# wb_arbiter_flat

$ cat config.mk
export PLATFORM = sky130hd
export DESIGN_NAME = wb_arbiter_flat
export DESIGN_NICKNAME = d
export VERILOG_FILES = /design/src/rtl/wb_arb_pkg.sv /design/src/rtl/wb_arbiter_if.sv /design/src/rtl/wb_timeout_counter.sv /design/src/rtl/wb_arbiter.sv /design/src/flat_wrapper.sv
export SDC_FILE = /design/constraint.sdc
export NUM_CORES = 1
export LEC_CHECK = 0
export CAP_MARGIN = 40
export CORE_AREA = 10 10 113 115
export CTS_CLUSTER_DIAMETER = 150
export CTS_CLUSTER_SIZE = 25
export DETAILED_ROUTE_END_ITERATION = 10
export DIE_AREA = 0 0 123 125
export DONT_BUFFER_PORTS = 1
export SKIP_LAST_GASP = 1
export SLEW_MARGIN = 40
export SYNTH_ARGS = -nofsm -noshare
export SYNTH_HDL_FRONTEND = slang
export SYNTH_SLANG_ARGS = --single-unit
$ cat constraint.sdc
create_clock -name i_clk -period 3.4 [get_ports i_clk]
set_clock_uncertainty 0.05 [all_clocks]
set_input_delay 0.34 -clock i_clk [delete_from_list [all_inputs] [get_ports i_clk]]
set_output_delay 0.34 -clock i_clk [all_outputs]
set_load 0.05 [all_outputs]
$ cat src/rtl/wb_arb_pkg.sv
// Shared types, bus widths and default tuning values for the two-master
// Wishbone arbiter.
package wb_arb_pkg;

    localparam int unsigned AddrWidth = 30;
    localparam int unsigned DataWidth = 32;
    localparam int unsigned SelWidth  = 4;

    localparam int unsigned DefaultTimeoutCycles  = 1000;
    localparam int unsigned DefaultMaxOutstanding = 15;

    typedef enum logic [1:0] {
        StIdle,
        StOwnA,
        StOwnB,
        StAbort
    } arb_state_e;

endpackage

$ cat src/rtl/wb_arbiter_if.sv
// Pipelined Wishbone link; the master modport drives the request, the slave
// modport drives the response.
interface wb_arbiter_if;
    import wb_arb_pkg::*;

    logic                 cyc;
    logic                 stb;
    logic                 we;
    logic [AddrWidth-1:0] addr;
    logic [DataWidth-1:0] wdata;
    logic [SelWidth-1:0]  sel;
    logic                 stall;
    logic                 ack;
    logic                 err;
    logic [DataWidth-1:0] rdata;

    modport master (
        output cyc, stb, we, addr, wdata, sel,
        input  stall, ack, err, rdata
    );

    modport slave (
        input  cyc, stb, we, addr, wdata, sel,
        output stall, ack, err, rdata
    );

endinterface

$ cat src/rtl/wb_timeout_counter.sv
// Watchdog for a stuck slave: counts enabled cycles and flags the cycle in
// which the count reaches TIMEOUT_CYCLES.
module wb_timeout_counter
    import wb_arb_pkg::*;
#(
    parameter int unsigned TIMEOUT_CYCLES = DefaultTimeoutCycles
) (
    input  logic i_clk,
    input  logic i_reset,
    input  logic clear,
    input  logic enable,
    output logic expired
);

    localparam int unsigned CntWidth = $clog2(TIMEOUT_CYCLES + 1);

    logic [CntWidth-1:0] count_q, count_d;

    // The current enabled cycle is the TIMEOUT_CYCLES-th one
    assign expired = enable && (count_q == CntWidth'(TIMEOUT_CYCLES - 1));

    always_comb begin
        count_d = count_q;
        if (clear) begin
            count_d = '0;
        end else if (enable) begin
            count_d = count_q + 1'b1;
        end
    end

    always_ff @(posedge i_clk) begin
        if (i_reset) begin
            count_q <= '0;
        end else begin
            count_q <= count_d;
        end
    end

endmodule

$ cat src/rtl/wb_arbiter.sv
// Two-master pipelined Wishbone arbiter: round-robin grant, outstanding-request
// limit and a timeout that aborts a transaction the slave never answers.
module wb_arbiter
    import wb_arb_pkg::*;
#(
    parameter int unsigned TIMEOUT_CYCLES  = DefaultTimeoutCycles,
    parameter int unsigned MAX_OUTSTANDING = DefaultMaxOutstanding
) (
    input logic          i_clk,
    input logic          i_reset,
    wb_arbiter_if.slave  a_bus,
    wb_arbiter_if.slave  b_bus,
    wb_arbiter_if.master wb_bus
);

    localparam int unsigned OutWidth = $clog2(MAX_OUTSTANDING + 1);

    arb_state_e          state_q, state_d;
    logic                last_b_q, last_b_d;
    logic [OutWidth-1:0] out_q, out_d;

    logic own_a, own_b, own;
    logic owner_cyc, owner_stb, other_cyc, abort_cyc;
    logic has_out, full, release_grant, expire, live;
    logic fwd_ack, fwd_err, stb_out, accept;
    logic tmo_clear, tmo_enable, tmo_expired;

    // Reset masks ownership so every output falls to its idle value at once
    assign own_a = !i_reset && (state_q == StOwnA);
    assign own_b = !i_reset && (state_q == StOwnB);
    assign own   = own_a | own_b;

    assign owner_cyc = own_a ? a_bus.cyc : (own_b & b_bus.cyc);
    assign owner_stb = own_a ? a_bus.stb : b_bus.stb;
    assign other_cyc = own_a ? b_bus.cyc : a_bus.cyc;
    assign abort_cyc = last_b_q ? b_bus.cyc : a_bus.cyc;

    assign has_out       = (out_q != '0);
    assign full          = (out_q == OutWidth'(MAX_OUTSTANDING));
    assign release_grant = own & ~owner_cyc;
    assign expire        = owner_cyc & tmo_expired;
    assign live          = owner_cyc & ~expire;

    // Responses with nothing outstanding are stray and never forwarded
    assign fwd_ack = live & has_out & wb_bus.ack;
    assign fwd_err = live & has_out & wb_bus.err;
    assign stb_out = live & owner_stb & ~full;
    assign accept  = stb_out & ~wb_bus.stall;

    assign tmo_enable = owner_cyc & has_out & ~wb_bus.ack & ~wb_bus.err;
    assign tmo_clear  = ~owner_cyc | accept | wb_bus.ack | wb_bus.err;

    wb_timeout_counter #(
        .TIMEOUT_CYCLES(TIMEOUT_CYCLES)
    ) u_timeout (
        .i_clk  (i_clk),
        .i_reset(i_reset),
        .clear  (tmo_clear),
        .enable (tmo_enable),
        .expired(tmo_expired)
    );

    always_comb begin
        wb_bus.cyc   = live;
        wb_bus.stb   = stb_out;
        wb_bus.we    = 1'b0;
        wb_bus.addr  = '0;
        wb_bus.wdata = '0;
        wb_bus.sel   = '0;
        a_bus.stall  = 1'b1;
        a_bus.ack    = 1'b0;
        a_bus.err    = 1'b0;
        a_bus.rdata  = '0;
        b_bus.stall  = 1'b1;
        b_bus.ack    = 1'b0;
        b_bus.err    = 1'b0;
        b_bus.rdata  = '0;
        if (live && own_a) begin
            wb_bus.we    = a_bus.we;
            wb_bus.addr  = a_bus.addr;
            wb_bus.wdata = a_bus.wdata;
            wb_bus.sel   = a_bus.sel;
            a_bus.stall  = wb_bus.stall | full;
            a_bus.ack    = fwd_ack;
            a_bus.err    = fwd_err;
            a_bus.rdata  = wb_bus.rdata;
        end else if (live && own_b) begin
            wb_bus.we    = b_bus.we;
            wb_bus.addr  = b_bus.addr;
            wb_bus.wdata = b_bus.wdata;
            wb_bus.sel   = b_bus.sel;
            b_bus.stall  = wb_bus.stall | full;
            b_bus.ack    = fwd_ack;
            b_bus.err    = fwd_err;
            b_bus.rdata  = wb_bus.rdata;
        end
        if (expire) begin
            if (own_a) begin
                a_bus.err = 1'b1;
            end else begin
                b_bus.err = 1'b1;
            end
        end
    end

    always_comb begin
        state_d  = state_q;
        last_b_d = last_b_q;
        out_d    = out_q;
        unique case (state_q)
            StIdle: begin
                if (a_bus.cyc && (!b_bus.cyc || last_b_q)) begin
                    state_d  = StOwnA;
                    last_b_d = 1'b0;
                end else if (b_bus.cyc) begin
                    state_d  = StOwnB;
                    last_b_d = 1'b1;
                end
            end
            StOwnA, StOwnB: begin
                if (release_grant) begin
                    out_d = '0;
                    if (other_cyc) begin
                        state_d  = own_a ? StOwnB : StOwnA;
                        last_b_d = own_a;
                    end else begin
                        state_d = StIdle;
                    end
                end else if (expire) begin
                    out_d   = '0;
                    state_d = StAbort;
                end else if (accept && !(fwd_ack || fwd_err)) begin
                    out_d = out_q + 1'b1;
                end else if (!accept && (fwd_ack || fwd_err)) begin
                    out_d = out_q - 1'b1;
                end
            end
            StAbort: begin
                if (!abort_cyc) begin
                    state_d = StIdle;
                end
            end
            default: state_d = StIdle;
        endcase
    end

    always_ff @(posedge i_clk) begin
        if (i_reset) begin
            state_q  <= StIdle;
            last_b_q <= 1'b1;
            out_q    <= '0;
        end else begin
            state_q  <= state_d;
            last_b_q <= last_b_d;
            out_q    <= out_d;
        end
    end

endmodule

$ cat src/flat_wrapper.sv
// flat-port wrapper written by rule: the top's interface ports become plain ports
module wb_arbiter_flat import wb_arb_pkg::*;
#(
    parameter int unsigned TIMEOUT_CYCLES  = DefaultTimeoutCycles,
    parameter int unsigned MAX_OUTSTANDING = DefaultMaxOutstanding
)
  (i_clk, i_reset, a_bus_cyc, a_bus_stb, a_bus_we, a_bus_addr, a_bus_wdata, a_bus_sel, a_bus_stall, a_bus_ack, a_bus_err, a_bus_rdata, b_bus_cyc, b_bus_stb, b_bus_we, b_bus_addr, b_bus_wdata, b_bus_sel, b_bus_stall, b_bus_ack, b_bus_err, b_bus_rdata, wb_bus_cyc, wb_bus_stb, wb_bus_we, wb_bus_addr, wb_bus_wdata, wb_bus_sel, wb_bus_stall, wb_bus_ack, wb_bus_err, wb_bus_rdata);
  wb_arbiter_if a_bus_i ();
  wb_arbiter_if b_bus_i ();
  wb_arbiter_if wb_bus_i ();
  input logic i_clk;
  input logic i_reset;
  input wire logic [$bits(a_bus_i.cyc)-1:0] a_bus_cyc;
  input wire logic [$bits(a_bus_i.stb)-1:0] a_bus_stb;
  input wire logic [$bits(a_bus_i.we)-1:0] a_bus_we;
  input wire logic [$bits(a_bus_i.addr)-1:0] a_bus_addr;
  input wire logic [$bits(a_bus_i.wdata)-1:0] a_bus_wdata;
  input wire logic [$bits(a_bus_i.sel)-1:0] a_bus_sel;
  output wire logic [$bits(a_bus_i.stall)-1:0] a_bus_stall;
  output wire logic [$bits(a_bus_i.ack)-1:0] a_bus_ack;
  output wire logic [$bits(a_bus_i.err)-1:0] a_bus_err;
  output wire logic [$bits(a_bus_i.rdata)-1:0] a_bus_rdata;
  input wire logic [$bits(b_bus_i.cyc)-1:0] b_bus_cyc;
  input wire logic [$bits(b_bus_i.stb)-1:0] b_bus_stb;
  input wire logic [$bits(b_bus_i.we)-1:0] b_bus_we;
  input wire logic [$bits(b_bus_i.addr)-1:0] b_bus_addr;
  input wire logic [$bits(b_bus_i.wdata)-1:0] b_bus_wdata;
  input wire logic [$bits(b_bus_i.sel)-1:0] b_bus_sel;
  output wire logic [$bits(b_bus_i.stall)-1:0] b_bus_stall;
  output wire logic [$bits(b_bus_i.ack)-1:0] b_bus_ack;
  output wire logic [$bits(b_bus_i.err)-1:0] b_bus_err;
  output wire logic [$bits(b_bus_i.rdata)-1:0] b_bus_rdata;
  output wire logic [$bits(wb_bus_i.cyc)-1:0] wb_bus_cyc;
  output wire logic [$bits(wb_bus_i.stb)-1:0] wb_bus_stb;
  output wire logic [$bits(wb_bus_i.we)-1:0] wb_bus_we;
  output wire logic [$bits(wb_bus_i.addr)-1:0] wb_bus_addr;
  output wire logic [$bits(wb_bus_i.wdata)-1:0] wb_bus_wdata;
  output wire logic [$bits(wb_bus_i.sel)-1:0] wb_bus_sel;
  input wire logic [$bits(wb_bus_i.stall)-1:0] wb_bus_stall;
  input wire logic [$bits(wb_bus_i.ack)-1:0] wb_bus_ack;
  input wire logic [$bits(wb_bus_i.err)-1:0] wb_bus_err;
  input wire logic [$bits(wb_bus_i.rdata)-1:0] wb_bus_rdata;
  assign a_bus_i.cyc = a_bus_cyc;
  assign a_bus_i.stb = a_bus_stb;
  assign a_bus_i.we = a_bus_we;
  assign a_bus_i.addr = a_bus_addr;
  assign a_bus_i.wdata = a_bus_wdata;
  assign a_bus_i.sel = a_bus_sel;
  assign a_bus_stall = a_bus_i.stall;
  assign a_bus_ack = a_bus_i.ack;
  assign a_bus_err = a_bus_i.err;
  assign a_bus_rdata = a_bus_i.rdata;
  assign b_bus_i.cyc = b_bus_cyc;
  assign b_bus_i.stb = b_bus_stb;
  assign b_bus_i.we = b_bus_we;
  assign b_bus_i.addr = b_bus_addr;
  assign b_bus_i.wdata = b_bus_wdata;
  assign b_bus_i.sel = b_bus_sel;
  assign b_bus_stall = b_bus_i.stall;
  assign b_bus_ack = b_bus_i.ack;
  assign b_bus_err = b_bus_i.err;
  assign b_bus_rdata = b_bus_i.rdata;
  assign wb_bus_cyc = wb_bus_i.cyc;
  assign wb_bus_stb = wb_bus_i.stb;
  assign wb_bus_we = wb_bus_i.we;
  assign wb_bus_addr = wb_bus_i.addr;
  assign wb_bus_wdata = wb_bus_i.wdata;
  assign wb_bus_sel = wb_bus_i.sel;
  assign wb_bus_i.stall = wb_bus_stall;
  assign wb_bus_i.ack = wb_bus_ack;
  assign wb_bus_i.err = wb_bus_err;
  assign wb_bus_i.rdata = wb_bus_rdata;
  wb_arbiter #(.TIMEOUT_CYCLES(TIMEOUT_CYCLES), .MAX_OUTSTANDING(MAX_OUTSTANDING)) u_core (.i_clk(i_clk), .i_reset(i_reset), .a_bus(a_bus_i), .b_bus(b_bus_i), .wb_bus(wb_bus_i));
endmodule
wb_arbiter_flat, floorplan with the power grid:
Pins as bars on the die edge. Tap cells in grey.
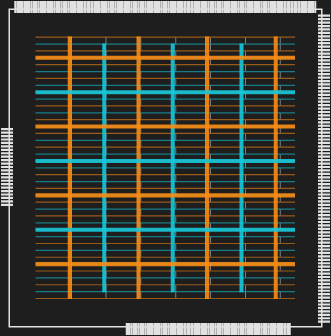
legend:
  VDD:
    colour: cyan
  VSS:
    colour: orange
met4 straps: 7
rows: 38

wb_arbiter_flat, cell classes on the final placement:
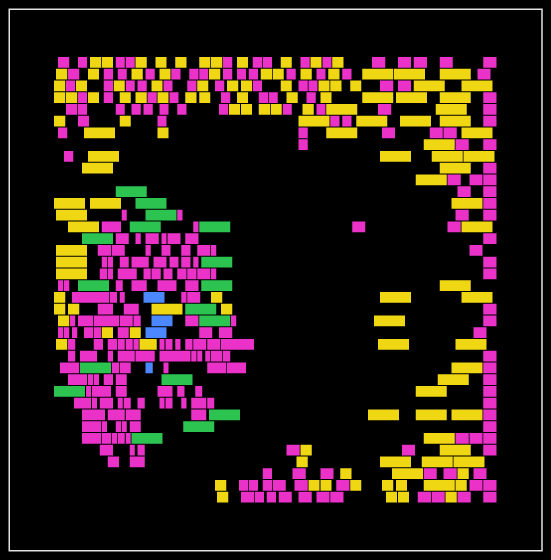
legend:
  clock drivers and dummy loads:
    colour: blue
    cells: 4
  sequential cells:
    colour: green
    cells: 17
  remaining buffers and delay cells:
    colour: yellow
    cells: 129
  combinational and other logic:
    colour: magenta
    cells: 265

wb_arbiter_flat, clock network drawn from the DEF:
Scale bar: 20 microns.
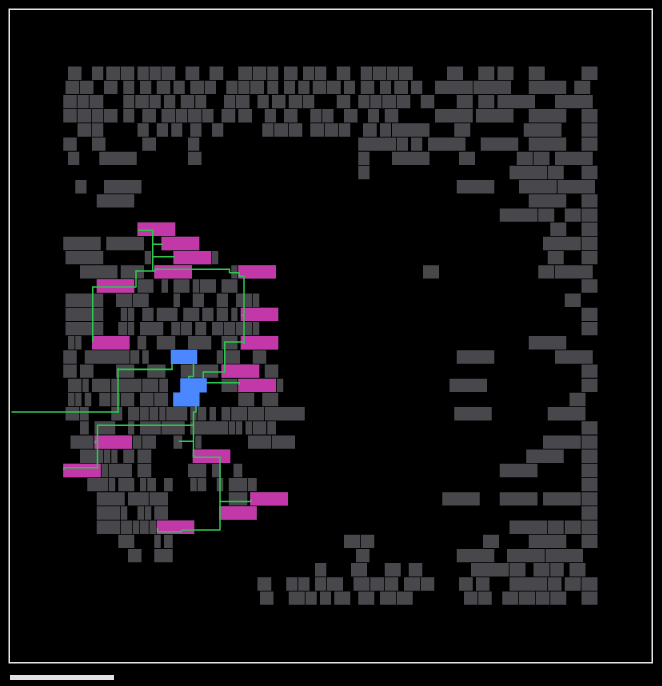
legend:
  clock drivers:
    colour: blue
    count: 3
  flip-flops:
    colour: magenta
    count: 17
  clock wires:
    colour: green
    length: 244 microns
routed clock nets: 4

==> GITHUB_STEP_SUMMARY <==
## Implementation flow summary

| Metric | Value |
|---|---|
| Ys cells | 306 |
| Most crowded layer after global routing | met2 |
| Total CTS buffers | 3 |
| Gr ovfl total | 0 |
| Inverters excl. clock | 13 |
| Status | finished clean |
| CP top delay family | simple AND/OR/NAND/NOR gates |
| Plain + repair buffers | 129 |
| Syn Inst Count | 306 |
| DRC | 0 |
| Top-area cell share | 24.7% |
| Syn Nets | 492 |
| Drt first pass iters | 4 |
| Ys Warns | 0 |
| Distinct lib cells | 49 |
| Reg2reg path depth | 14 |
| Flop area | 340 sq um |
| Internal Power | 486 uW |
| Reg2reg setup slack | 0.24 ns |
| Grt met1 use | 21.2% |
| Placed cells | 551 |

# elev_disp_anim

## src/rtl/elev_disp_anim.sv

```systemverilog
// Elevator floor display driver: floor digit when idle, travelling-segment
// animation interleaved with the digit when moving, blinking digit in stop mode.
module elev_disp_anim #(
    parameter int FLOORS   = 3,
    parameter int TICK_DIV = 25_000_000
) (
    input  logic       clk,
    input  logic       rst,
    input  logic [3:0] floor,
    input  logic [1:0] dir,
    output logic [6:0] seg,
    output logic       err,
    output logic       tick
);

    localparam int              CW        = $clog2(TICK_DIV);
    localparam logic [CW-1:0]   LAST      = CW'(TICK_DIV - 1);
    localparam logic [3:0]      FLOOR_LIM = 4'(FLOORS);

    localparam logic [6:0] GLYPH_E     = 7'b1001111;
    localparam logic [6:0] GLYPH_BLANK = 7'b0000000;
    localparam logic [6:0] GLYPH_BOT   = 7'b0001000;
    localparam logic [6:0] GLYPH_MID   = 7'b0000001;
    localparam logic [6:0] GLYPH_TOP   = 7'b1000000;

    typedef enum logic [3:0] {
        IDLE, UP1, UP2, UP3, UPF, DN1, DN2, DN3, DNF, STON, STOFF
    } state_t;

    function automatic logic [1:0] mode_of(input state_t s);
        case (s)
            IDLE:               return 2'b00;
            UP1, UP2, UP3, UPF: return 2'b01;
            DN1, DN2, DN3, DNF: return 2'b10;
            default:            return 2'b11;
        endcase
    endfunction

    function automatic state_t entry_of(input logic [1:0] m);
        case (m)
            2'b00:   return IDLE;
            2'b01:   return UP1;
            2'b10:   return DN1;
            default: return STON;
        endcase
    endfunction

    function automatic logic [6:0] digit_code(input logic [3:0] d);
        case (d)
            4'd0:    return 7'b1111110;
            4'd1:    return 7'b0110000;
            4'd2:    return 7'b1101101;
            4'd3:    return 7'b1111001;
            4'd4:    return 7'b0110011;
            4'd5:    return 7'b1011011;
            4'd6:    return 7'b1011111;
            4'd7:    return 7'b1110000;
            4'd8:    return 7'b1111111;
            4'd9:    return 7'b1111011;
            default: return GLYPH_E;
        endcase
    endfunction

    logic [3:0]    floor_q;
    logic [1:0]    dir_q;
    state_t        state, state_next;
    logic [CW-1:0] count, count_next;
    logic          mode_change, out_of_range, tick_next;
    logic [6:0]    floor_glyph, seg_next;

    always_comb begin
        // NOTE: every combinational output gets a default first so no latch is inferred.
        state_next   = state;
        count_next   = (count == LAST) ? '0 : count + CW'(1);
        mode_change  = (dir_q != mode_of(state));
        out_of_range = (floor_q >= FLOOR_LIM);
        floor_glyph  = out_of_range ? GLYPH_E : digit_code(floor_q);

        // tick is registered high by construction only when no mode change is pending
        if (mode_change) begin
            state_next = entry_of(dir_q);
            count_next = '0;
        end else if (tick) begin
            case (state)
                UP1:     state_next = UP2;
                UP2:     state_next = UP3;
                UP3:     state_next = UPF;
                UPF:     state_next = UP1;
                DN1:     state_next = DN2;
                DN2:     state_next = DN3;
                DN3:     state_next = DNF;
                DNF:     state_next = DN1;
                STON:    state_next = STOFF;
                STOFF:   state_next = STON;
                default: state_next = state;
            endcase
        end

        // dir_q loads dir on this edge, so dir predicts next cycle's mode check
        tick_next = (count_next == LAST) && (dir == mode_of(state_next));

        case (state_next)
            UP1, DN3: seg_next = GLYPH_BOT;
            UP2, DN2: seg_next = GLYPH_MID;
            UP3, DN1: seg_next = GLYPH_TOP;
            STOFF:    seg_next = GLYPH_BLANK;
            default:  seg_next = floor_glyph;
        endcase
    end

    always_ff @(posedge clk) begin
        // NOTE: sequential state uses non-blocking assignments so all registers update together.
        if (rst) begin
            floor_q <= '0;
            dir_q   <= '0;
            state   <= IDLE;
            count   <= '0;
            seg     <= '0;
            err     <= 1'b0;
            tick    <= 1'b0;
        end else begin
            floor_q <= floor;
            dir_q   <= dir;
            state   <= state_next;
            count   <= count_next;
            seg     <= seg_next;
            err     <= out_of_range;
            tick    <= tick_next;
        end
    end

endmodule

```

## config.mk

```make
export PLATFORM = sky130hd
export DESIGN_NAME = elev_disp_anim
export DESIGN_NICKNAME = d
export VERILOG_FILES = /design/src/rtl/elev_disp_anim.sv
export SDC_FILE = /design/constraint.sdc
export NUM_CORES = 1
export LEC_CHECK = 0
export ABC_AREA = 1
export CELL_PAD_IN_SITES_DETAIL_PLACEMENT = 0
export CELL_PAD_IN_SITES_GLOBAL_PLACEMENT = 1
export CORE_UTILIZATION = 45
export DETAILED_ROUTE_END_ITERATION = 10
export HOLD_SLACK_MARGIN = 0.06
export PLACE_DENSITY_LB_ADDON = 0.1
export SYNTH_ARGS = -nofsm -noshare
export SYNTH_HDL_FRONTEND = slang
export SYNTH_SLANG_ARGS = --single-unit
```

## constraint.sdc

```tcl
create_clock -name clk -period 4.6 [get_ports clk]
set_input_delay 0.46 -clock clk [delete_from_list [all_inputs] [get_ports clk]]
set_output_delay 0.46 -clock clk [all_outputs]
set_load 0.02 [all_outputs]
```

elev_disp_anim, floorplan with the power grid:
Pins as bars on the die edge. Tap cells in grey.
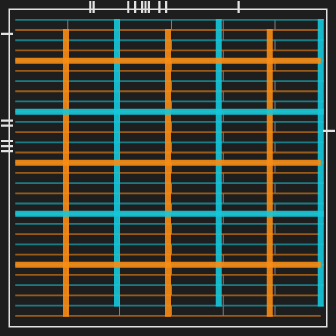
legend:
  VDD:
    colour: cyan
  VSS:
    colour: orange
met5 straps: 5
tap cells: 77
rows: 29
met4 straps: 6
met1 rails: 30

==> GITHUB_STEP_SUMMARY <==
## Implementation flow summary

| Metric | Value |
|---|---|
| Status | finished clean |
| Syn Nets | 491 |
| Ys async rst share | 0% |
| Via-to-Cell Ratio | 5.10 |
| H-tree depth | 2 |
| Worst setup startpoint | count[0] |
| Top cell type by instance count after synthesis | nand2_1 |
| Final core occ | 53.0% |
| Comb gate area | 1750 sq um |
| CP Capture Point | count[14] |
| Inverters excl. clock | 58 |
| Hold Fails Final Rpt | 0 |
| Final slew viol count | 0 |
| Post-CTS sizing | 0 |
| RD Place Congestion | 0.841 |
| Top cells by area | dfxtp_1 (35%), nand2_1 (16%), nor2_1 (12%) |
| Worst VDD drop | 0.000185 V |
| Detailed Route WL | 7.21 mm |
| CP endpoint kind | flop |
| Met3 Use GR | 3.54% |

# des_key_scheduler

### config.mk
export PLATFORM = sky130hd
export DESIGN_NAME = des_key_scheduler
export DESIGN_NICKNAME = d
export VERILOG_FILES = /design/src/rtl/des_key_scheduler.sv
export SDC_FILE = /design/constraint.sdc
export NUM_CORES = 1
export LEC_CHECK = 0
export ABC_AREA = 1
export CORE_MARGIN = 1.5
export CORE_UTILIZATION = 44
export DETAILED_ROUTE_END_ITERATION = 10
export PLACE_DENSITY = 0.69
export SLEW_MARGIN = 20
export SYNTH_ARGS = -nofsm -noshare
export SYNTH_HDL_FRONTEND = slang
export SYNTH_SLANG_ARGS = --single-unit
export TNS_END_PERCENT = 10
### constraint.sdc
create_clock -name clk -period 2.2 [get_ports clk]
set_clock_uncertainty 0.15 [all_clocks]
set_input_delay 0.66 -clock clk [delete_from_list [all_inputs] [get_ports clk]]
set_output_delay 0.66 -clock clk [all_outputs]
set_load 0.005 [all_outputs]
### src/rtl/des_key_scheduler.sv
// DES round-key sequencer: rotates the PC-1 key halves each round and issues PC-2 round keys over valid/ready.
// Optional reverse (decrypt) schedule is built when DES_KEY_DECRYPT_EN is defined.

module p_key2 (
  input  logic [55:0] cd,
  output logic [47:0] k
);
  // Output bit 1 (MSB) takes input bit PC2[0], input bits numbered 1..56 from the MSB.
  localparam int PC2 [48] = '{
    14, 17, 11, 24,  1,  5,  3, 28, 15,  6, 21, 10,
    23, 19, 12,  4, 26,  8, 16,  7, 27, 20, 13,  2,
    41, 52, 31, 37, 47, 55, 30, 40, 51, 45, 33, 48,
    44, 49, 39, 56, 34, 53, 46, 42, 50, 36, 29, 32
  };

  for (genvar i = 0; i < 48; i++) begin : g_pc2
    assign k[47-i] = cd[56-PC2[i]];
  end

  // Bits 9, 18, 22, 25, 35, 38, 43, 54 are discarded by PC-2.
  logic unused_bits;
  assign unused_bits = ^{cd[47], cd[38], cd[34], cd[31], cd[21], cd[18], cd[13], cd[2]};
endmodule

module des_key_scheduler #(
  parameter int KEY_W  = 56,
  parameter int RK_W   = 48,
  parameter int ROUNDS = 16
) (
  input  logic             clk,
  input  logic             rst,
  input  logic             start,
  input  logic             mode_dec,
  input  logic [KEY_W-1:0] key_in,
  output logic             busy,
  output logic             rk_valid,
  input  logic             rk_ready,
  output logic [RK_W-1:0]  rk_out,
  output logic [4:0]       rk_round,
  output logic             done
);
  localparam int HALF = KEY_W / 2;
  localparam logic [4:0] LAST = 5'(ROUNDS);

  localparam logic [1:0] S_IDLE = 2'd0;
  localparam logic [1:0] S_LOAD = 2'd1;
  localparam logic [1:0] S_RUN  = 2'd2;

  logic [1:0]      state;
  logic [HALF-1:0] c_q, d_q;
  logic [HALF-1:0] c_rot, d_rot;
  logic [4:0]      r;
  logic [1:0]      amt;
  logic [RK_W-1:0] pc2_out;
  logic            advance;

  function automatic logic [HALF-1:0] rotl(input logic [HALF-1:0] x, input logic [1:0] n);
    case (n)
      2'd0:    rotl = x;
      2'd1:    rotl = {x[HALF-2:0], x[HALF-1]};
      default: rotl = {x[HALF-3:0], x[HALF-1:HALF-2]};
    endcase
  endfunction

`ifdef DES_KEY_DECRYPT_EN
  logic mode_q;

  function automatic logic [HALF-1:0] rotr(input logic [HALF-1:0] x, input logic [1:0] n);
    case (n)
      2'd0:    rotr = x;
      2'd1:    rotr = {x[0], x[HALF-1:1]};
      default: rotr = {x[1:0], x[HALF-1:2]};
    endcase
  endfunction
`else
  logic unused_mode;
  assign unused_mode = mode_dec;
`endif

  always_comb begin
    amt = 2'd2;
    if (r == 5'd1 || r == 5'd2 || r == 5'd9 || r == LAST) amt = 2'd1;
`ifdef DES_KEY_DECRYPT_EN
    // Reverse schedule starts from the fully rotated key, so round 1 leaves C/D untouched.
    if (mode_q && r == 5'd1) amt = 2'd0;
    c_rot = mode_q ? rotr(c_q, amt) : rotl(c_q, amt);
    d_rot = mode_q ? rotr(d_q, amt) : rotl(d_q, amt);
`else
    c_rot = rotl(c_q, amt);
    d_rot = rotl(d_q, amt);
`endif
  end

  p_key2 u_pc2 (
    .cd ({c_rot, d_rot}),
    .k  (pc2_out)
  );

  assign advance = !rk_valid || rk_ready;

  always_ff @(posedge clk) begin
    if (rst) begin
      state    <= S_IDLE;
      c_q      <= '0;
      d_q      <= '0;
      r        <= '0;
      busy     <= 1'b0;
      rk_valid <= 1'b0;
      rk_out   <= '0;
      rk_round <= '0;
      done     <= 1'b0;
`ifdef DES_KEY_DECRYPT_EN
      mode_q   <= 1'b0;
`endif
    end else begin
      done <= 1'b0;
      case (state)
        S_IDLE: begin
          // The done cycle is already IDLE; a start there is deliberately dropped.
          if (start && !done) begin
            c_q   <= key_in[KEY_W-1:HALF];
            d_q   <= key_in[HALF-1:0];
            r     <= 5'd1;
            busy  <= 1'b1;
            state <= S_LOAD;
`ifdef DES_KEY_DECRYPT_EN
            mode_q <= mode_dec;
`endif
          end
        end
        S_LOAD: state <= S_RUN;
        S_RUN: begin
          if (advance) begin
            if (r <= LAST) begin
              c_q      <= c_rot;
              d_q      <= d_rot;
              rk_out   <= pc2_out;
              rk_round <= r;
              rk_valid <= 1'b1;
              r        <= r + 5'd1;
            end else begin
              rk_valid <= 1'b0;
              done     <= 1'b1;
              busy     <= 1'b0;
              state    <= S_IDLE;
            end
          end
        end
        default: state <= S_IDLE;
      endcase
    end
  end
endmodule

==> GITHUB_STEP_SUMMARY <==
## Implementation flow summary

| Metric | Value |
|---|---|
| Hold Path Cell Cnt | 2 |
| Ao+oa area frac | 17.2% |
| Final setup fails | 0 |
| Initial antenna violation count | 0 |
| Largest net degree at the start of global routing | 56 |
| Post-Synth Simple-Gate Area | 30.1% |
| Internal Power | 4.69 mW |
| Worst setup startpoint | rk_out[44] |
| Comb power | 1.60 mW |
| Status | finished clean |
| Sequential fraction of the synthesis area | 38.5% |
| Port Buffer Count | 115 |
| Max layer used | met4 |
| Syn Inst Count | 945 |
| Worst rel slew slack | 71.3% |
des_key_scheduler, track usage over the die:
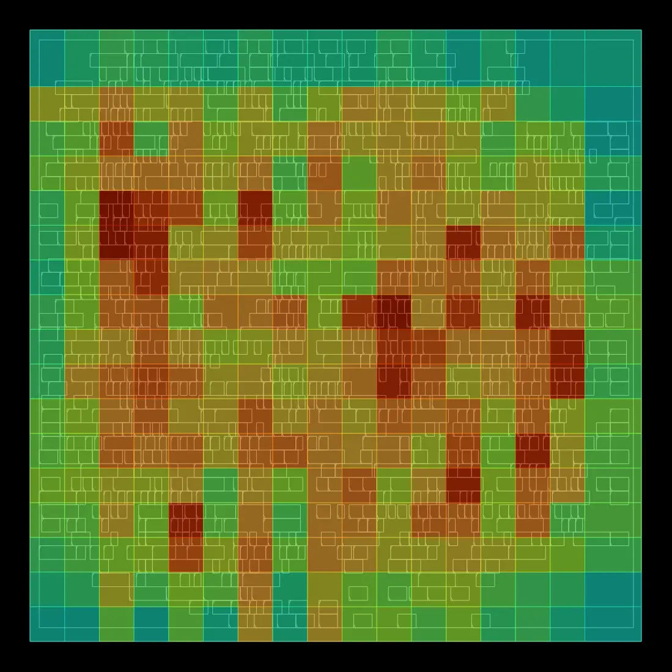
average wire per standard cell: 14.3 microns
met3 Use GR: 4.68%
final core occ: 58.6%

des_key_scheduler, cell classes on the final placement:
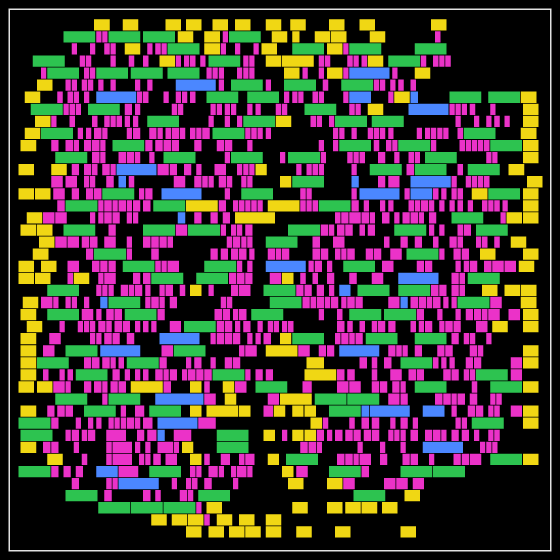
legend:
  sequential cells:
    colour: green
    cells: 119
  combinational and other logic:
    colour: magenta
    cells: 755
  clock drivers and dummy loads:
    colour: blue
    cells: 31
  remaining buffers and delay cells:
    colour: yellow
    cells: 146
core box area: 13,800 sq um
site row count: 43
flop share of the area: 29.4%
Final Cell Area: 8100 sq um

des_key_scheduler, signal wires by layer:
Scale bar: 20 microns.
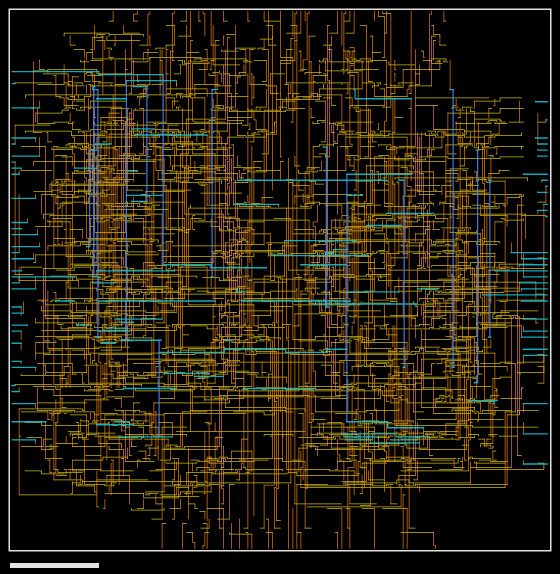
legend:
  metal 4:
    colour: blue
    wire_length: 596 microns
  metal 2:
    colour: orange
    wire_length: 8,440 microns
  metal 3:
    colour: cyan
    wire_length: 884 microns
  metal 1:
    colour: yellow
    wire_length: 7,690 microns
GRT Total Usage: 24.3%
Detailed Route WL: 17.6 mm
Vias: 6,284


# dmem_wbuf_ctrl

dmem_wbuf_ctrl, cell classes on the final placement:
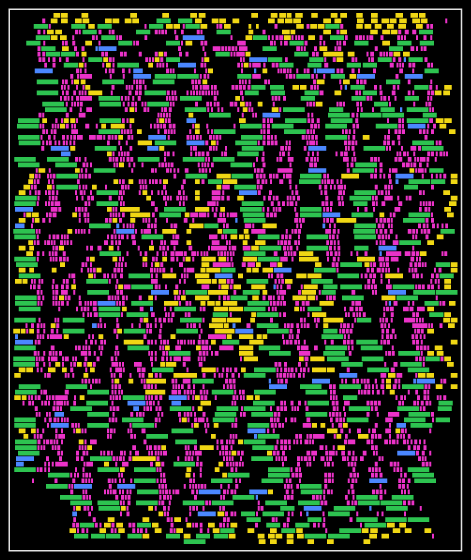
dmem_wbuf_ctrl, clock network drawn from the DEF:
Scale bar: 50 microns.
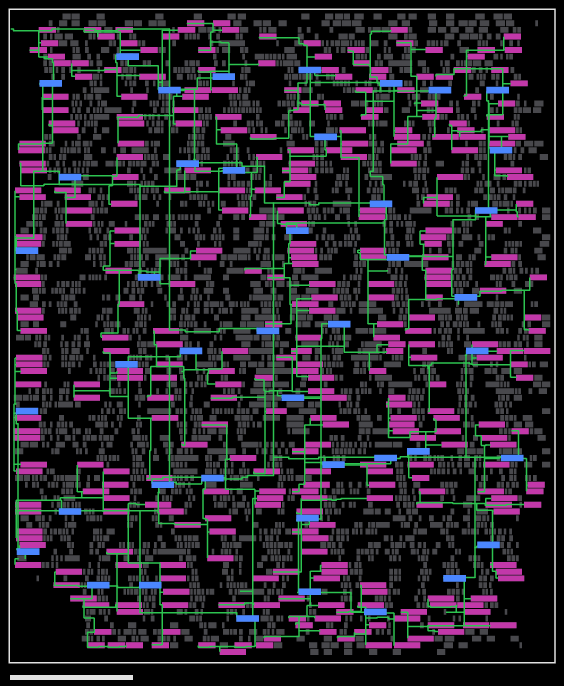
**src/rtl/mips_mem_pkg.sv**
```systemverilog
// Shared MEM-stage definitions for the data-memory write buffer.
// Holds the default buffer depth and the bus FSM encoding.
package mips_mem_pkg;

  localparam int WBUF_DEPTH_DEF = 4;

  typedef enum logic [1:0] {
    IDLE    = 2'd0,
    WR_BUSY = 2'd1,
    RD_BUSY = 2'd2,
    RD_DONE = 2'd3
  } mem_state_e;

endpackage

```
**src/rtl/wbuf_fifo.sv**
```systemverilog
// Posted-write FIFO with an age-ordered view of every entry.
// Entry 0 of the view is the head (oldest), higher indices are younger.
module wbuf_fifo
  import mips_mem_pkg::*;
#(
  parameter int DEPTH = WBUF_DEPTH_DEF,
  parameter int EW    = 30
) (
  input  logic                       clk,
  input  logic                       reset,
  input  logic                       i_push,
  input  logic [EW-1:0]              i_addr,
  input  logic [31:0]                i_data,
  input  logic                       i_pop,
  output logic                       o_full,
  output logic                       o_empty,
  output logic [DEPTH-1:0]           o_ent_vld,
  output logic [DEPTH-1:0][EW-1:0]   o_ent_addr,
  output logic [DEPTH-1:0][31:0]     o_ent_data
);

  localparam int PW = $clog2(DEPTH);

  logic [PW:0]   r_wptr;
  logic [PW:0]   r_rptr;
  logic [EW-1:0] r_addr [DEPTH];
  logic [31:0]   r_data [DEPTH];

  logic [PW:0]   w_count;
  logic [PW-1:0] w_idx;
  logic          w_do_push;
  logic          w_do_pop;

  assign w_count = r_wptr - r_rptr;
  assign o_empty = (r_wptr == r_rptr);
  assign o_full  = (r_wptr[PW] != r_rptr[PW]) &&
                   (r_wptr[PW-1:0] == r_rptr[PW-1:0]);

  // A push into a full buffer is legal when the head leaves on the same edge
  assign w_do_push = i_push & (~o_full | i_pop);
  assign w_do_pop  = i_pop & ~o_empty;

  always_ff @(posedge clk) begin
    if (reset) begin
      r_wptr <= '0;
      r_rptr <= '0;
    end else begin
      if (w_do_push) begin
        r_addr[r_wptr[PW-1:0]] <= i_addr;
        r_data[r_wptr[PW-1:0]] <= i_data;
        r_wptr <= r_wptr + 1'b1;
      end
      if (w_do_pop) begin
        r_rptr <= r_rptr + 1'b1;
      end
    end
  end

  always_comb begin
    w_idx      = '0;
    o_ent_vld  = '0;
    o_ent_addr = '0;
    o_ent_data = '0;
    for (int k = 0; k < DEPTH; k++) begin
      w_idx         = r_rptr[PW-1:0] + PW'(k);
      o_ent_vld[k]  = ((PW+1)'(k) < w_count);
      o_ent_addr[k] = r_addr[w_idx];
      o_ent_data[k] = r_data[w_idx];
    end
  end

endmodule

```
**src/rtl/dmem_wbuf_ctrl.sv**
```systemverilog
// MEM-stage data-memory controller: posted write buffer with
// store-to-load forwarding and a single outstanding bus transaction.
module dmem_wbuf_ctrl
  import mips_mem_pkg::*;
#(
  parameter int WBUF_DEPTH = WBUF_DEPTH_DEF,
  parameter int AW         = 32
) (
  input  logic          clk,
  input  logic          reset,
  input  logic          memread_mem,
  input  logic          memwrite_mem,
  input  logic [AW-1:0] aluout_mem,
  input  logic [31:0]   writedata_mem,
  output logic [31:0]   readdata_mem,
  output logic          stall,
  output logic          bus_req,
  output logic          bus_we,
  output logic [AW-1:0] bus_addr,
  output logic [31:0]   bus_wdata,
  input  logic          bus_ack,
  input  logic [31:0]   bus_rdata
);

  localparam int EW = AW - 2;

  mem_state_e r_state;
  mem_state_e w_state_nx;

  logic          r_bus_req;
  logic          r_bus_we;
  logic [AW-1:0] r_bus_addr;
  logic [31:0]   r_bus_wdata;
  logic [31:0]   r_rdata;

  logic          w_bus_req_nx;
  logic          w_bus_we_nx;
  logic [AW-1:0] w_bus_addr_nx;
  logic [31:0]   w_bus_wdata_nx;
  logic [31:0]   w_rdata_nx;

  logic          w_wr;
  logic          w_rd;
  logic          w_ack;
  logic          w_pop;
  logic          w_full;
  logic          w_empty;
  logic          w_hit;
  logic          w_miss;
  logic          w_rd_done;
  logic [31:0]   w_hit_data;
  logic [EW-1:0] w_word;
  logic          w_unused;

  logic [WBUF_DEPTH-1:0]         w_ent_vld;
  logic [WBUF_DEPTH-1:0][EW-1:0] w_ent_addr;
  logic [WBUF_DEPTH-1:0][31:0]   w_ent_data;

  assign w_word   = aluout_mem[AW-1:2];
  assign w_unused = ^aluout_mem[1:0];

  // A store wins when both requests are raised together
  assign w_wr      = memwrite_mem;
  assign w_rd      = memread_mem & ~memwrite_mem;
  assign w_ack     = bus_ack & r_bus_req;
  assign w_pop     = (r_state == WR_BUSY) & w_ack;
  assign w_rd_done = (r_state == RD_DONE);

  wbuf_fifo #(
    .DEPTH (WBUF_DEPTH),
    .EW    (EW)
  ) u_fifo (
    .clk        (clk),
    .reset      (reset),
    .i_push     (w_wr),
    .i_addr     (w_word),
    .i_data     (writedata_mem),
    .i_pop      (w_pop),
    .o_full     (w_full),
    .o_empty    (w_empty),
    .o_ent_vld  (w_ent_vld),
    .o_ent_addr (w_ent_addr),
    .o_ent_data (w_ent_data)
  );

  // Scan oldest to youngest so the youngest match is the one kept
  always_comb begin
    w_hit      = 1'b0;
    w_hit_data = '0;
    for (int k = 0; k < WBUF_DEPTH; k++) begin
      if (w_ent_vld[k] && (w_ent_addr[k] == w_word)) begin
        w_hit      = 1'b1;
        w_hit_data = w_ent_data[k];
      end
    end
  end

  assign w_miss = w_rd & ~w_hit;

  always_comb begin
    w_state_nx     = r_state;
    w_bus_req_nx   = r_bus_req;
    w_bus_we_nx    = r_bus_we;
    w_bus_addr_nx  = r_bus_addr;
    w_bus_wdata_nx = r_bus_wdata;
    w_rdata_nx     = r_rdata;
    unique case (r_state)
      IDLE: begin
        if (!w_empty) begin
          w_state_nx     = WR_BUSY;
          w_bus_req_nx   = 1'b1;
          w_bus_we_nx    = 1'b1;
          w_bus_addr_nx  = {w_ent_addr[0], 2'b00};
          w_bus_wdata_nx = w_ent_data[0];
        end else if (w_miss) begin
          w_state_nx    = RD_BUSY;
          w_bus_req_nx  = 1'b1;
          w_bus_we_nx   = 1'b0;
          w_bus_addr_nx = {w_word, 2'b00};
        end
      end
      WR_BUSY: begin
        if (w_ack) begin
          w_state_nx   = IDLE;
          w_bus_req_nx = 1'b0;
        end
      end
      RD_BUSY: begin
        if (w_ack) begin
          w_state_nx   = RD_DONE;
          w_bus_req_nx = 1'b0;
          w_rdata_nx   = bus_rdata;
        end
      end
      RD_DONE: w_state_nx = IDLE;
      default: w_state_nx = IDLE;
    endcase
  end

  always_ff @(posedge clk) begin
    if (reset) begin
      r_state     <= IDLE;
      r_bus_req   <= 1'b0;
      r_bus_we    <= 1'b0;
      r_bus_addr  <= '0;
      r_bus_wdata <= '0;
      r_rdata     <= '0;
    end else begin
      r_state     <= w_state_nx;
      r_bus_req   <= w_bus_req_nx;
      r_bus_we    <= w_bus_we_nx;
      r_bus_addr  <= w_bus_addr_nx;
      r_bus_wdata <= w_bus_wdata_nx;
      r_rdata     <= w_rdata_nx;
    end
  end

  always_comb begin
    readdata_mem = '0;
    unique case (1'b1)
      w_rd_done:                  readdata_mem = r_rdata;
      (!w_rd_done && w_rd && w_hit): readdata_mem = w_hit_data;
      default:                    readdata_mem = '0;
    endcase
  end

  // Full-buffer store waits for a drain; a miss waits until its data is shown
  assign stall = (w_wr & w_full & ~w_pop) | (w_miss & ~w_rd_done);

  assign bus_req   = r_bus_req;
  assign bus_we    = r_bus_we;
  assign bus_addr  = r_bus_addr;
  assign bus_wdata = r_bus_wdata;

endmodule

```
**config.mk**
```make
export PLATFORM = sky130hd
export DESIGN_NAME = dmem_wbuf_ctrl
export DESIGN_NICKNAME = d
export VERILOG_FILES = /design/src/rtl/mips_mem_pkg.sv /design/src/rtl/wbuf_fifo.sv /design/src/rtl/dmem_wbuf_ctrl.sv
export SDC_FILE = /design/constraint.sdc
export NUM_CORES = 1
export LEC_CHECK = 0
export ABC_AREA = 1
export CAP_MARGIN = 20
export CELL_PAD_IN_SITES_DETAIL_PLACEMENT = 0
export CELL_PAD_IN_SITES_GLOBAL_PLACEMENT = 1
export CORE_ASPECT_RATIO = 1.2
export CORE_MARGIN = 1
export CORE_UTILIZATION = 38
export DETAILED_ROUTE_END_ITERATION = 16
export PLACE_DENSITY_LB_ADDON = 0.08
export SYNTH_ARGS = -nofsm -noshare
export SYNTH_HDL_FRONTEND = slang
export SYNTH_SLANG_ARGS = --single-unit
```
**constraint.sdc**
```tcl
create_clock -name clk -period 4.5 [get_ports clk]
set_input_delay 0.9 -clock clk [delete_from_list [all_inputs] [get_ports clk]]
set_output_delay 0.9 -clock clk [all_outputs]
set_load 0.02 [all_outputs]
```
==> GITHUB_STEP_SUMMARY <==
## Implementation flow summary

| Metric | Value |
|---|---|
| Status | finished with violations |
| Failing checks | negative setup slack |
| Ys cells | 3,193 |
| Worst VDD drop | 0.000299 V |
| Fin crit share | 103% |
| Flop share of the area | 33.1% |
| Final WS setup | -0.120 ns |
| Initial antenna violation count | 4 |
| Hold Path Cell Cnt | 2 |
| Comb power frac | 25.9% |
| Buf/Inv on CP | 5 |
| Final setup fails | 26 |
| Die area | 58,700 sq um |
| Max Clock Freq | 0.216 GHz |
| Sw power | 3.25 mW |
| Met3 Wirelength | 4.17 mm |
| Drt first pass iters | 5 |
## Picture notes: 'cell classes on the final placement' of dmem_wbuf_ctrl
legend:
  sequential cells:
    colour: green
    cells: 354
  combinational and other logic:
    colour: magenta
    cells: 2,630
  clock drivers and dummy loads:
    colour: blue
    cells: 80
  remaining buffers and delay cells:
    colour: yellow
    cells: 448

## Picture notes: 'clock network drawn from the DEF' of dmem_wbuf_ctrl
legend:
  clock wires:
    colour: green
    length: 5,540 microns
  clock drivers:
    colour: blue
    count: 43
  flip-flops:
    colour: magenta
    count: 354
routed clock nets: 44
flops lie: spread over the die


# screen_fill_ctrl_flat

screen_fill_ctrl_flat, floorplan with the power grid:
Pins as bars on the die edge. Tap cells in grey.
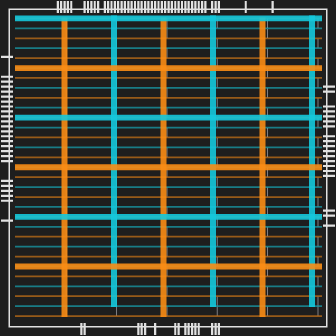
screen_fill_ctrl_flat, cell classes on the final placement:
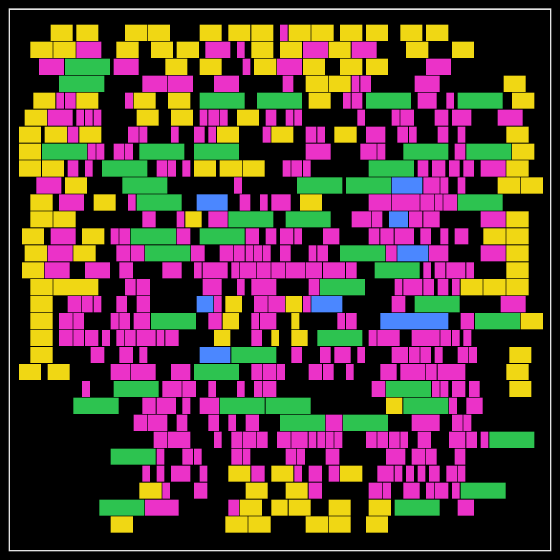
### src/rtl/screen_fill_if.sv
// Frame-RAM port-A bus of screen_fill_ctrl: CPU access, fill command, and the muxed RAM port.
// The err signal exists only when SCREEN_FILL_RANGE_CHECK_EN is defined.
interface screen_fill_if #(
    parameter int AW = 15,
    parameter int DW = 12
);
    logic          cpu_req;
    logic          cpu_we;
    logic [AW-1:0] cpu_addr;
    logic [DW-1:0] cpu_din;
    logic          start;
    logic          abort;
    logic [AW-1:0] base;
    logic [AW:0]   len;
    logic [DW-1:0] color;
    logic          ram_we;
    logic [AW-1:0] ram_addr;
    logic [DW-1:0] ram_din;
    logic          busy;
    logic          done;
`ifdef SCREEN_FILL_RANGE_CHECK_EN
    logic          err;
`endif

    modport master (
        output cpu_req, cpu_we, cpu_addr, cpu_din, start, abort, base, len, color,
        input  ram_we, ram_addr, ram_din, busy, done
`ifdef SCREEN_FILL_RANGE_CHECK_EN
        , input err
`endif
    );

    modport slave (
        input  cpu_req, cpu_we, cpu_addr, cpu_din, start, abort, base, len, color,
        output ram_we, ram_addr, ram_din, busy, done
`ifdef SCREEN_FILL_RANGE_CHECK_EN
        , output err
`endif
    );
endinterface

### src/rtl/screen_fill_ctrl.sv
// Rectangle-free linear screen fill engine sharing frame-RAM port A with the CPU (CPU has priority).
// Optional start range check with sticky err: define SCREEN_FILL_RANGE_CHECK_EN.
module screen_fill_ctrl #(
    parameter int AW    = 15,
    parameter int DW    = 12,
    parameter int DEPTH = 19200
) (
    input logic          clk,
    input logic          rst,
    screen_fill_if.slave bus
);
    typedef enum logic [1:0] {
        IDLE = 2'd0,
        FILL = 2'd1,
        DONE = 2'd2
    } state_t;

    localparam logic [AW-1:0] LAST = AW'(DEPTH - 1);

    state_t        state, state_nxt;
    logic [AW-1:0] cur, cur_nxt;
    logic [AW:0]   rem, rem_nxt;
    logic [DW-1:0] pix, pix_nxt;
    logic          fill_wr;
    logic          start_ok;

    assign fill_wr = (state == FILL) && !bus.cpu_req;

`ifdef SCREEN_FILL_RANGE_CHECK_EN
    logic          err, err_nxt;
    logic [AW+1:0] end_addr;
    logic          range_bad;

    assign end_addr  = {2'b00, bus.base} + {1'b0, bus.len};
    assign range_bad = ({1'b0, bus.base} >= (AW+1)'(DEPTH)) || (end_addr > (AW+2)'(DEPTH));
    assign start_ok  = bus.start && !range_bad;
    assign bus.err   = err;
`else
    assign start_ok  = bus.start;
`endif

    always_comb begin
        state_nxt = state;
        cur_nxt   = cur;
        rem_nxt   = rem;
        pix_nxt   = pix;
`ifdef SCREEN_FILL_RANGE_CHECK_EN
        err_nxt   = err;
`endif
        case (state)
            IDLE: begin
                if (start_ok) begin
                    cur_nxt   = bus.base;
                    rem_nxt   = bus.len;
                    pix_nxt   = bus.color;
                    state_nxt = (bus.len == '0) ? DONE : FILL;
`ifdef SCREEN_FILL_RANGE_CHECK_EN
                    err_nxt   = 1'b0;
                end else if (bus.start) begin
                    err_nxt   = 1'b1;
`endif
                end
            end
            FILL: begin
                if (fill_wr) begin
                    cur_nxt = (cur == LAST) ? '0 : cur + 1'b1;
                    rem_nxt = rem - 1'b1;
                end
                // abort outranks completion; the write issued this cycle still lands
                if (bus.abort)
                    state_nxt = IDLE;
                else if (fill_wr && rem == (AW+1)'(1))
                    state_nxt = DONE;
            end
            DONE:    state_nxt = IDLE;
            default: state_nxt = IDLE;
        endcase
    end

    always_comb begin
        if (bus.cpu_req) begin
            bus.ram_we   = bus.cpu_we;
            bus.ram_addr = bus.cpu_addr;
            bus.ram_din  = bus.cpu_din;
        end else begin
            bus.ram_we   = (state == FILL);
            bus.ram_addr = cur;
            bus.ram_din  = pix;
        end
    end

    assign bus.busy = (state == FILL);
    assign bus.done = (state == DONE);

    always_ff @(posedge clk) begin
        if (rst) begin
            state <= IDLE;
            cur   <= '0;
            rem   <= '0;
            pix   <= '0;
`ifdef SCREEN_FILL_RANGE_CHECK_EN
            err   <= 1'b0;
`endif
        end else begin
            state <= state_nxt;
            cur   <= cur_nxt;
            rem   <= rem_nxt;
            pix   <= pix_nxt;
`ifdef SCREEN_FILL_RANGE_CHECK_EN
            err   <= err_nxt;
`endif
        end
    end
endmodule

### src/flat_wrapper.sv
// flat-port wrapper written by rule: the top's interface ports become plain ports
module screen_fill_ctrl_flat 
#(
    parameter int AW    = 15,
    parameter int DW    = 12,
    parameter int DEPTH = 19200
)
  (clk, rst, bus_cpu_req, bus_cpu_we, bus_cpu_addr, bus_cpu_din, bus_start, bus_abort, bus_base, bus_len, bus_color, bus_ram_we, bus_ram_addr, bus_ram_din, bus_busy, bus_done);
  screen_fill_if #(.AW(AW), .DW(DW)) bus_i ();
  input logic clk;
  input logic rst;
  input wire logic [$bits(bus_i.cpu_req)-1:0] bus_cpu_req;
  input wire logic [$bits(bus_i.cpu_we)-1:0] bus_cpu_we;
  input wire logic [$bits(bus_i.cpu_addr)-1:0] bus_cpu_addr;
  input wire logic [$bits(bus_i.cpu_din)-1:0] bus_cpu_din;
  input wire logic [$bits(bus_i.start)-1:0] bus_start;
  input wire logic [$bits(bus_i.abort)-1:0] bus_abort;
  input wire logic [$bits(bus_i.base)-1:0] bus_base;
  input wire logic [$bits(bus_i.len)-1:0] bus_len;
  input wire logic [$bits(bus_i.color)-1:0] bus_color;
  output wire logic [$bits(bus_i.ram_we)-1:0] bus_ram_we;
  output wire logic [$bits(bus_i.ram_addr)-1:0] bus_ram_addr;
  output wire logic [$bits(bus_i.ram_din)-1:0] bus_ram_din;
  output wire logic [$bits(bus_i.busy)-1:0] bus_busy;
  output wire logic [$bits(bus_i.done)-1:0] bus_done;
  assign bus_i.cpu_req = bus_cpu_req;
  assign bus_i.cpu_we = bus_cpu_we;
  assign bus_i.cpu_addr = bus_cpu_addr;
  assign bus_i.cpu_din = bus_cpu_din;
  assign bus_i.start = bus_start;
  assign bus_i.abort = bus_abort;
  assign bus_i.base = bus_base;
  assign bus_i.len = bus_len;
  assign bus_i.color = bus_color;
  assign bus_ram_we = bus_i.ram_we;
  assign bus_ram_addr = bus_i.ram_addr;
  assign bus_ram_din = bus_i.ram_din;
  assign bus_busy = bus_i.busy;
  assign bus_done = bus_i.done;
  screen_fill_ctrl #(.AW(AW), .DW(DW), .DEPTH(DEPTH)) u_core (.clk(clk), .rst(rst), .bus(bus_i));
endmodule
### config.mk
export PLATFORM = sky130hd
export DESIGN_NAME = screen_fill_ctrl_flat
export DESIGN_NICKNAME = d
export VERILOG_FILES = /design/src/rtl/screen_fill_if.sv /design/src/rtl/screen_fill_ctrl.sv /design/src/flat_wrapper.sv
export SDC_FILE = /design/constraint.sdc
export NUM_CORES = 1
export LEC_CHECK = 0
export CORE_MARGIN = 1
export CORE_UTILIZATION = 40
export DETAILED_ROUTE_END_ITERATION = 8
export PLACE_DENSITY = 0.69
export RECOVER_POWER = 50
export SYNTH_ARGS = -nofsm -noshare
export SYNTH_HDL_FRONTEND = slang
export SYNTH_SLANG_ARGS = --single-unit
### constraint.sdc
create_clock -name clk -period 2.71 [get_ports clk]
set_input_delay 0.271 -clock clk [delete_from_list [all_inputs] [get_ports clk]]
set_output_delay 0.271 -clock clk [all_outputs]
set_load 0.02 [all_outputs]
==> GITHUB_STEP_SUMMARY <==
## Implementation flow summary

| Metric | Value |
|---|---|
| Flops | 45 |
| Flop share of the area | 21.8% |
| Register share of total power | 38.8% |
| Reg2reg setup slack | 0.56 ns |
| Worst setup startpoint | bus_cpu_req |
| Worst Hold Path EP | u_core.pix[9] |
| Ao+oa area frac | 22.7% |
| Status | finished clean |
| Top cell excl fill/tap | clkdlybuf4s50_1 |
| Placed cells | 566 |
| Distinct lib cells | 53 |
| DP HPWL | 6.40 mm |
| Post-route insts no fill | 574 |
| Top-area cell share | 31.4% |
| Logic share of the area | 44.3% |
| Most instantiated cells after synthesis | nand2_1 (63), dfxtp_1 (45), nor2_1 (36) |
| # clk buffers | 5 |
| Flop area | 901 sq um |
| Port Buffer Count | 105 |
| Metal-1 WL | 4.13 mm |
| IO Count | 106 |
| Slew at the pin with the worst max-slew slack | 1.01 ns |
| Setup Buffers After CTS | 0 |
| CP Launch Type | primary input |
About 'floorplan with the power grid' of screen_fill_ctrl_flat:
legend:
  VDD:
    colour: cyan
  VSS:
    colour: orange
met1 rails: 31
rows: 30
signal pins: 106

About 'cell classes on the final placement' of screen_fill_ctrl_flat:
legend:
  clock drivers and dummy loads:
    colour: blue
    cells: 8
  remaining buffers and delay cells:
    colour: yellow
    cells: 116
  combinational and other logic:
    colour: magenta
    cells: 309
  sequential cells:
    colour: green
    cells: 45


# ig_stream_ctrl

ig_stream_ctrl, track usage over the die:
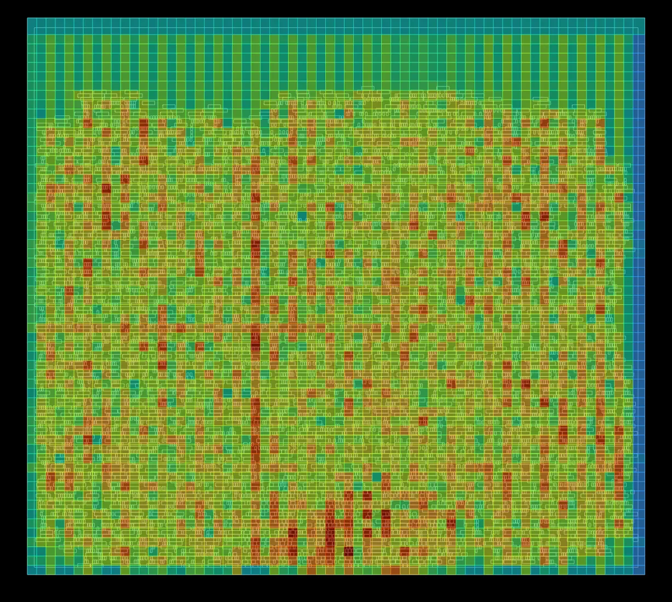
ig_stream_ctrl, clock network drawn from the DEF:
Scale bar: 100 microns.
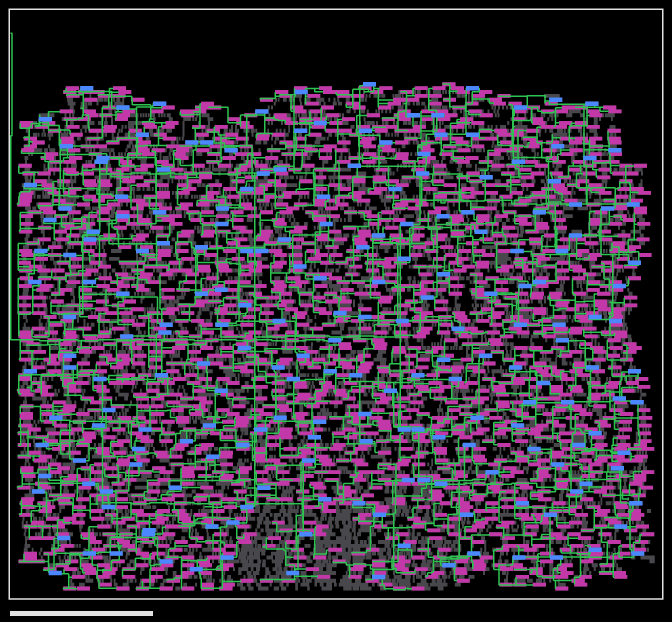
File: src/rtl/ig_pkg.sv
// Shared state encoding, default geometry and the {Gx,Gy} word layout for
// the image-gradient stream sequencer and anything consuming its output.
package ig_pkg;

   localparam int IG_IMG_W  = 256;
   localparam int IG_IMG_H  = 256;
   localparam int IG_PIX_W  = 8;
   localparam int IG_GRAD_W = 10;

   typedef enum logic [1:0] {
      IDLE  = 2'd0,
      READ  = 2'd1,
      DRAIN = 2'd2,
      FIN   = 2'd3
   } ig_state_t;

   function automatic logic [2*IG_GRAD_W-1:0] pack_grad(
      input logic [IG_GRAD_W-1:0] gx,
      input logic [IG_GRAD_W-1:0] gy
   );
      return {gx, gy};
   endfunction

endpackage

File: src/rtl/ig_line_buf.sv
// One-row-plus-one-pixel pixel history. tap0 is the pixel being captured this
// cycle; taps 1..DEPTH are the registered history, so tapW is p(x,y).
module ig_line_buf
   import ig_pkg::*;
#(
   parameter int DEPTH = IG_IMG_W,
   parameter int PIX_W = IG_PIX_W
) (
   input  logic             clk,
   input  logic             reset,
   input  logic             i_shift,
   input  logic [PIX_W-1:0] i_din,
   output logic [PIX_W-1:0] o_tap0,
   output logic [PIX_W-1:0] o_tap_wm1,
   output logic [PIX_W-1:0] o_tap_w
);

   logic [PIX_W-1:0] r_sr [DEPTH];

   always_ff @(posedge clk or negedge reset) begin
      if (!reset) begin
         for (int i = 0; i < DEPTH; i++) r_sr[i] <= '0;
      end else if (i_shift) begin
         r_sr[0] <= i_din;
         for (int i = 1; i < DEPTH; i++) r_sr[i] <= r_sr[i-1];
      end
   end

   assign o_tap0    = i_din;
   assign o_tap_wm1 = r_sr[DEPTH-2];
   assign o_tap_w   = r_sr[DEPTH-1];

endmodule

File: src/rtl/ig_stream_ctrl.sv
// Frame sequencer: streams the image once in raster order and writes the
// forward gradient {Gx,Gy} for every pixel, also in raster order.
//
//   state | meaning
//   IDLE  | waiting for start
//   READ  | issuing image reads, address 0..N-1
//   DRAIN | last captures plus IMG_W flush outputs in flight
//   FIN   | one-cycle done pulse
module ig_stream_ctrl
   import ig_pkg::*;
#(
   parameter int IMG_W  = IG_IMG_W,
   parameter int IMG_H  = IG_IMG_H,
   parameter int PIX_W  = IG_PIX_W,
   parameter int GRAD_W = IG_GRAD_W,
   parameter int ADDR_W = 16
) (
   input  logic                clk,
   input  logic                reset,
   input  logic                start,
   output logic                busy,
   output logic                done,
   output logic                img_rd,
   output logic [ADDR_W-1:0]   img_addr,
   input  logic [PIX_W-1:0]    img_di,
   output logic                grad_wr,
   output logic [ADDR_W-1:0]   grad_addr,
   output logic [2*GRAD_W-1:0] grad_do
);

   localparam int N  = IMG_W * IMG_H;
   localparam int XB = $clog2(IMG_W);
   localparam logic [ADDR_W-1:0] A_LAST = ADDR_W'(N - 1);
   localparam logic [ADDR_W-1:0] A_W    = ADDR_W'(IMG_W);
   localparam logic [ADDR_W-1:0] A_LROW = ADDR_W'(N - IMG_W);

   ig_state_t         r_state;
   logic              r_rd_d;
   logic              r_flush;
   logic [ADDR_W-1:0] r_cap;
   logic [ADDR_W-1:0] r_oc;

   logic              w_shift;
   logic              w_ov;
   logic              w_x_last;
   logic              w_y_last;
   logic [PIX_W-1:0]  w_tap0;
   logic [PIX_W-1:0]  w_tap_wm1;
   logic [PIX_W-1:0]  w_tap_w;
   logic [GRAD_W-1:0] w_gx;
   logic [GRAD_W-1:0] w_gy;

   ig_line_buf #(
      .DEPTH (IMG_W),
      .PIX_W (PIX_W)
   ) u_line_buf (
      .clk       (clk),
      .reset     (reset),
      .i_shift   (w_shift),
      .i_din     (img_di),
      .o_tap0    (w_tap0),
      .o_tap_wm1 (w_tap_wm1),
      .o_tap_w   (w_tap_w)
   );

   // r_rd_d marks the cycle img_di carries valid data; after the last capture
   // the buffer keeps shifting for IMG_W flush cycles to emit the last row.
   assign w_shift  = r_rd_d | r_flush;
   assign w_ov     = (r_rd_d && (r_cap >= A_W)) || r_flush;
   assign w_x_last = &r_oc[XB-1:0];
   assign w_y_last = (r_oc >= A_LROW);

   assign w_gx = w_x_last ? '0 : (GRAD_W'(w_tap_wm1) - GRAD_W'(w_tap_w));
   assign w_gy = w_y_last ? '0 : (GRAD_W'(w_tap0) - GRAD_W'(w_tap_w));

   always_ff @(posedge clk or negedge reset) begin
      if (!reset) begin
         r_state   <= IDLE;
         busy      <= 1'b0;
         done      <= 1'b0;
         img_rd    <= 1'b0;
         img_addr  <= '0;
         grad_wr   <= 1'b0;
         grad_addr <= '0;
         grad_do   <= '0;
         r_rd_d    <= 1'b0;
         r_flush   <= 1'b0;
         r_cap     <= '0;
         r_oc      <= '0;
      end else begin
         done    <= 1'b0;
         r_rd_d  <= img_rd;
         grad_wr <= w_ov;

         if (w_ov) begin
            grad_addr <= r_oc;
            grad_do   <= (2*GRAD_W)'(pack_grad(IG_GRAD_W'(w_gx), IG_GRAD_W'(w_gy)));
            r_oc      <= r_oc + 1'b1;
         end

         if (r_rd_d) r_cap <= r_cap + 1'b1;

         if (r_rd_d && (r_cap == A_LAST)) r_flush <= 1'b1;
         else if (r_flush && (r_oc == A_LAST)) r_flush <= 1'b0;

         case (r_state)
            IDLE: begin
               if (start) begin
                  r_state  <= READ;
                  busy     <= 1'b1;
                  img_rd   <= 1'b1;
                  img_addr <= '0;
                  r_cap    <= '0;
                  r_oc     <= '0;
               end
            end
            READ: begin
               if (img_addr == A_LAST) begin
                  img_rd  <= 1'b0;
                  r_state <= DRAIN;
               end else begin
                  img_addr <= img_addr + 1'b1;
               end
            end
            DRAIN: begin
               if (grad_wr && (grad_addr == A_LAST)) begin
                  r_state <= FIN;
                  busy    <= 1'b0;
                  done    <= 1'b1;
               end
            end
            FIN: r_state <= IDLE;
            default: r_state <= IDLE;
         endcase
      end
   end

endmodule

File: config.mk
export PLATFORM = sky130hd
export DESIGN_NAME = ig_stream_ctrl
export DESIGN_NICKNAME = d
export VERILOG_FILES = /design/src/rtl/ig_pkg.sv /design/src/rtl/ig_line_buf.sv /design/src/rtl/ig_stream_ctrl.sv
export SDC_FILE = /design/constraint.sdc
export NUM_CORES = 2
export LEC_CHECK = 0
export CAP_MARGIN = 20
export CORE_ASPECT_RATIO = 0.9
export CORE_MARGIN = 5
export CORE_UTILIZATION = 45
export CTS_CLUSTER_DIAMETER = 60
export DETAILED_ROUTE_END_ITERATION = 7
export SYNTH_ARGS = -nofsm -noshare
export SYNTH_HDL_FRONTEND = slang
export SYNTH_SLANG_ARGS = --single-unit
File: constraint.sdc
create_clock -name clk -period 1.78 [get_ports clk]
set_input_delay 0.445 -clock clk [delete_from_list [all_inputs] [get_ports clk]]
set_output_delay 0.445 -clock clk [all_outputs]
set_load 0.01 [all_outputs]
==> GITHUB_STEP_SUMMARY <==
## Implementation flow summary

| Metric | Value |
|---|---|
| Biggest regs | u_line_buf.r_sr: 2032 flops, grad_do: 18 flops |
| CP Cell Sequence | ha_2, fa_2, nor2b_2, o31a_1, o21ai_0, a211oi_2, a22o_1 |
| Leakage power | 54.0 nW |
| Top-area cell share | 66.1% |
| Clk sink count | 2,138 |
| Top pwr grp | sequential cells |
| Mapped cell area | 81,000 sq um |
| GRT Total Usage | 15.3% |
| Final setup fails | 55 |
| CP Launch Type | flop |
| Status | finished with violations |
| Main synth FF type | dfrtp_1 |
| Max layer used | met4 |
| Met3 Use GR | 2.58% |
| Failing checks | negative setup slack |
| Buf/Inv on CP | 0 |
| Initial antenna violation count | 1 |
| Slew at the pin with the worst max-slew slack | 0.556 ns |
| Post-CTS sizing | 337 |
| Metal-1 WL | 69.3 mm |
| Die area | 189,000 sq um |
| DP Area | 86,700 sq um |
| Final min period | 1.96 ns |
| Xor/xnor share | 0.433% |
| Ys Warns | 0 |
| Top cell excl fill/tap | nand2_1 |
| Final WS setup | -0.180 ns |
| FF-to-FF Start | u_line_buf.o_tap_w[0] |
| Post-route insts no fill | 11,900 |
| CP Class | flop to flop |
About 'track usage over the die' of ig_stream_ctrl:
global routing usage on met2: 25.6%
most crowded layer after global routing: met2

About 'clock network drawn from the DEF' of ig_stream_ctrl:
legend:
  flip-flops:
    colour: magenta
    count: 2,138
  clock wires:
    colour: green
    length: 25.2 mm
  clock drivers:
    colour: blue
    count: 206
routed clock nets: 207


# heat_col_iterator

===== config.mk =====
export PLATFORM = sky130hd
export DESIGN_NAME = heat_col_iterator
export DESIGN_NICKNAME = d
export VERILOG_FILES = /design/src/rtl/heat_col_iterator.sv
export SDC_FILE = /design/constraint.sdc
export NUM_CORES = 1
export LEC_CHECK = 0
export CORE_MARGIN = 2
export CORE_UTILIZATION = 28
export CTS_CLUSTER_DIAMETER = 200
export DETAILED_ROUTE_END_ITERATION = 16
export GPL_TIMING_DRIVEN = 0
export PLACE_DENSITY_LB_ADDON = 0.12
export SLEW_MARGIN = 15
export SYNTH_ARGS = -nofsm -noshare
export SYNTH_HDL_FRONTEND = slang
export SYNTH_SLANG_ARGS = --single-unit

===== constraint.sdc =====
create_clock -name clk -period 4.85 [get_ports clk]
set_clock_uncertainty 0.15 [all_clocks]
set_input_delay 0.7275 -clock clk [delete_from_list [all_inputs] [get_ports clk]]
set_output_delay 0.7275 -clock clk [all_outputs]
set_load 0.01 [all_outputs]

===== src/rtl/heat_col_iterator.sv =====
// rtl/heat_col_iterator.sv - one heat-map column: fetch samples, map to RGB332, hand pixels to the arbiter
// Optional feature macro: HEAT_COL_GRID_EN (white gridline on every 32nd row).
module heat_col_iterator #(
    parameter int          COL_X    = 0,
    parameter int          N_ROWS   = 480,
    parameter int          SCREEN_W = 640,
    parameter logic [31:0] VGA_BASE = 32'd0,
    parameter int          TEMP_W   = 16
) (
    input  logic              clk,
    input  logic              reset,
    input  logic              inter_start,
    input  logic              comp_flag,
    output logic [8:0]        temp_rd_addr,
    input  logic [TEMP_W-1:0] temp_rd_data,
    output logic [31:0]       vga_addr,
    output logic [31:0]       vga_pxl_clr,
    output logic              col_select,
    output logic              col_done
);

    localparam logic [2:0] S_IDLE    = 3'd0;
    localparam logic [2:0] S_FETCH   = 3'd1;
    localparam logic [2:0] S_RDWAIT  = 3'd2;
    localparam logic [2:0] S_PRESENT = 3'd3;
    localparam logic [2:0] S_ACKLOW  = 3'd4;
    localparam logic [2:0] S_DONE    = 3'd5;

    localparam logic [8:0] LAST_ROW = 9'(N_ROWS - 1);

    logic [2:0]  r_state;
    logic [8:0]  r_row;
    logic [31:0] r_addr;
    logic [7:0]  r_clr;
    logic        r_sel;
    logic        r_done;

    logic [1:0]  w_band;
    logic [7:0]  w_heat;
    logic [7:0]  w_clr;
    logic [31:0] w_addr;
    logic        w_unused_low;

    // Only the top two bits of the sample select the colour band.
    assign w_band       = temp_rd_data[TEMP_W-1 -: 2];
    assign w_unused_low = ^temp_rd_data[TEMP_W-3:0];

    always_comb begin
        w_heat = 8'h03;
        case (w_band)
            2'd0:    w_heat = 8'h03;
            2'd1:    w_heat = 8'h1C;
            2'd2:    w_heat = 8'hFC;
            default: w_heat = 8'hE0;
        endcase
    end

`ifdef HEAT_COL_GRID_EN
    assign w_clr = (r_row[4:0] == 5'd0) ? 8'hFF : w_heat;
`else
    assign w_clr = w_heat;
`endif

    assign w_addr = VGA_BASE + ({23'd0, r_row} * 32'(SCREEN_W)) + 32'(COL_X);

    always_ff @(posedge clk or negedge reset) begin
        if (!reset) begin
            r_state <= S_IDLE;
            r_row   <= 9'd0;
            r_addr  <= 32'd0;
            r_clr   <= 8'd0;
            r_sel   <= 1'b0;
            r_done  <= 1'b0;
        end else if (inter_start) begin
            // A restart discards any pixel still waiting for acceptance.
            r_row   <= 9'd0;
            r_sel   <= 1'b0;
            r_done  <= 1'b0;
            r_state <= S_FETCH;
        end else begin
            case (r_state)
                S_IDLE: r_state <= S_IDLE;
                S_FETCH: r_state <= S_RDWAIT;
                S_RDWAIT: begin
                    r_addr  <= w_addr;
                    r_clr   <= w_clr;
                    r_sel   <= 1'b1;
                    r_state <= S_PRESENT;
                end
                S_PRESENT: begin
                    if (comp_flag) begin
                        r_sel <= 1'b0;
                        if (r_row == LAST_ROW) begin
                            r_done  <= 1'b1;
                            r_state <= S_DONE;
                        end else begin
                            r_row   <= r_row + 9'd1;
                            r_state <= S_ACKLOW;
                        end
                    end
                end
                // A held accept must drop before the next pixel is offered.
                S_ACKLOW: begin
                    if (!comp_flag) begin
                        r_state <= S_FETCH;
                    end
                end
                S_DONE: r_state <= S_DONE;
                default: r_state <= S_IDLE;
            endcase
        end
    end

    assign temp_rd_addr = r_row;
    assign vga_addr     = r_addr;
    assign vga_pxl_clr  = {24'd0, r_clr};
    assign col_select   = r_sel;
    assign col_done     = r_done;

endmodule


heat_col_iterator, floorplan with the power grid:
Pins as bars on the die edge. Tap cells in grey.
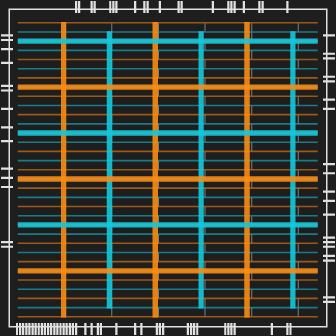
legend:
  VSS:
    colour: orange
  VDD:
    colour: cyan
met4 straps: 6
met1 rails: 33
signal pins: 95
tap cells: 102
met5 straps: 6
Worst VDD drop: 0.000136 V
die height: 93.5 microns
core box area: 7730 sq um
Die W: 93.5 microns

heat_col_iterator, cell classes on the final placement:
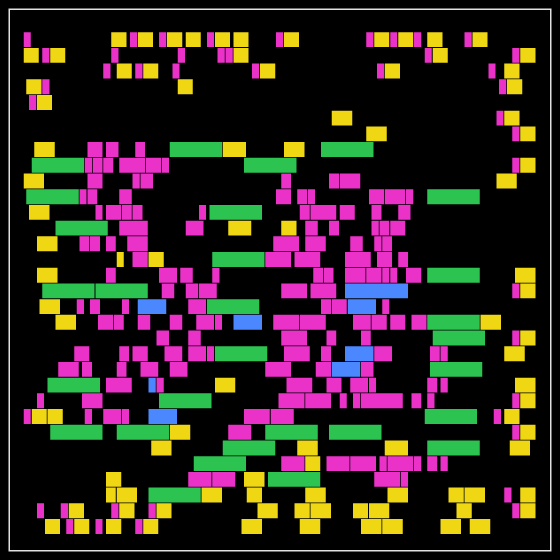
legend:
  clock drivers and dummy loads:
    colour: blue
    cells: 8
  sequential cells:
    colour: green
    cells: 29
  combinational and other logic:
    colour: magenta
    cells: 193
  remaining buffers and delay cells:
    colour: yellow
    cells: 93
final core occ: 38.9%
flop share of the area: 24.1%
Final Cell Area: 3010 sq um
site row count: 32

==> GITHUB_STEP_SUMMARY <==
## Implementation flow summary

| Metric | Value |
|---|---|
| Power Clock | 262 uW |
| Vias in the first global route | 1,584 |
| # clk buffers | 7 |
| Xor/xnor share | 3.12% |
| Sw power | 179 uW |
| Plain + repair buffers | 93 |
| Top-area cell share | 32.3% |
| Met3 Wirelength | 186 microns |
| Flops | 29 |
| Max FFs per register | 12 |
| Worst hold path type | primary input to async pin |
| Layout cells sized above 1 | 23.5% |
| Number of enable flip-flop cells | 0 |
| Final total power | 711 uW |
| H-tree depth | 2 |
| Most frequent logic cells in the routed design | buf_4 (53), conb_1 (44), clkdlybuf4s50_1 (35) |
| Distinct lib cells | 44 |
| Reg2reg path depth | 8 |
| Global routing usage on met2 | 17.4% |
| Comb power frac | 25.2% |
| Top cell category | logic gates |
| MUX area fraction | 5.24% |
| CP top delay family | buffers and inverters |
| Comb power | 179 uW |
| Status | finished clean |
| CP Launch Type | primary input |
| Top cells by area | dfrtp_1 (32%), buf_4 (18%), ha_1 (11%) |
| Iteration-0 DRC Markers | 32 |

# rs_syndrome_stream

rs_syndrome_stream, floorplan with the power grid:
Pins as bars on the die edge. Tap cells in grey.
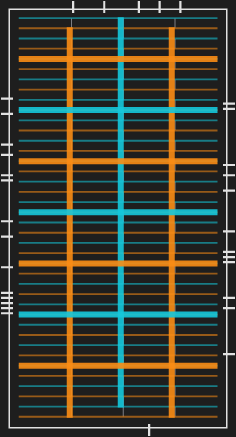
rs_syndrome_stream, cell classes on the final placement:
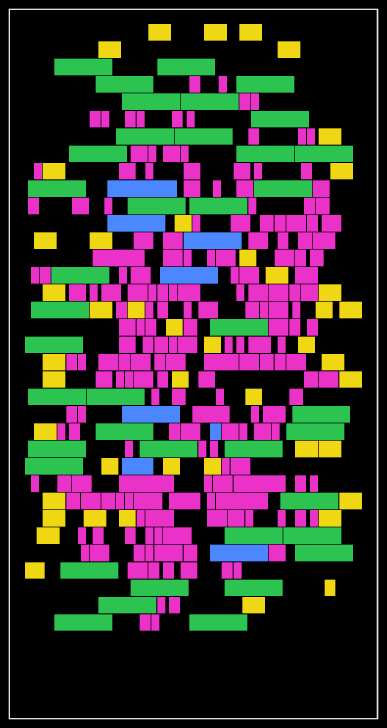
rs_syndrome_stream, clock network drawn from the DEF:
Scale bar: 20 microns.
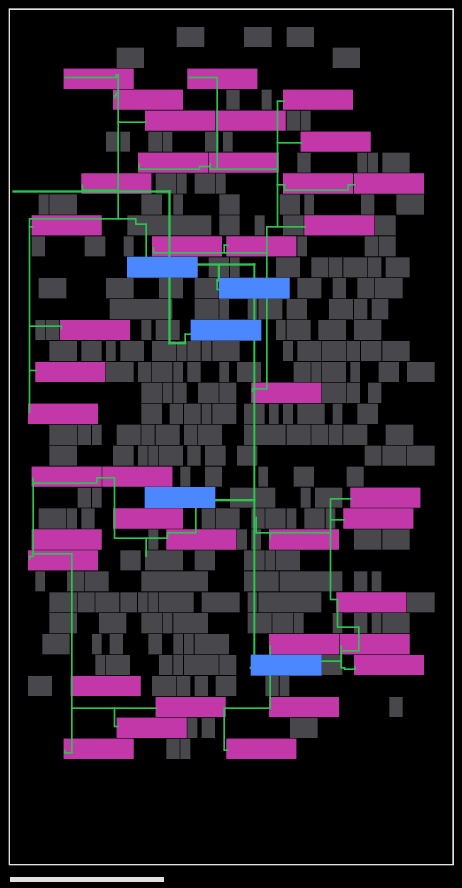
--- config.mk ---
export PLATFORM = sky130hd
export DESIGN_NAME = rs_syndrome_stream
export DESIGN_NICKNAME = d
export VERILOG_FILES = /design/src/rtl/rs_pkg.sv /design/src/rtl/rs_syndrome_cell.sv /design/src/rtl/rs_syndrome_stream.sv
export SDC_FILE = /design/constraint.sdc
export NUM_CORES = 1
export LEC_CHECK = 0
export CORE_ASPECT_RATIO = 2
export CORE_MARGIN = 2
export CORE_UTILIZATION = 40
export CTS_CLUSTER_SIZE = 30
export DETAILED_ROUTE_END_ITERATION = 12
export PLACE_DENSITY = 0.68
export SETUP_SLACK_MARGIN = 0.02
export SLEW_MARGIN = 20
export SYNTH_ARGS = -nofsm -noshare
export SYNTH_HDL_FRONTEND = slang
export SYNTH_SLANG_ARGS = --single-unit
--- constraint.sdc ---
create_clock -name clk -period 2.3 [get_ports clk]
set_input_delay 0.23 -clock clk [delete_from_list [all_inputs] [get_ports clk]]
set_output_delay 0.23 -clock clk [all_outputs]
set_load 0.03 [all_outputs]
--- src/rtl/rs_pkg.sv ---
// GF(2^m) helpers shared by the RS encoder, syndrome calculator and Chien search.
package rs_pkg;

  // Default field: GF(2^8) with x^8 + x^4 + x^3 + x^2 + 1, alpha = 2.
  localparam int unsigned SymbolWidthDef = 8;
  localparam logic [8:0]  PrimPolyDef    = 9'h11D;

  // Widest field the helper functions support.
  localparam int unsigned MaxW = 16;

  typedef logic [SymbolWidthDef-1:0] symbol_t;
  typedef logic [MaxW-1:0]           gf_wide_t;
  typedef logic [MaxW:0]             gf_poly_t;

  // Shift-and-reduce multiply in GF(2^m) modulo poly (poly includes the x^m term).
  // Operands and result live in the low m bits of a gf_wide_t.
  function automatic gf_wide_t gf_mul(input gf_wide_t a, input gf_wide_t b,
                                      input int unsigned m, input gf_poly_t poly);
    gf_poly_t p;
    gf_poly_t sh;
    p  = '0;
    sh = {1'b0, a};
    for (int unsigned i = 0; i < MaxW; i++) begin
      if (i < m) begin
        if (b[i]) p = p ^ sh;
        sh = sh << 1;
        if (sh[m]) sh = sh ^ poly;
      end
    end
    return p[MaxW-1:0];
  endfunction

  // alpha^k with alpha = 2; intended for elaboration-time constants only.
  function automatic gf_wide_t gf_alpha_pow(input int unsigned k, input int unsigned m,
                                            input gf_poly_t poly);
    gf_wide_t r;
    r = gf_wide_t'(1);
    for (int unsigned i = 0; i < k; i++) begin
      r = gf_mul(r, gf_wide_t'(2), m, poly);
    end
    return r;
  endfunction

endpackage

--- src/rtl/rs_syndrome_cell.sv ---
// One syndrome accumulator: acc <= acc * alpha^j ^ data (Horner step), or a plain load.
module rs_syndrome_cell
  import rs_pkg::*;
#(
  parameter int unsigned                 SYMBOL_WIDTH = SymbolWidthDef,
  parameter logic [SYMBOL_WIDTH:0]       PRIM_POLY    = PrimPolyDef,
  parameter logic [SYMBOL_WIDTH-1:0]     ALPHA_J      = 2
) (
  input  logic                    clk,
  input  logic                    rst_n,
  input  logic                    i_step,
  input  logic                    i_load,
  input  logic                    i_last,
  input  logic [SYMBOL_WIDTH-1:0] i_data,
  output logic [SYMBOL_WIDTH-1:0] o_next
);

  localparam gf_poly_t PolyWide = gf_poly_t'(PRIM_POLY);

  logic [SYMBOL_WIDTH-1:0] r_acc;
  gf_wide_t                w_prod_wide;
  logic [SYMBOL_WIDTH-1:0] w_prod;

  // Constant multiply by alpha^j; synthesis folds the loop into an XOR network.
  always_comb begin
    w_prod_wide = gf_mul(gf_wide_t'(r_acc), gf_wide_t'(ALPHA_J), SYMBOL_WIDTH, PolyWide);
    w_prod      = w_prod_wide[SYMBOL_WIDTH-1:0];
    o_next      = i_load ? i_data : (w_prod ^ i_data);
  end

  // Accumulator; the final value goes to the top-level output register, so clear on last.
  always_ff @(posedge clk or negedge rst_n) begin
    if (!rst_n) begin
      r_acc <= '0;
    end else if (i_step) begin
      r_acc <= i_last ? '0 : o_next;
    end
  end

endmodule

--- src/rtl/rs_syndrome_stream.sv ---
// Streaming RS syndrome calculator with a double-buffered syndrome output register.
module rs_syndrome_stream
  import rs_pkg::*;
#(
  parameter int unsigned           SYMBOL_WIDTH = SymbolWidthDef,
  parameter int unsigned           N            = 18,
  parameter int unsigned           T            = 1,
  parameter logic [SYMBOL_WIDTH:0] PRIM_POLY    = PrimPolyDef
) (
  input  logic                             clk,
  input  logic                             rst_n,
  input  logic                             flush,
  input  logic                             in_valid,
  output logic                             in_ready,
  input  logic [SYMBOL_WIDTH-1:0]          in_data,
  output logic                             out_valid,
  input  logic                             out_ready,
  output logic [2*T*SYMBOL_WIDTH-1:0]      out_syn,
  output logic                             out_error_free
);

  localparam int unsigned NUM_SYN  = 2 * T;
  localparam int unsigned CntW     = $clog2(N);
  localparam gf_poly_t    PolyWide = gf_poly_t'(PRIM_POLY);

  if (SYMBOL_WIDTH < 2 || SYMBOL_WIDTH > MaxW) begin : g_bad_width
    $error("rs_syndrome_stream: SYMBOL_WIDTH out of supported range");
  end
  if (N < 2 || N > (1 << SYMBOL_WIDTH) - 1) begin : g_bad_n
    $error("rs_syndrome_stream: N must satisfy 2 <= N <= 2^SYMBOL_WIDTH-1");
  end
  if (NUM_SYN >= N) begin : g_bad_t
    $error("rs_syndrome_stream: 2T must be less than N");
  end

  logic [CntW-1:0]                 r_count;
  logic [NUM_SYN*SYMBOL_WIDTH-1:0] r_syn;
  logic                            r_out_valid;
  logic                            r_error_free;

  logic                            w_first;
  logic                            w_last;
  logic                            w_accept;
  logic [NUM_SYN*SYMBOL_WIDTH-1:0] w_next;

  // Handshake decode; only the last symbol of a codeword can stall on a full output register.
  always_comb begin
    w_first  = (r_count == '0);
    w_last   = (r_count == CntW'(N - 1));
    in_ready = !(w_last && r_out_valid && !out_ready);
    w_accept = in_valid && in_ready && !flush;
  end

  for (genvar j = 0; j < NUM_SYN; j++) begin : g_cell
    localparam gf_wide_t              AlphaWide = gf_alpha_pow(j + 1, SYMBOL_WIDTH, PolyWide);
    localparam logic [SYMBOL_WIDTH-1:0] AlphaJ  = AlphaWide[SYMBOL_WIDTH-1:0];

    rs_syndrome_cell #(
      .SYMBOL_WIDTH (SYMBOL_WIDTH),
      .PRIM_POLY    (PRIM_POLY),
      .ALPHA_J      (AlphaJ)
    ) u_cell (
      .clk    (clk),
      .rst_n  (rst_n),
      .i_step (w_accept),
      .i_load (w_first),
      .i_last (w_last),
      .i_data (in_data),
      .o_next (w_next[j*SYMBOL_WIDTH +: SYMBOL_WIDTH])
    );
  end

  // Symbol counter; flush wins over a same-cycle accept and discards that symbol.
  always_ff @(posedge clk or negedge rst_n) begin
    if (!rst_n) begin
      r_count <= '0;
    end else if (flush) begin
      r_count <= '0;
    end else if (w_accept) begin
      r_count <= w_last ? '0 : r_count + 1'b1;
    end
  end

  // Output register: reload on the last accept (even during a handshake), else drain.
  always_ff @(posedge clk or negedge rst_n) begin
    if (!rst_n) begin
      r_syn        <= '0;
      r_out_valid  <= 1'b0;
      r_error_free <= 1'b0;
    end else if (w_accept && w_last) begin
      r_syn        <= w_next;
      r_out_valid  <= 1'b1;
      r_error_free <= (w_next == '0);
    end else if (r_out_valid && out_ready) begin
      r_out_valid  <= 1'b0;
    end
  end

  assign out_syn        = r_syn;
  assign out_valid      = r_out_valid;
  assign out_error_free = r_error_free;

endmodule
==> GITHUB_STEP_SUMMARY <==
## Implementation flow summary

| Metric | Value |
|---|---|
| Internal Power | 1.54 mW |
| Global routing usage on met2 | 27.0% |
| Unrepaired setup endpoints after global routing | no |
| Vias in the first global route | 1,887 |
| Comb gate area | 1210 sq um |
| Met2 wire len | 2.57 mm |
| Status | finished clean |
| DRC | 0 |
| RD Place Congestion | 0.822 |
| CP Class | flop to flop |
| Sequential fraction of the synthesis area | 42.7% |
| Iteration-0 DRC Markers | 55 |
| Top cell type by instance count after synthesis | nand2_1 |
| Main synth FF type | dfrtp_1 |
| CP Capture Point | out_error_free |
| Setup TNS | 0 ns |
| Max Clock Freq | 0.472 GHz |
| Final setup fails | 0 |
Notes on 'floorplan with the power grid' of rs_syndrome_stream above:
legend:
  VSS:
    colour: orange
  VDD:
    colour: cyan
tap cells: 61
met5 straps: 7
met4 straps: 3
met1 rails: 40
core box area: 5610 sq um
die height: 111 microns
Die W: 57.5 microns
Worst VDD drop: 0.000582 V

Notes on 'cell classes on the final placement' of rs_syndrome_stream above:
legend:
  sequential cells:
    colour: green
    cells: 39
  clock drivers and dummy loads:
    colour: blue
    cells: 8
  combinational and other logic:
    colour: magenta
    cells: 191
  remaining buffers and delay cells:
    colour: yellow
    cells: 44
site row count: 39
Final Cell Area: 2850 sq um
flop share of the area: 34.2%
final core occ: 50.9%

Notes on 'clock network drawn from the DEF' of rs_syndrome_stream above:
legend:
  clock drivers:
    colour: blue
    count: 5
  flip-flops:
    colour: magenta
    count: 39
  clock wires:
    colour: green
    length: 508 microns
flops lie: spread over the die
Late-Pin Clk Latency: 0.28 ns
Power Clock: 810 uW


# pipe_adder

pipe_adder, floorplan with the power grid:
Pins as bars on the die edge. Tap cells in grey.
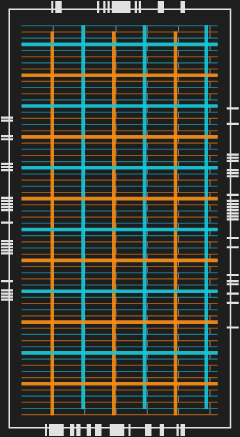
pipe_adder, cell classes on the final placement:
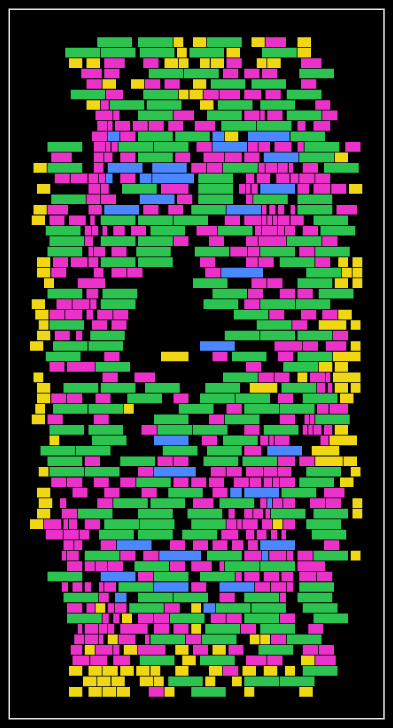
--- src/rtl/adder_pkg.sv ---
`default_nettype none
// ============================================================================
// Module      : adder_pkg
// Description : Shared defaults, pipeline-depth helper and per-stage control
//               record for the chunked pipelined adder.
//               The partial-sum vector of each stage is kept beside this
//               record because its width follows the instance parameter W.
// Revision    : 1.0 - initial release
// ============================================================================
package adder_pkg;

    localparam int c_w_default     = 32;
    localparam int c_chunk_default = 8;

    // Pipeline depth: one stage per CHUNK-bit slice, last slice may be short.
    function automatic int adder_stages(input int w, input int chunk);
        return (w + chunk - 1) / chunk;
    endfunction

    // Control bits that travel with each pair through the pipe.
    typedef struct packed {
        logic cout;   // carry out of this stage's slice
        logic valid;  // stage holds a live pair
        logic sub;    // pair was issued as a subtraction
    } stage_ctl_t;

endpackage
`default_nettype wire

--- src/rtl/chunk_add.sv ---
`default_nettype none
// ============================================================================
// Module      : chunk_add
// Description : Purely combinational N-bit ripple slice adder.
// Ports       : x, y  - N-bit addends
//               cin   - carry in
//               s     - N-bit sum
//               cout  - carry out of bit N-1
// Revision    : 1.0 - initial release
// ============================================================================
module chunk_add
    import adder_pkg::*;
#(
    parameter int N = 8
) (
    input  logic [N-1:0] x,
    input  logic [N-1:0] y,
    input  logic         cin,
    output logic [N-1:0] s,
    output logic         cout
);

    assign {cout, s} = {1'b0, x} + {1'b0, y} + {{N{1'b0}}, cin};

endmodule
`default_nettype wire

--- src/rtl/pipe_adder.sv ---
`default_nettype none
// ============================================================================
// Module      : pipe_adder
// Description : W-bit adder pipelined as ceil(W/CHUNK) ripple slices with a
//               valid/ready handshake on both sides and a single global
//               advance enable (the whole pipe stalls together).
// Ports       : clk, rst_n        - clock, async active-low reset
//               a, b, in_valid    - operand pair, offered this cycle
//               in_ready          - pair is accepted this cycle
//               sum, carry        - result and carry out of bit W-1
//               out_valid         - sum/carry are valid
//               out_ready         - consumer takes sum/carry this cycle
//               sub               - (PIPE_ADDER_SUB_EN only) a-b instead of a+b
// Config      : define PIPE_ADDER_SUB_EN to add subtraction support.
// Revision    : 1.0 - initial release
// ============================================================================
module pipe_adder
    import adder_pkg::*;
#(
    parameter int W     = c_w_default,
    parameter int CHUNK = c_chunk_default
) (
    input  logic         clk,
    input  logic         rst_n,
    input  logic [W-1:0] a,
    input  logic [W-1:0] b,
    input  logic         in_valid,
    output logic         in_ready,
    output logic [W-1:0] sum,
    output logic         carry,
    output logic         out_valid,
    input  logic         out_ready
`ifdef PIPE_ADDER_SUB_EN
    ,
    input  logic         sub
`endif
);

    localparam int STAGES = adder_stages(W, CHUNK);

    logic w_en;
    logic w_sub_issue;

`ifdef PIPE_ADDER_SUB_EN
    assign w_sub_issue = sub;
`else
    assign w_sub_issue = 1'b0;
`endif

    // A stalled full output freezes every stage; otherwise everything shifts.
    assign w_en     = !out_valid || out_ready;
    assign in_ready = w_en;

    // Each stage carries two W-bit vectors:
    //   x : already-summed slices in the low bits, untouched a bits above
    //   y : b (pre-inverted for subtraction); only its upper bits still matter
    // Stage k overwrites slice k of x with the slice sum.
    for (genvar k = 0; k < STAGES; k++) begin : g_stage
        localparam int c_lo = k * CHUNK;
        localparam int c_cw = ((W - c_lo) < CHUNK) ? (W - c_lo) : CHUNK;

        logic [W-1:0]    w_x_in;
        logic [W-1:0]    w_y_in;
        logic            w_cin;
        logic            w_vld_in;
        logic            w_sub_in;
        logic [c_cw-1:0] w_s;
        logic            w_cout;

        logic [W-1:0]    x_d, x_q;
        logic [W-1:0]    y_d, y_q;
        stage_ctl_t      ctl_d, ctl_q;

        if (k == 0) begin : g_head
            assign w_x_in   = a;
            assign w_y_in   = w_sub_issue ? ~b : b;
            assign w_cin    = w_sub_issue;
            assign w_vld_in = in_valid;
            assign w_sub_in = w_sub_issue;
        end else begin : g_body
            assign w_x_in   = g_stage[k-1].x_q;
            assign w_y_in   = g_stage[k-1].y_q;
            assign w_cin    = g_stage[k-1].ctl_q.cout;
            assign w_vld_in = g_stage[k-1].ctl_q.valid;
            assign w_sub_in = g_stage[k-1].ctl_q.sub;
        end

        chunk_add #(
            .N    (c_cw)
        ) u_chunk_add (
            .x    (w_x_in[c_lo +: c_cw]),
            .y    (w_y_in[c_lo +: c_cw]),
            .cin  (w_cin),
            .s    (w_s),
            .cout (w_cout)
        );

        // Data fields only load behind a live pair so the output stage keeps
        // its last result through bubbles.
        always_comb begin
            x_d   = x_q;
            y_d   = y_q;
            ctl_d = ctl_q;
            if (w_en) begin
                ctl_d.valid = w_vld_in;
                if (w_vld_in) begin
                    x_d               = w_x_in;
                    x_d[c_lo +: c_cw] = w_s;
                    y_d               = w_y_in;
                    ctl_d.cout        = w_cout;
                    ctl_d.sub         = w_sub_in;
                end
            end
        end

        always_ff @(posedge clk or negedge rst_n) begin
            if (!rst_n) begin
                x_q   <= '0;
                y_q   <= '0;
                ctl_q <= '0;
            end else begin
                x_q   <= x_d;
                y_q   <= y_d;
                ctl_q <= ctl_d;
            end
        end
    end

    assign sum       = g_stage[STAGES-1].x_q;
    assign carry     = g_stage[STAGES-1].ctl_q.cout;
    assign out_valid = g_stage[STAGES-1].ctl_q.valid;

    // The last stage's copy of b and its sub flag have no consumer.
    logic w_unused_tail;
    assign w_unused_tail = ^{g_stage[STAGES-1].y_q, g_stage[STAGES-1].ctl_q.sub};

endmodule
`default_nettype wire
--- config.mk ---
export PLATFORM = sky130hd
export DESIGN_NAME = pipe_adder
export DESIGN_NICKNAME = d
export VERILOG_FILES = /design/src/rtl/adder_pkg.sv /design/src/rtl/chunk_add.sv /design/src/rtl/pipe_adder.sv
export SDC_FILE = /design/constraint.sdc
export NUM_CORES = 1
export LEC_CHECK = 0
export CORE_ASPECT_RATIO = 2
export CORE_MARGIN = 5
export CORE_UTILIZATION = 55
export CTS_BUF_LIST = sky130_fd_sc_hd__clkbuf_16
export DETAILED_ROUTE_END_ITERATION = 16
export GPL_ROUTABILITY_DRIVEN = 0
export HOLD_SLACK_MARGIN = 0.12
export PLACE_DENSITY = 0.84
export REMOVE_ABC_BUFFERS = 1
export SLEW_MARGIN = 20
export SYNTH_ARGS = -nofsm -noshare
export SYNTH_HDL_FRONTEND = slang
export SYNTH_HIERARCHICAL = 1
export SYNTH_SLANG_ARGS = --single-unit
--- constraint.sdc ---
create_clock -name clk -period 2.4 [get_ports clk]
set_input_delay 0.48 -clock clk [delete_from_list [all_inputs] [get_ports clk]]
set_output_delay 0.48 -clock clk [all_outputs]
set_load 0.1 [all_outputs]
==> GITHUB_STEP_SUMMARY <==
## Implementation flow summary

| Metric | Value |
|---|---|
| Status | finished clean |
| CP Cell Sequence | fa_1, fa_1, a21oi_1, o21a_1, o21ai_0, mux2_2 |
| Core box area | 14,800 sq um |
| Log Warnings | 25 |
| GRT Total Usage | 19.1% |
| Xor/xnor share | 1.69% |
| Unrepaired setup endpoints after global routing | no |
| Worst Hold Path EP | g_stage[1].y_q[29] |
| Final Cell Area | 10,200 sq um |
| Die area | 17,800 sq um |
| Post-route insts no fill | 884 |
| Hold Fails Final Rpt | 0 |
| Number of enable flip-flop cells | 0 |
| Synthesized registers | 184 |
| Main synth FF type | dfrtp_1 |
| Max FFs per register | 96 |
| Hold slack | 0.496 ns |
| # hold bufs at CTS | 1 |
| Most frequent logic cells in the routed design | dfrtp_1 (184), mux2_2 (159), clkdlybuf4s50_1 (66) |
## Picture notes: 'floorplan with the power grid' of pipe_adder
legend:
  VDD:
    colour: cyan
  VSS:
    colour: orange
met4 straps: 6
signal pins: 103
rows: 63
met1 rails: 64

## Picture notes: 'cell classes on the final placement' of pipe_adder
legend:
  sequential cells:
    colour: green
    cells: 184
  remaining buffers and delay cells:
    colour: yellow
    cells: 118
  clock drivers and dummy loads:
    colour: blue
    cells: 31
  combinational and other logic:
    colour: magenta
    cells: 356
flop share of the area: 45.3%
site row count: 63


# kb_scan_controller

**src/rtl/kb_scan_controller.sv**
```systemverilog
// rtl/kb_scan_controller.sv - PS2 Set-2 scan-code sequencer with case adjust and show-ahead FIFO (optional caps lock: KB_CAPS_LOCK_EN)
module kb_scan_controller #(
    parameter int FIFO_ADDR_W = 2
) (
    input  logic       i_clk,
    input  logic       i_reset,
    input  logic [7:0] i_scan_code,
    input  logic       i_scan_done,
    output logic [7:0] o_key_code,
    input  logic [7:0] i_ascii_code,
    input  logic       i_rd,
    output logic [7:0] o_ascii,
    output logic       o_empty,
    output logic       o_full,
    output logic       o_overflow
);

    localparam int DEPTH = 1 << FIFO_ADDR_W;
    localparam logic [FIFO_ADDR_W-1:0] PTR_ONE    = FIFO_ADDR_W'(1);
    localparam logic [FIFO_ADDR_W:0]   CNT_ONE    = (FIFO_ADDR_W+1)'(1);
    localparam logic [FIFO_ADDR_W:0]   CNT_FULL   = (FIFO_ADDR_W+1)'(DEPTH);
    localparam logic [FIFO_ADDR_W:0]   CNT_EMPTY  = '0;

    typedef enum logic [1:0] {
        ST_IDLE,
        ST_BRK,
        ST_EXT,
        ST_EXT_BRK
    } state_t;

    state_t r_state;
    state_t w_next_state;

    logic       r_lshift;
    logic       r_rshift;
    logic       r_push_pend;
    logic [7:0] r_key_code;
    logic       r_overflow;

    logic [7:0]             r_mem [DEPTH];
    logic [FIFO_ADDR_W-1:0] r_wr_ptr;
    logic [FIFO_ADDR_W-1:0] r_rd_ptr;
    logic [FIFO_ADDR_W:0]   r_count;

    logic       w_load_key;
    logic       w_set_lshift;
    logic       w_set_rshift;
    logic       w_clr_lshift;
    logic       w_clr_rshift;
    logic       w_shift;
    logic [7:0] w_push_data;
    logic       w_full;
    logic       w_empty;
    logic       w_pop;
    logic       w_push;
    logic       w_drop;

`ifdef KB_CAPS_LOCK_EN
    logic r_caps;
    logic r_caps_held;
    logic w_caps_make;
    logic w_caps_brk;
`endif

    // Prefix tracking: decode each strobed byte against the current prefix state.
    always_comb begin
        w_next_state = r_state;
        w_load_key   = 1'b0;
        w_set_lshift = 1'b0;
        w_set_rshift = 1'b0;
        w_clr_lshift = 1'b0;
        w_clr_rshift = 1'b0;
`ifdef KB_CAPS_LOCK_EN
        w_caps_make  = 1'b0;
        w_caps_brk   = 1'b0;
`endif
        if (i_scan_done) begin
            case (r_state)
                ST_IDLE: begin
                    if (i_scan_code == 8'hF0)      w_next_state = ST_BRK;
                    else if (i_scan_code == 8'hE0) w_next_state = ST_EXT;
                    else if (i_scan_code == 8'h12) w_set_lshift = 1'b1;
                    else if (i_scan_code == 8'h59) w_set_rshift = 1'b1;
`ifdef KB_CAPS_LOCK_EN
                    else if (i_scan_code == 8'h58) w_caps_make  = 1'b1;
`endif
                    else                           w_load_key   = 1'b1;
                end
                ST_BRK: begin
                    if (i_scan_code == 8'h12)      w_clr_lshift = 1'b1;
                    else if (i_scan_code == 8'h59) w_clr_rshift = 1'b1;
`ifdef KB_CAPS_LOCK_EN
                    else if (i_scan_code == 8'h58) w_caps_brk   = 1'b1;
`endif
                    w_next_state = ST_IDLE;
                end
                ST_EXT: begin
                    if (i_scan_code == 8'hF0) w_next_state = ST_EXT_BRK;
                    else                      w_next_state = ST_IDLE;
                end
                default: w_next_state = ST_IDLE;
            endcase
        end
    end

    // State, modifier flags and the key code presented to the mapper.
    always_ff @(posedge i_clk) begin
        if (i_reset) begin
            r_state     <= ST_IDLE;
            r_lshift    <= 1'b0;
            r_rshift    <= 1'b0;
            r_push_pend <= 1'b0;
            r_key_code  <= 8'h00;
        end else begin
            r_state     <= w_next_state;
            r_push_pend <= w_load_key;
            if (w_load_key)   r_key_code <= i_scan_code;
            if (w_set_lshift) r_lshift   <= 1'b1;
            if (w_clr_lshift) r_lshift   <= 1'b0;
            if (w_set_rshift) r_rshift   <= 1'b1;
            if (w_clr_rshift) r_rshift   <= 1'b0;
        end
    end

`ifdef KB_CAPS_LOCK_EN
    // Caps lock toggles once per physical press; typematic repeats are held off by caps_held.
    always_ff @(posedge i_clk) begin
        if (i_reset) begin
            r_caps      <= 1'b0;
            r_caps_held <= 1'b0;
        end else begin
            if (w_caps_make) begin
                if (!r_caps_held) r_caps <= ~r_caps;
                r_caps_held <= 1'b1;
            end
            if (w_caps_brk) r_caps_held <= 1'b0;
        end
    end

    assign w_shift = (r_lshift | r_rshift) ^ r_caps;
`else
    assign w_shift = r_lshift | r_rshift;
`endif

    // The mapper yields uppercase letters; fold them to lowercase when unshifted.
    assign w_push_data = (!w_shift && i_ascii_code >= 8'h41 && i_ascii_code <= 8'h5A)
                       ? i_ascii_code + 8'h20 : i_ascii_code;

    assign w_empty = (r_count == CNT_EMPTY);
    assign w_full  = (r_count == CNT_FULL);
    assign w_pop   = i_rd && !w_empty;
    // A pop in the same cycle makes room, so a push into a full FIFO still lands.
    assign w_push  = r_push_pend && (!w_full || w_pop);
    assign w_drop  = r_push_pend && w_full && !w_pop;

    // FIFO storage; no reset needed because the output is gated by empty.
    always_ff @(posedge i_clk) begin
        if (!i_reset && w_push) r_mem[r_wr_ptr] <= w_push_data;
    end

    // FIFO pointers, occupancy and sticky overflow.
    always_ff @(posedge i_clk) begin
        if (i_reset) begin
            r_wr_ptr   <= '0;
            r_rd_ptr   <= '0;
            r_count    <= '0;
            r_overflow <= 1'b0;
        end else begin
            if (w_push) r_wr_ptr <= r_wr_ptr + PTR_ONE;
            if (w_pop)  r_rd_ptr <= r_rd_ptr + PTR_ONE;
            if (w_push && !w_pop)      r_count <= r_count + CNT_ONE;
            else if (!w_push && w_pop) r_count <= r_count - CNT_ONE;
            if (w_drop) r_overflow <= 1'b1;
        end
    end

    assign o_key_code = r_key_code;
    assign o_ascii    = w_empty ? 8'h00 : r_mem[r_rd_ptr];
    assign o_empty    = w_empty;
    assign o_full     = w_full;
    assign o_overflow = r_overflow;

endmodule

```
**config.mk**
```make
export PLATFORM = sky130hd
export DESIGN_NAME = kb_scan_controller
export DESIGN_NICKNAME = d
export VERILOG_FILES = /design/src/rtl/kb_scan_controller.sv
export SDC_FILE = /design/constraint.sdc
export NUM_CORES = 1
export LEC_CHECK = 0
export CORE_MARGIN = 5
export CORE_UTILIZATION = 30
export CTS_CLUSTER_DIAMETER = 120
export DETAILED_ROUTE_END_ITERATION = 16
export PLACE_DENSITY_LB_ADDON = 0.3
export SYNTH_ARGS = -nofsm -noshare
export SYNTH_HDL_FRONTEND = slang
export SYNTH_SLANG_ARGS = --single-unit
```
**constraint.sdc**
```tcl
create_clock -name i_clk -period 2.9 [get_ports i_clk]
set_input_delay 0.58 -clock i_clk [delete_from_list [all_inputs] [get_ports i_clk]]
set_output_delay 0.58 -clock i_clk [all_outputs]
set_load 0.02 [all_outputs]
```
kb_scan_controller, floorplan with the power grid:
Pins as bars on the die edge. Tap cells in grey.
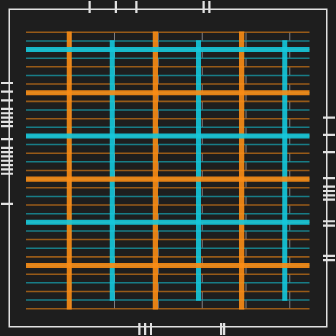
legend:
  VDD:
    colour: cyan
  VSS:
    colour: orange
met4 straps: 6
met5 straps: 6
rows: 32
signal pins: 39
tap cells: 102

kb_scan_controller, cell classes on the final placement:
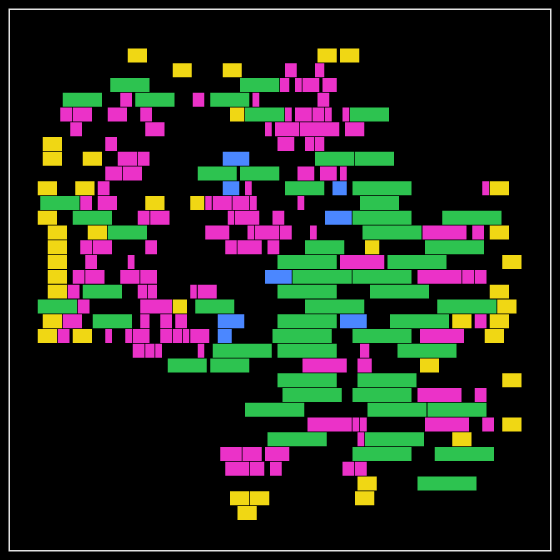
legend:
  combinational and other logic:
    colour: magenta
    cells: 118
  clock drivers and dummy loads:
    colour: blue
    cells: 8
  sequential cells:
    colour: green
    cells: 55
  remaining buffers and delay cells:
    colour: yellow
    cells: 42

==> GITHUB_STEP_SUMMARY <==
## Implementation flow summary

| Metric | Value |
|---|---|
| Syn Inst Count | 180 |
| CP required | 2.32 ns |
| H-tree depth | 2 |
| Critical Path Stages | 4 |
| Final nets | 249 |
| Top reg by flops | r_mem |
| Worst Hold Path EP | o_key_code[3] |
| Final WS setup | 0.158 ns |
| Comb gate area | 926 sq um |
| Synthesized registers | 55 |
| Comb power frac | 34.0% |
| Final setup fails | 0 |
| Post-Synth Simple-Gate Area | 17.4% |
| Worst VDD drop | 0.000220 V |
| Port Buffer Count | 38 |
| Initial antenna violation count | 0 |
| Reg-to-reg endpoint | r_count[2] |
| Sequential fraction of the synthesis area | 59.2% |
| First-pass GRT wire length | 7.17 mm |
| MUX area fraction | 13.0% |
| Clock-pin slew on the worst setup and hold paths | 0.10 ns |
| DP HPWL | 3.17 mm |
| Comb_multi_in | 111 |
| CP Launch Type | flop |
| Drt first pass iters | 4 |
| CTS root buf | clkbuf_8 |
| Status | finished clean |
| Vias in the first global route | 1,469 |
| Unrepaired setup endpoints after global routing | no |

# exu_fpu_sched_flat

exu_fpu_sched_flat, floorplan with the power grid:
Pins as bars on the die edge. Tap cells in grey.
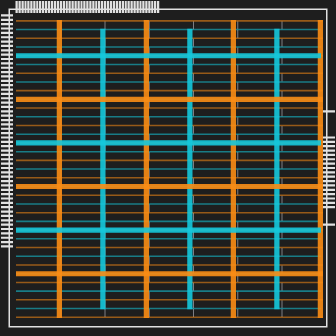
exu_fpu_sched_flat, cell classes on the final placement:
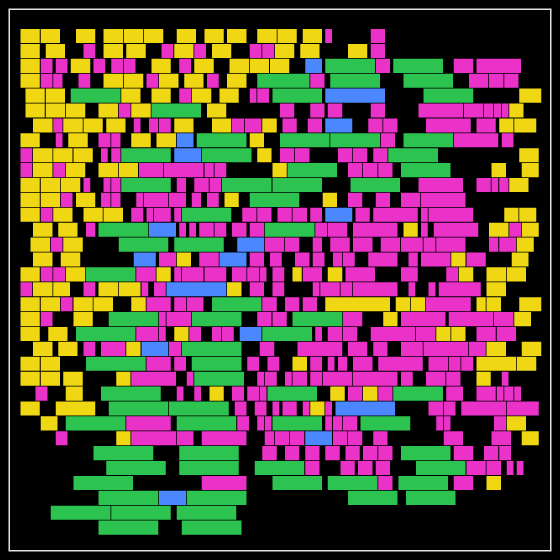
$ cat src/rtl/exu_fpu_pkg.sv
// Shared types for the FP issue/retire scheduler: accrued-flag layout and
// scheduler FSM states.
package exu_fpu_pkg;

  typedef struct packed {
    logic nv;
    logic dz;
    logic of;
    logic uf;
    logic nx;
  } fflags_t;

  typedef enum logic [1:0] {
    IDLE  = 2'd0,
    BUSY  = 2'd1,
    FLUSH = 2'd2
  } sched_state_e;

endpackage

$ cat src/rtl/exu_fpu_sched_if.sv
// Scheduler <-> FPU wrapper link: op launch, result return and kill.
interface exu_fpu_sched_if;

  // An op transfers when fpu_in_valid & fpu_in_ready are both high on a
  // rising edge; a result transfers on fpu_out_valid & fpu_out_ready.
  // Neither valid may wait for its ready; fpu_flush kills everything in flight.
  logic        fpu_in_valid;
  logic        fpu_in_ready;
  logic        fpu_out_valid;
  logic        fpu_out_ready;
  logic [31:0] fpu_result;
  logic [4:0]  fpu_status;
  logic        fpu_flush;

  modport master (
    output fpu_in_valid, fpu_out_ready, fpu_flush,
    input  fpu_in_ready, fpu_out_valid, fpu_result, fpu_status
  );

  modport slave (
    input  fpu_in_valid, fpu_out_ready, fpu_flush,
    output fpu_in_ready, fpu_out_valid, fpu_result, fpu_status
  );

endinterface

$ cat src/rtl/exu_fpu_tagq.sv
// In-order tag queue holding the destination register of each in-flight FP op.
module exu_fpu_tagq #(
  parameter int DEPTH = 4,
  parameter int RW    = 5
) (
  input  logic                     clk,
  input  logic                     rst,
  input  logic                     push,
  input  logic [RW-1:0]            push_rd,
  input  logic                     pop,
  input  logic                     clear,
  output logic [RW-1:0]            head,
  output logic [$clog2(DEPTH):0]   count,
  output logic                     full,
  output logic                     empty
);

  localparam int PW = $clog2(DEPTH);

  logic [RW-1:0] mem [DEPTH];
  logic [PW-1:0] wp;
  logic [PW-1:0] rp;

  // Pointers wrap naturally because DEPTH is a power of two.
  always_ff @(posedge clk or posedge rst) begin
    if (rst) begin
      wp    <= '0;
      rp    <= '0;
      count <= '0;
    end else if (clear) begin
      wp    <= '0;
      rp    <= '0;
      count <= '0;
    end else begin
      if (push) wp <= wp + 1'b1;
      if (pop)  rp <= rp + 1'b1;
      count <= count + {{PW{1'b0}}, push} - {{PW{1'b0}}, pop};
    end
  end

  always_ff @(posedge clk) begin
    if (push) mem[wp] <= push_rd;
  end

  assign head  = mem[rp];
  assign full  = (count == (PW+1)'(DEPTH));
  assign empty = (count == '0);

endmodule

$ cat src/rtl/exu_fpu_sched.sv
// FP issue/retire scheduler: hazard-checked launch into the FPU, in-order
// writeback routing, sticky fflags accrual and one-cycle flush sequencing.
module exu_fpu_sched
  import exu_fpu_pkg::*;
#(
  parameter int DEPTH = 4,
  parameter int RW    = 5
) (
  input  logic                  clk,
  input  logic                  rst,
  input  logic                  dec_fp_valid,
  input  logic [RW-1:0]         dec_rd,
  input  logic [RW-1:0]         dec_rs1,
  input  logic [RW-1:0]         dec_rs2,
  input  logic [RW-1:0]         dec_rs3,
  input  logic [2:0]            dec_rs_en,
  output logic                  dec_stall,
  exu_fpu_sched_if.master       fpu,
  input  logic                  flush_lower,
  output logic                  wb_valid,
  output logic [RW-1:0]         wb_rd,
  output logic [31:0]           wb_data,
  output logic [4:0]            fflags,
  input  logic                  csr_fflags_we,
  input  logic [4:0]            csr_fflags_wd,
  output logic                  sched_busy,
  output sched_state_e          sched_state
);

  localparam int CW = $clog2(DEPTH) + 1;

  logic [(2**RW)-1:0] sb;
  fflags_t            flags_q;
  logic               hazard;
  logic               can_launch;
  logic               issue;
  logic               retire;
  logic               in_flush;
  logic [RW-1:0]      head;
  logic [CW-1:0]      count;
  logic               full;
  logic               empty;

  assign in_flush   = (sched_state == FLUSH);
  assign hazard     = (dec_rs_en[0] & sb[dec_rs1]) | (dec_rs_en[1] & sb[dec_rs2]) |
                      (dec_rs_en[2] & sb[dec_rs3]) | sb[dec_rd];
  assign can_launch = dec_fp_valid & ~hazard & ~full & ~in_flush & ~flush_lower;
  assign issue      = can_launch & fpu.fpu_in_ready;
  assign dec_stall  = dec_fp_valid & ~issue;
  assign fpu.fpu_in_valid = can_launch;

  // A result arriving with an empty queue is ignored so it cannot corrupt the head.
  assign retire   = fpu.fpu_out_valid & ~in_flush & ~flush_lower & ~empty;
  assign wb_valid = retire;
  assign wb_rd    = retire ? head : '0;
  assign wb_data  = retire ? fpu.fpu_result : '0;

  assign fflags     = flags_q;
  assign sched_busy = ~empty;

  exu_fpu_tagq #(.DEPTH(DEPTH), .RW(RW)) u_tagq (
    .clk     (clk),
    .rst     (rst),
    .push    (issue),
    .push_rd (dec_rd),
    .pop     (retire),
    .clear   (in_flush),
    .head    (head),
    .count   (count),
    .full    (full),
    .empty   (empty)
  );

  always_ff @(posedge clk or posedge rst) begin
    if (rst) begin
      sched_state       <= IDLE;
      fpu.fpu_flush     <= 1'b0;
      fpu.fpu_out_ready <= 1'b1;
    end else begin
      fpu.fpu_flush     <= flush_lower;
      fpu.fpu_out_ready <= ~flush_lower;
      if (flush_lower) begin
        sched_state <= FLUSH;
      end else begin
        case (sched_state)
          IDLE:    if (issue) sched_state <= BUSY;
          BUSY:    if (retire && !issue && count == CW'(1)) sched_state <= IDLE;
          FLUSH:   sched_state <= IDLE;
          default: sched_state <= IDLE;
        endcase
      end
    end
  end

  // Set after clear so a just-freed register re-issued in the same cycle stays busy.
  always_ff @(posedge clk or posedge rst) begin
    if (rst) begin
      sb      <= '0;
      flags_q <= '0;
    end else begin
      if (in_flush) begin
        sb <= '0;
      end else begin
        if (retire) sb[head]   <= 1'b0;
        if (issue)  sb[dec_rd] <= 1'b1;
      end
      if (csr_fflags_we)
        flags_q <= fflags_t'(csr_fflags_wd);
      else if (retire)
        flags_q <= fflags_t'(flags_q | fpu.fpu_status);
    end
  end

  a_no_orphan_result: assert property (@(posedge clk) disable iff (rst)
    !(fpu.fpu_out_valid && empty && !in_flush))
    else $error("fpu_out_valid with no op in flight");

endmodule

$ cat src/flat_wrapper.sv
// flat-port wrapper written by rule: the top's interface ports become plain ports
module exu_fpu_sched_flat import exu_fpu_pkg::*;
#(
  parameter int DEPTH = 4,
  parameter int RW    = 5
)
  (clk, rst, dec_fp_valid, dec_rd, dec_rs1, dec_rs2, dec_rs3, dec_rs_en, dec_stall, flush_lower, wb_valid, wb_rd, wb_data, fflags, csr_fflags_we, csr_fflags_wd, sched_busy, sched_state, fpu_fpu_in_valid, fpu_fpu_out_ready, fpu_fpu_flush, fpu_fpu_in_ready, fpu_fpu_out_valid, fpu_fpu_result, fpu_fpu_status);
  exu_fpu_sched_if fpu_i ();
  input  logic clk;
  input  logic rst;
  input  logic dec_fp_valid;
  input  logic [RW-1:0] dec_rd;
  input  logic [RW-1:0] dec_rs1;
  input  logic [RW-1:0] dec_rs2;
  input  logic [RW-1:0] dec_rs3;
  input  logic [2:0] dec_rs_en;
  output logic dec_stall;
  input  logic flush_lower;
  output logic wb_valid;
  output logic [RW-1:0] wb_rd;
  output logic [31:0] wb_data;
  output logic [4:0] fflags;
  input  logic csr_fflags_we;
  input  logic [4:0] csr_fflags_wd;
  output logic sched_busy;
  output sched_state_e sched_state;
  output wire logic [$bits(fpu_i.fpu_in_valid)-1:0] fpu_fpu_in_valid;
  output wire logic [$bits(fpu_i.fpu_out_ready)-1:0] fpu_fpu_out_ready;
  output wire logic [$bits(fpu_i.fpu_flush)-1:0] fpu_fpu_flush;
  input wire logic [$bits(fpu_i.fpu_in_ready)-1:0] fpu_fpu_in_ready;
  input wire logic [$bits(fpu_i.fpu_out_valid)-1:0] fpu_fpu_out_valid;
  input wire logic [$bits(fpu_i.fpu_result)-1:0] fpu_fpu_result;
  input wire logic [$bits(fpu_i.fpu_status)-1:0] fpu_fpu_status;
  assign fpu_fpu_in_valid = fpu_i.fpu_in_valid;
  assign fpu_fpu_out_ready = fpu_i.fpu_out_ready;
  assign fpu_fpu_flush = fpu_i.fpu_flush;
  assign fpu_i.fpu_in_ready = fpu_fpu_in_ready;
  assign fpu_i.fpu_out_valid = fpu_fpu_out_valid;
  assign fpu_i.fpu_result = fpu_fpu_result;
  assign fpu_i.fpu_status = fpu_fpu_status;
  exu_fpu_sched #(.DEPTH(DEPTH), .RW(RW)) u_core (.clk(clk), .rst(rst), .dec_fp_valid(dec_fp_valid), .dec_rd(dec_rd), .dec_rs1(dec_rs1), .dec_rs2(dec_rs2), .dec_rs3(dec_rs3), .dec_rs_en(dec_rs_en), .dec_stall(dec_stall), .fpu(fpu_i), .flush_lower(flush_lower), .wb_valid(wb_valid), .wb_rd(wb_rd), .wb_data(wb_data), .fflags(fflags), .csr_fflags_we(csr_fflags_we), .csr_fflags_wd(csr_fflags_wd), .sched_busy(sched_busy), .sched_state(sched_state));
endmodule
$ cat config.mk
export PLATFORM = sky130hd
export DESIGN_NAME = exu_fpu_sched_flat
export DESIGN_NICKNAME = d
export VERILOG_FILES = /design/src/rtl/exu_fpu_pkg.sv /design/src/rtl/exu_fpu_sched_if.sv /design/src/rtl/exu_fpu_tagq.sv /design/src/rtl/exu_fpu_sched.sv /design/src/flat_wrapper.sv
export SDC_FILE = /design/constraint.sdc
export NUM_CORES = 1
export LEC_CHECK = 0
export CORE_MARGIN = 1.5
export CORE_UTILIZATION = 49
export CTS_CLUSTER_DIAMETER = 60
export DETAILED_ROUTE_END_ITERATION = 10
export PLACE_DENSITY = 0.79
export SLEW_MARGIN = 10
export SYNTH_ARGS = -nofsm -noshare
export SYNTH_HDL_FRONTEND = slang
export SYNTH_SLANG_ARGS = --single-unit
$ cat constraint.sdc
create_clock -name clk -period 4.9 [get_ports clk]
set_clock_uncertainty 0.2 [all_clocks]
set_input_delay 1.225 -clock clk [delete_from_list [all_inputs] [get_ports clk]]
set_output_delay 1.225 -clock clk [all_outputs]
set_load 0.005 [all_outputs]
==> GITHUB_STEP_SUMMARY <==
## Implementation flow summary

| Metric | Value |
|---|---|
| Status | finished with violations |
| Failing checks | design-rule violations |
| Adders+Majority by Area | 2.12% |
| CP Class | primary input to output pin |
| Clock-pin slew on the worst setup and hold paths | 0.08 ns |
| Clk sink count | 68 |
| Comb_multi_in | 294 |
| Top cells by area | dfrtp_1 (26%), edfxtp_1 (13%), mux4_2 (13%) |
| Final nets | 625 |
| DRC | 4 |
| DP HPWL | 10.6 mm |
| Die area | 9720 sq um |
| Grt met1 use | 37.5% |
| Setup Buffers After CTS | 3 |
| Worst hold path type | flop to flop |
| Iteration-0 DRC Markers | 335 |
| CP Cell Sequence | buf_6, mux4_2, mux2_4, a221oi_2, a311oi_2, nor4_4, buf_4, nand2_4, and2_1, clkdlybuf4s15_1 |
| ANT nets after route | 0 |
| Hold slack | 0.296 ns |
| Final total power | 1.42 mW |
| Critical Path Stages | 10 |
| CP Launch Type | primary input |
| Hold Path Origin | u_core.sched_state[1] |
| CTS tree | yes |
| CP max-delay cell | mux4_2 |
| Met2 wire len | 7.10 mm |
Notes on 'floorplan with the power grid' of exu_fpu_sched_flat above:
legend:
  VSS:
    colour: orange
  VDD:
    colour: cyan
met5 straps: 6
rows: 34
signal pins: 122
met1 rails: 35
tap cells: 108
Worst VDD drop: 0.000162 V
core box area: 8810 sq um
die height: 98.6 microns
Die W: 98.6 microns

Notes on 'cell classes on the final placement' of exu_fpu_sched_flat above:
legend:
  combinational and other logic:
    colour: magenta
    cells: 304
  clock drivers and dummy loads:
    colour: blue
    cells: 16
  remaining buffers and delay cells:
    colour: yellow
    cells: 163
  sequential cells:
    colour: green
    cells: 68
Final Cell Area: 6300 sq um
final core occ: 71.6%
flop share of the area: 28.6%
site row count: 34



==> gallery <==
Track usage over the die.
(a)
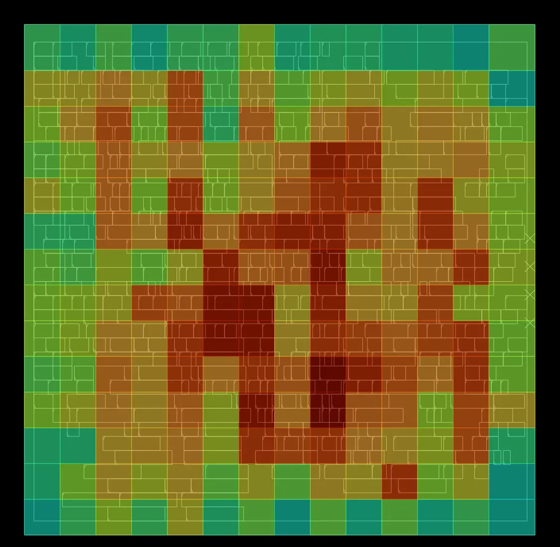
(b)
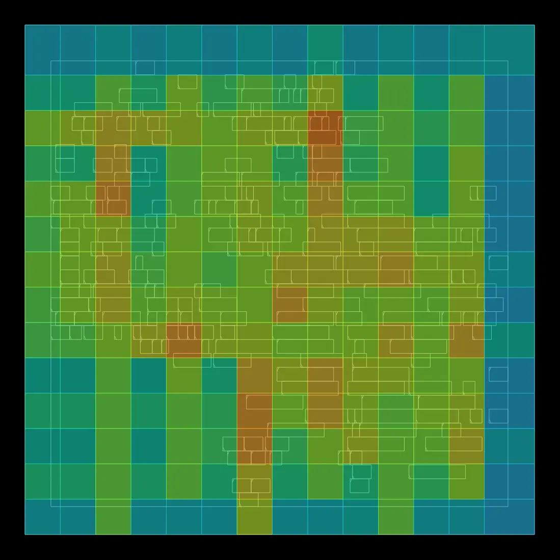
(c)
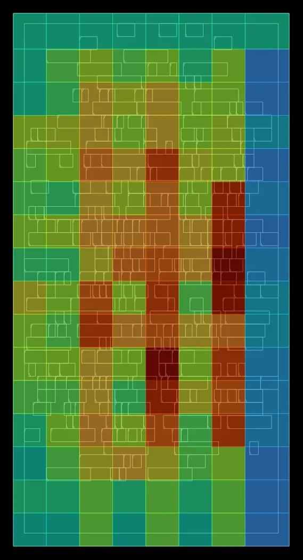
(d)
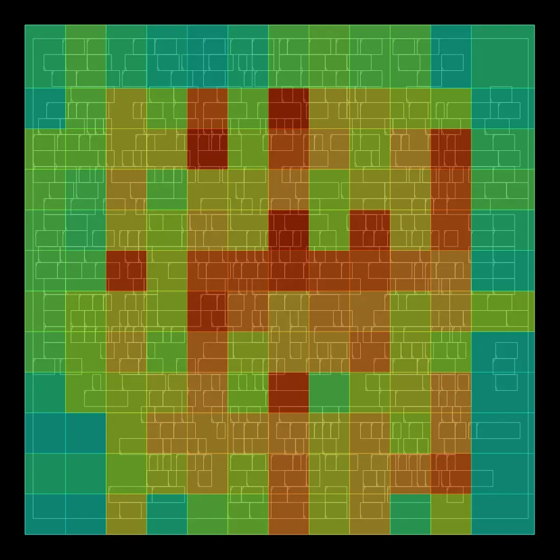
(e)
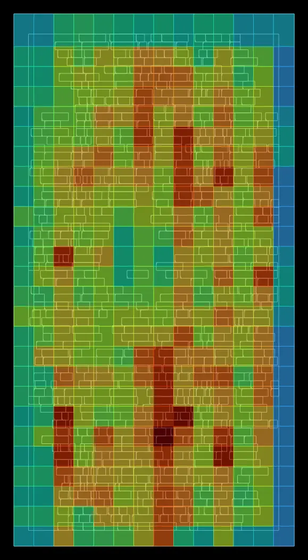
(f)
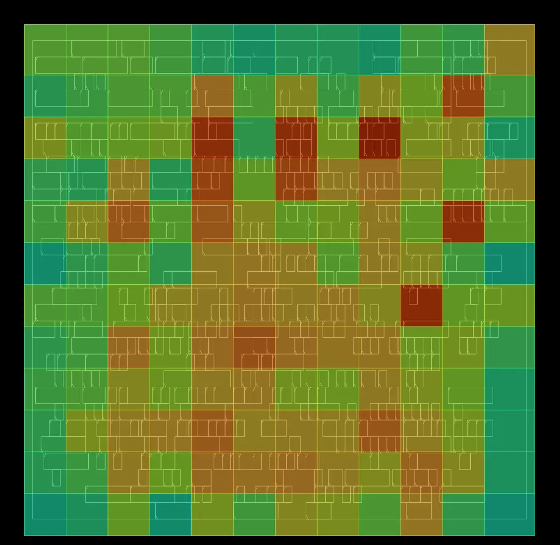
- screen_fill_ctrl_flat = (d)
- rs_syndrome_stream = (c)
- kb_scan_controller = (b)
- elev_disp_anim = (f)
- exu_fpu_sched_flat = (a)
- pipe_adder = (e)
- lowest utilization: (b)
- highest track usage: (a)


==> gallery <==
Track usage over the die.
Plate I
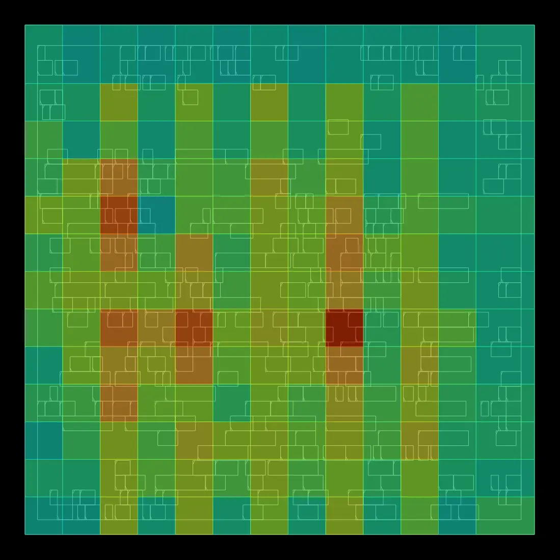
Plate II
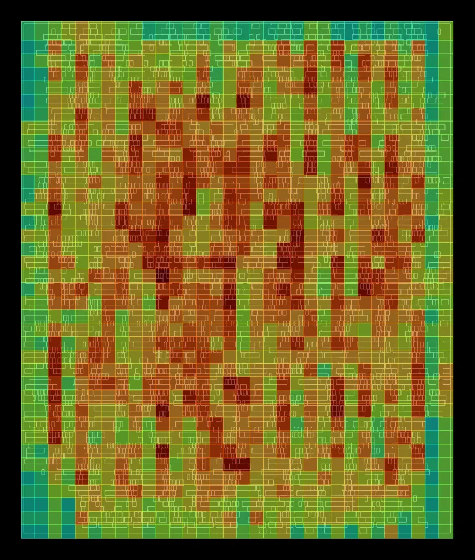
Plate III
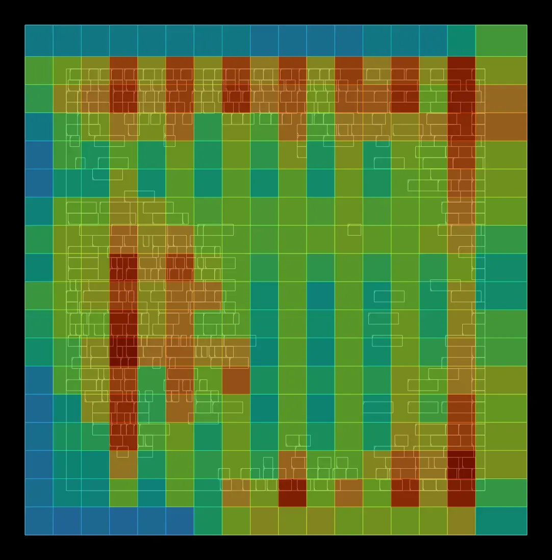
dmem_wbuf_ctrl -> Plate II
heat_col_iterator -> Plate I
wb_arbiter_flat -> Plate III

Power figures rest on the tool's default switching activity, not on a simulated workload.
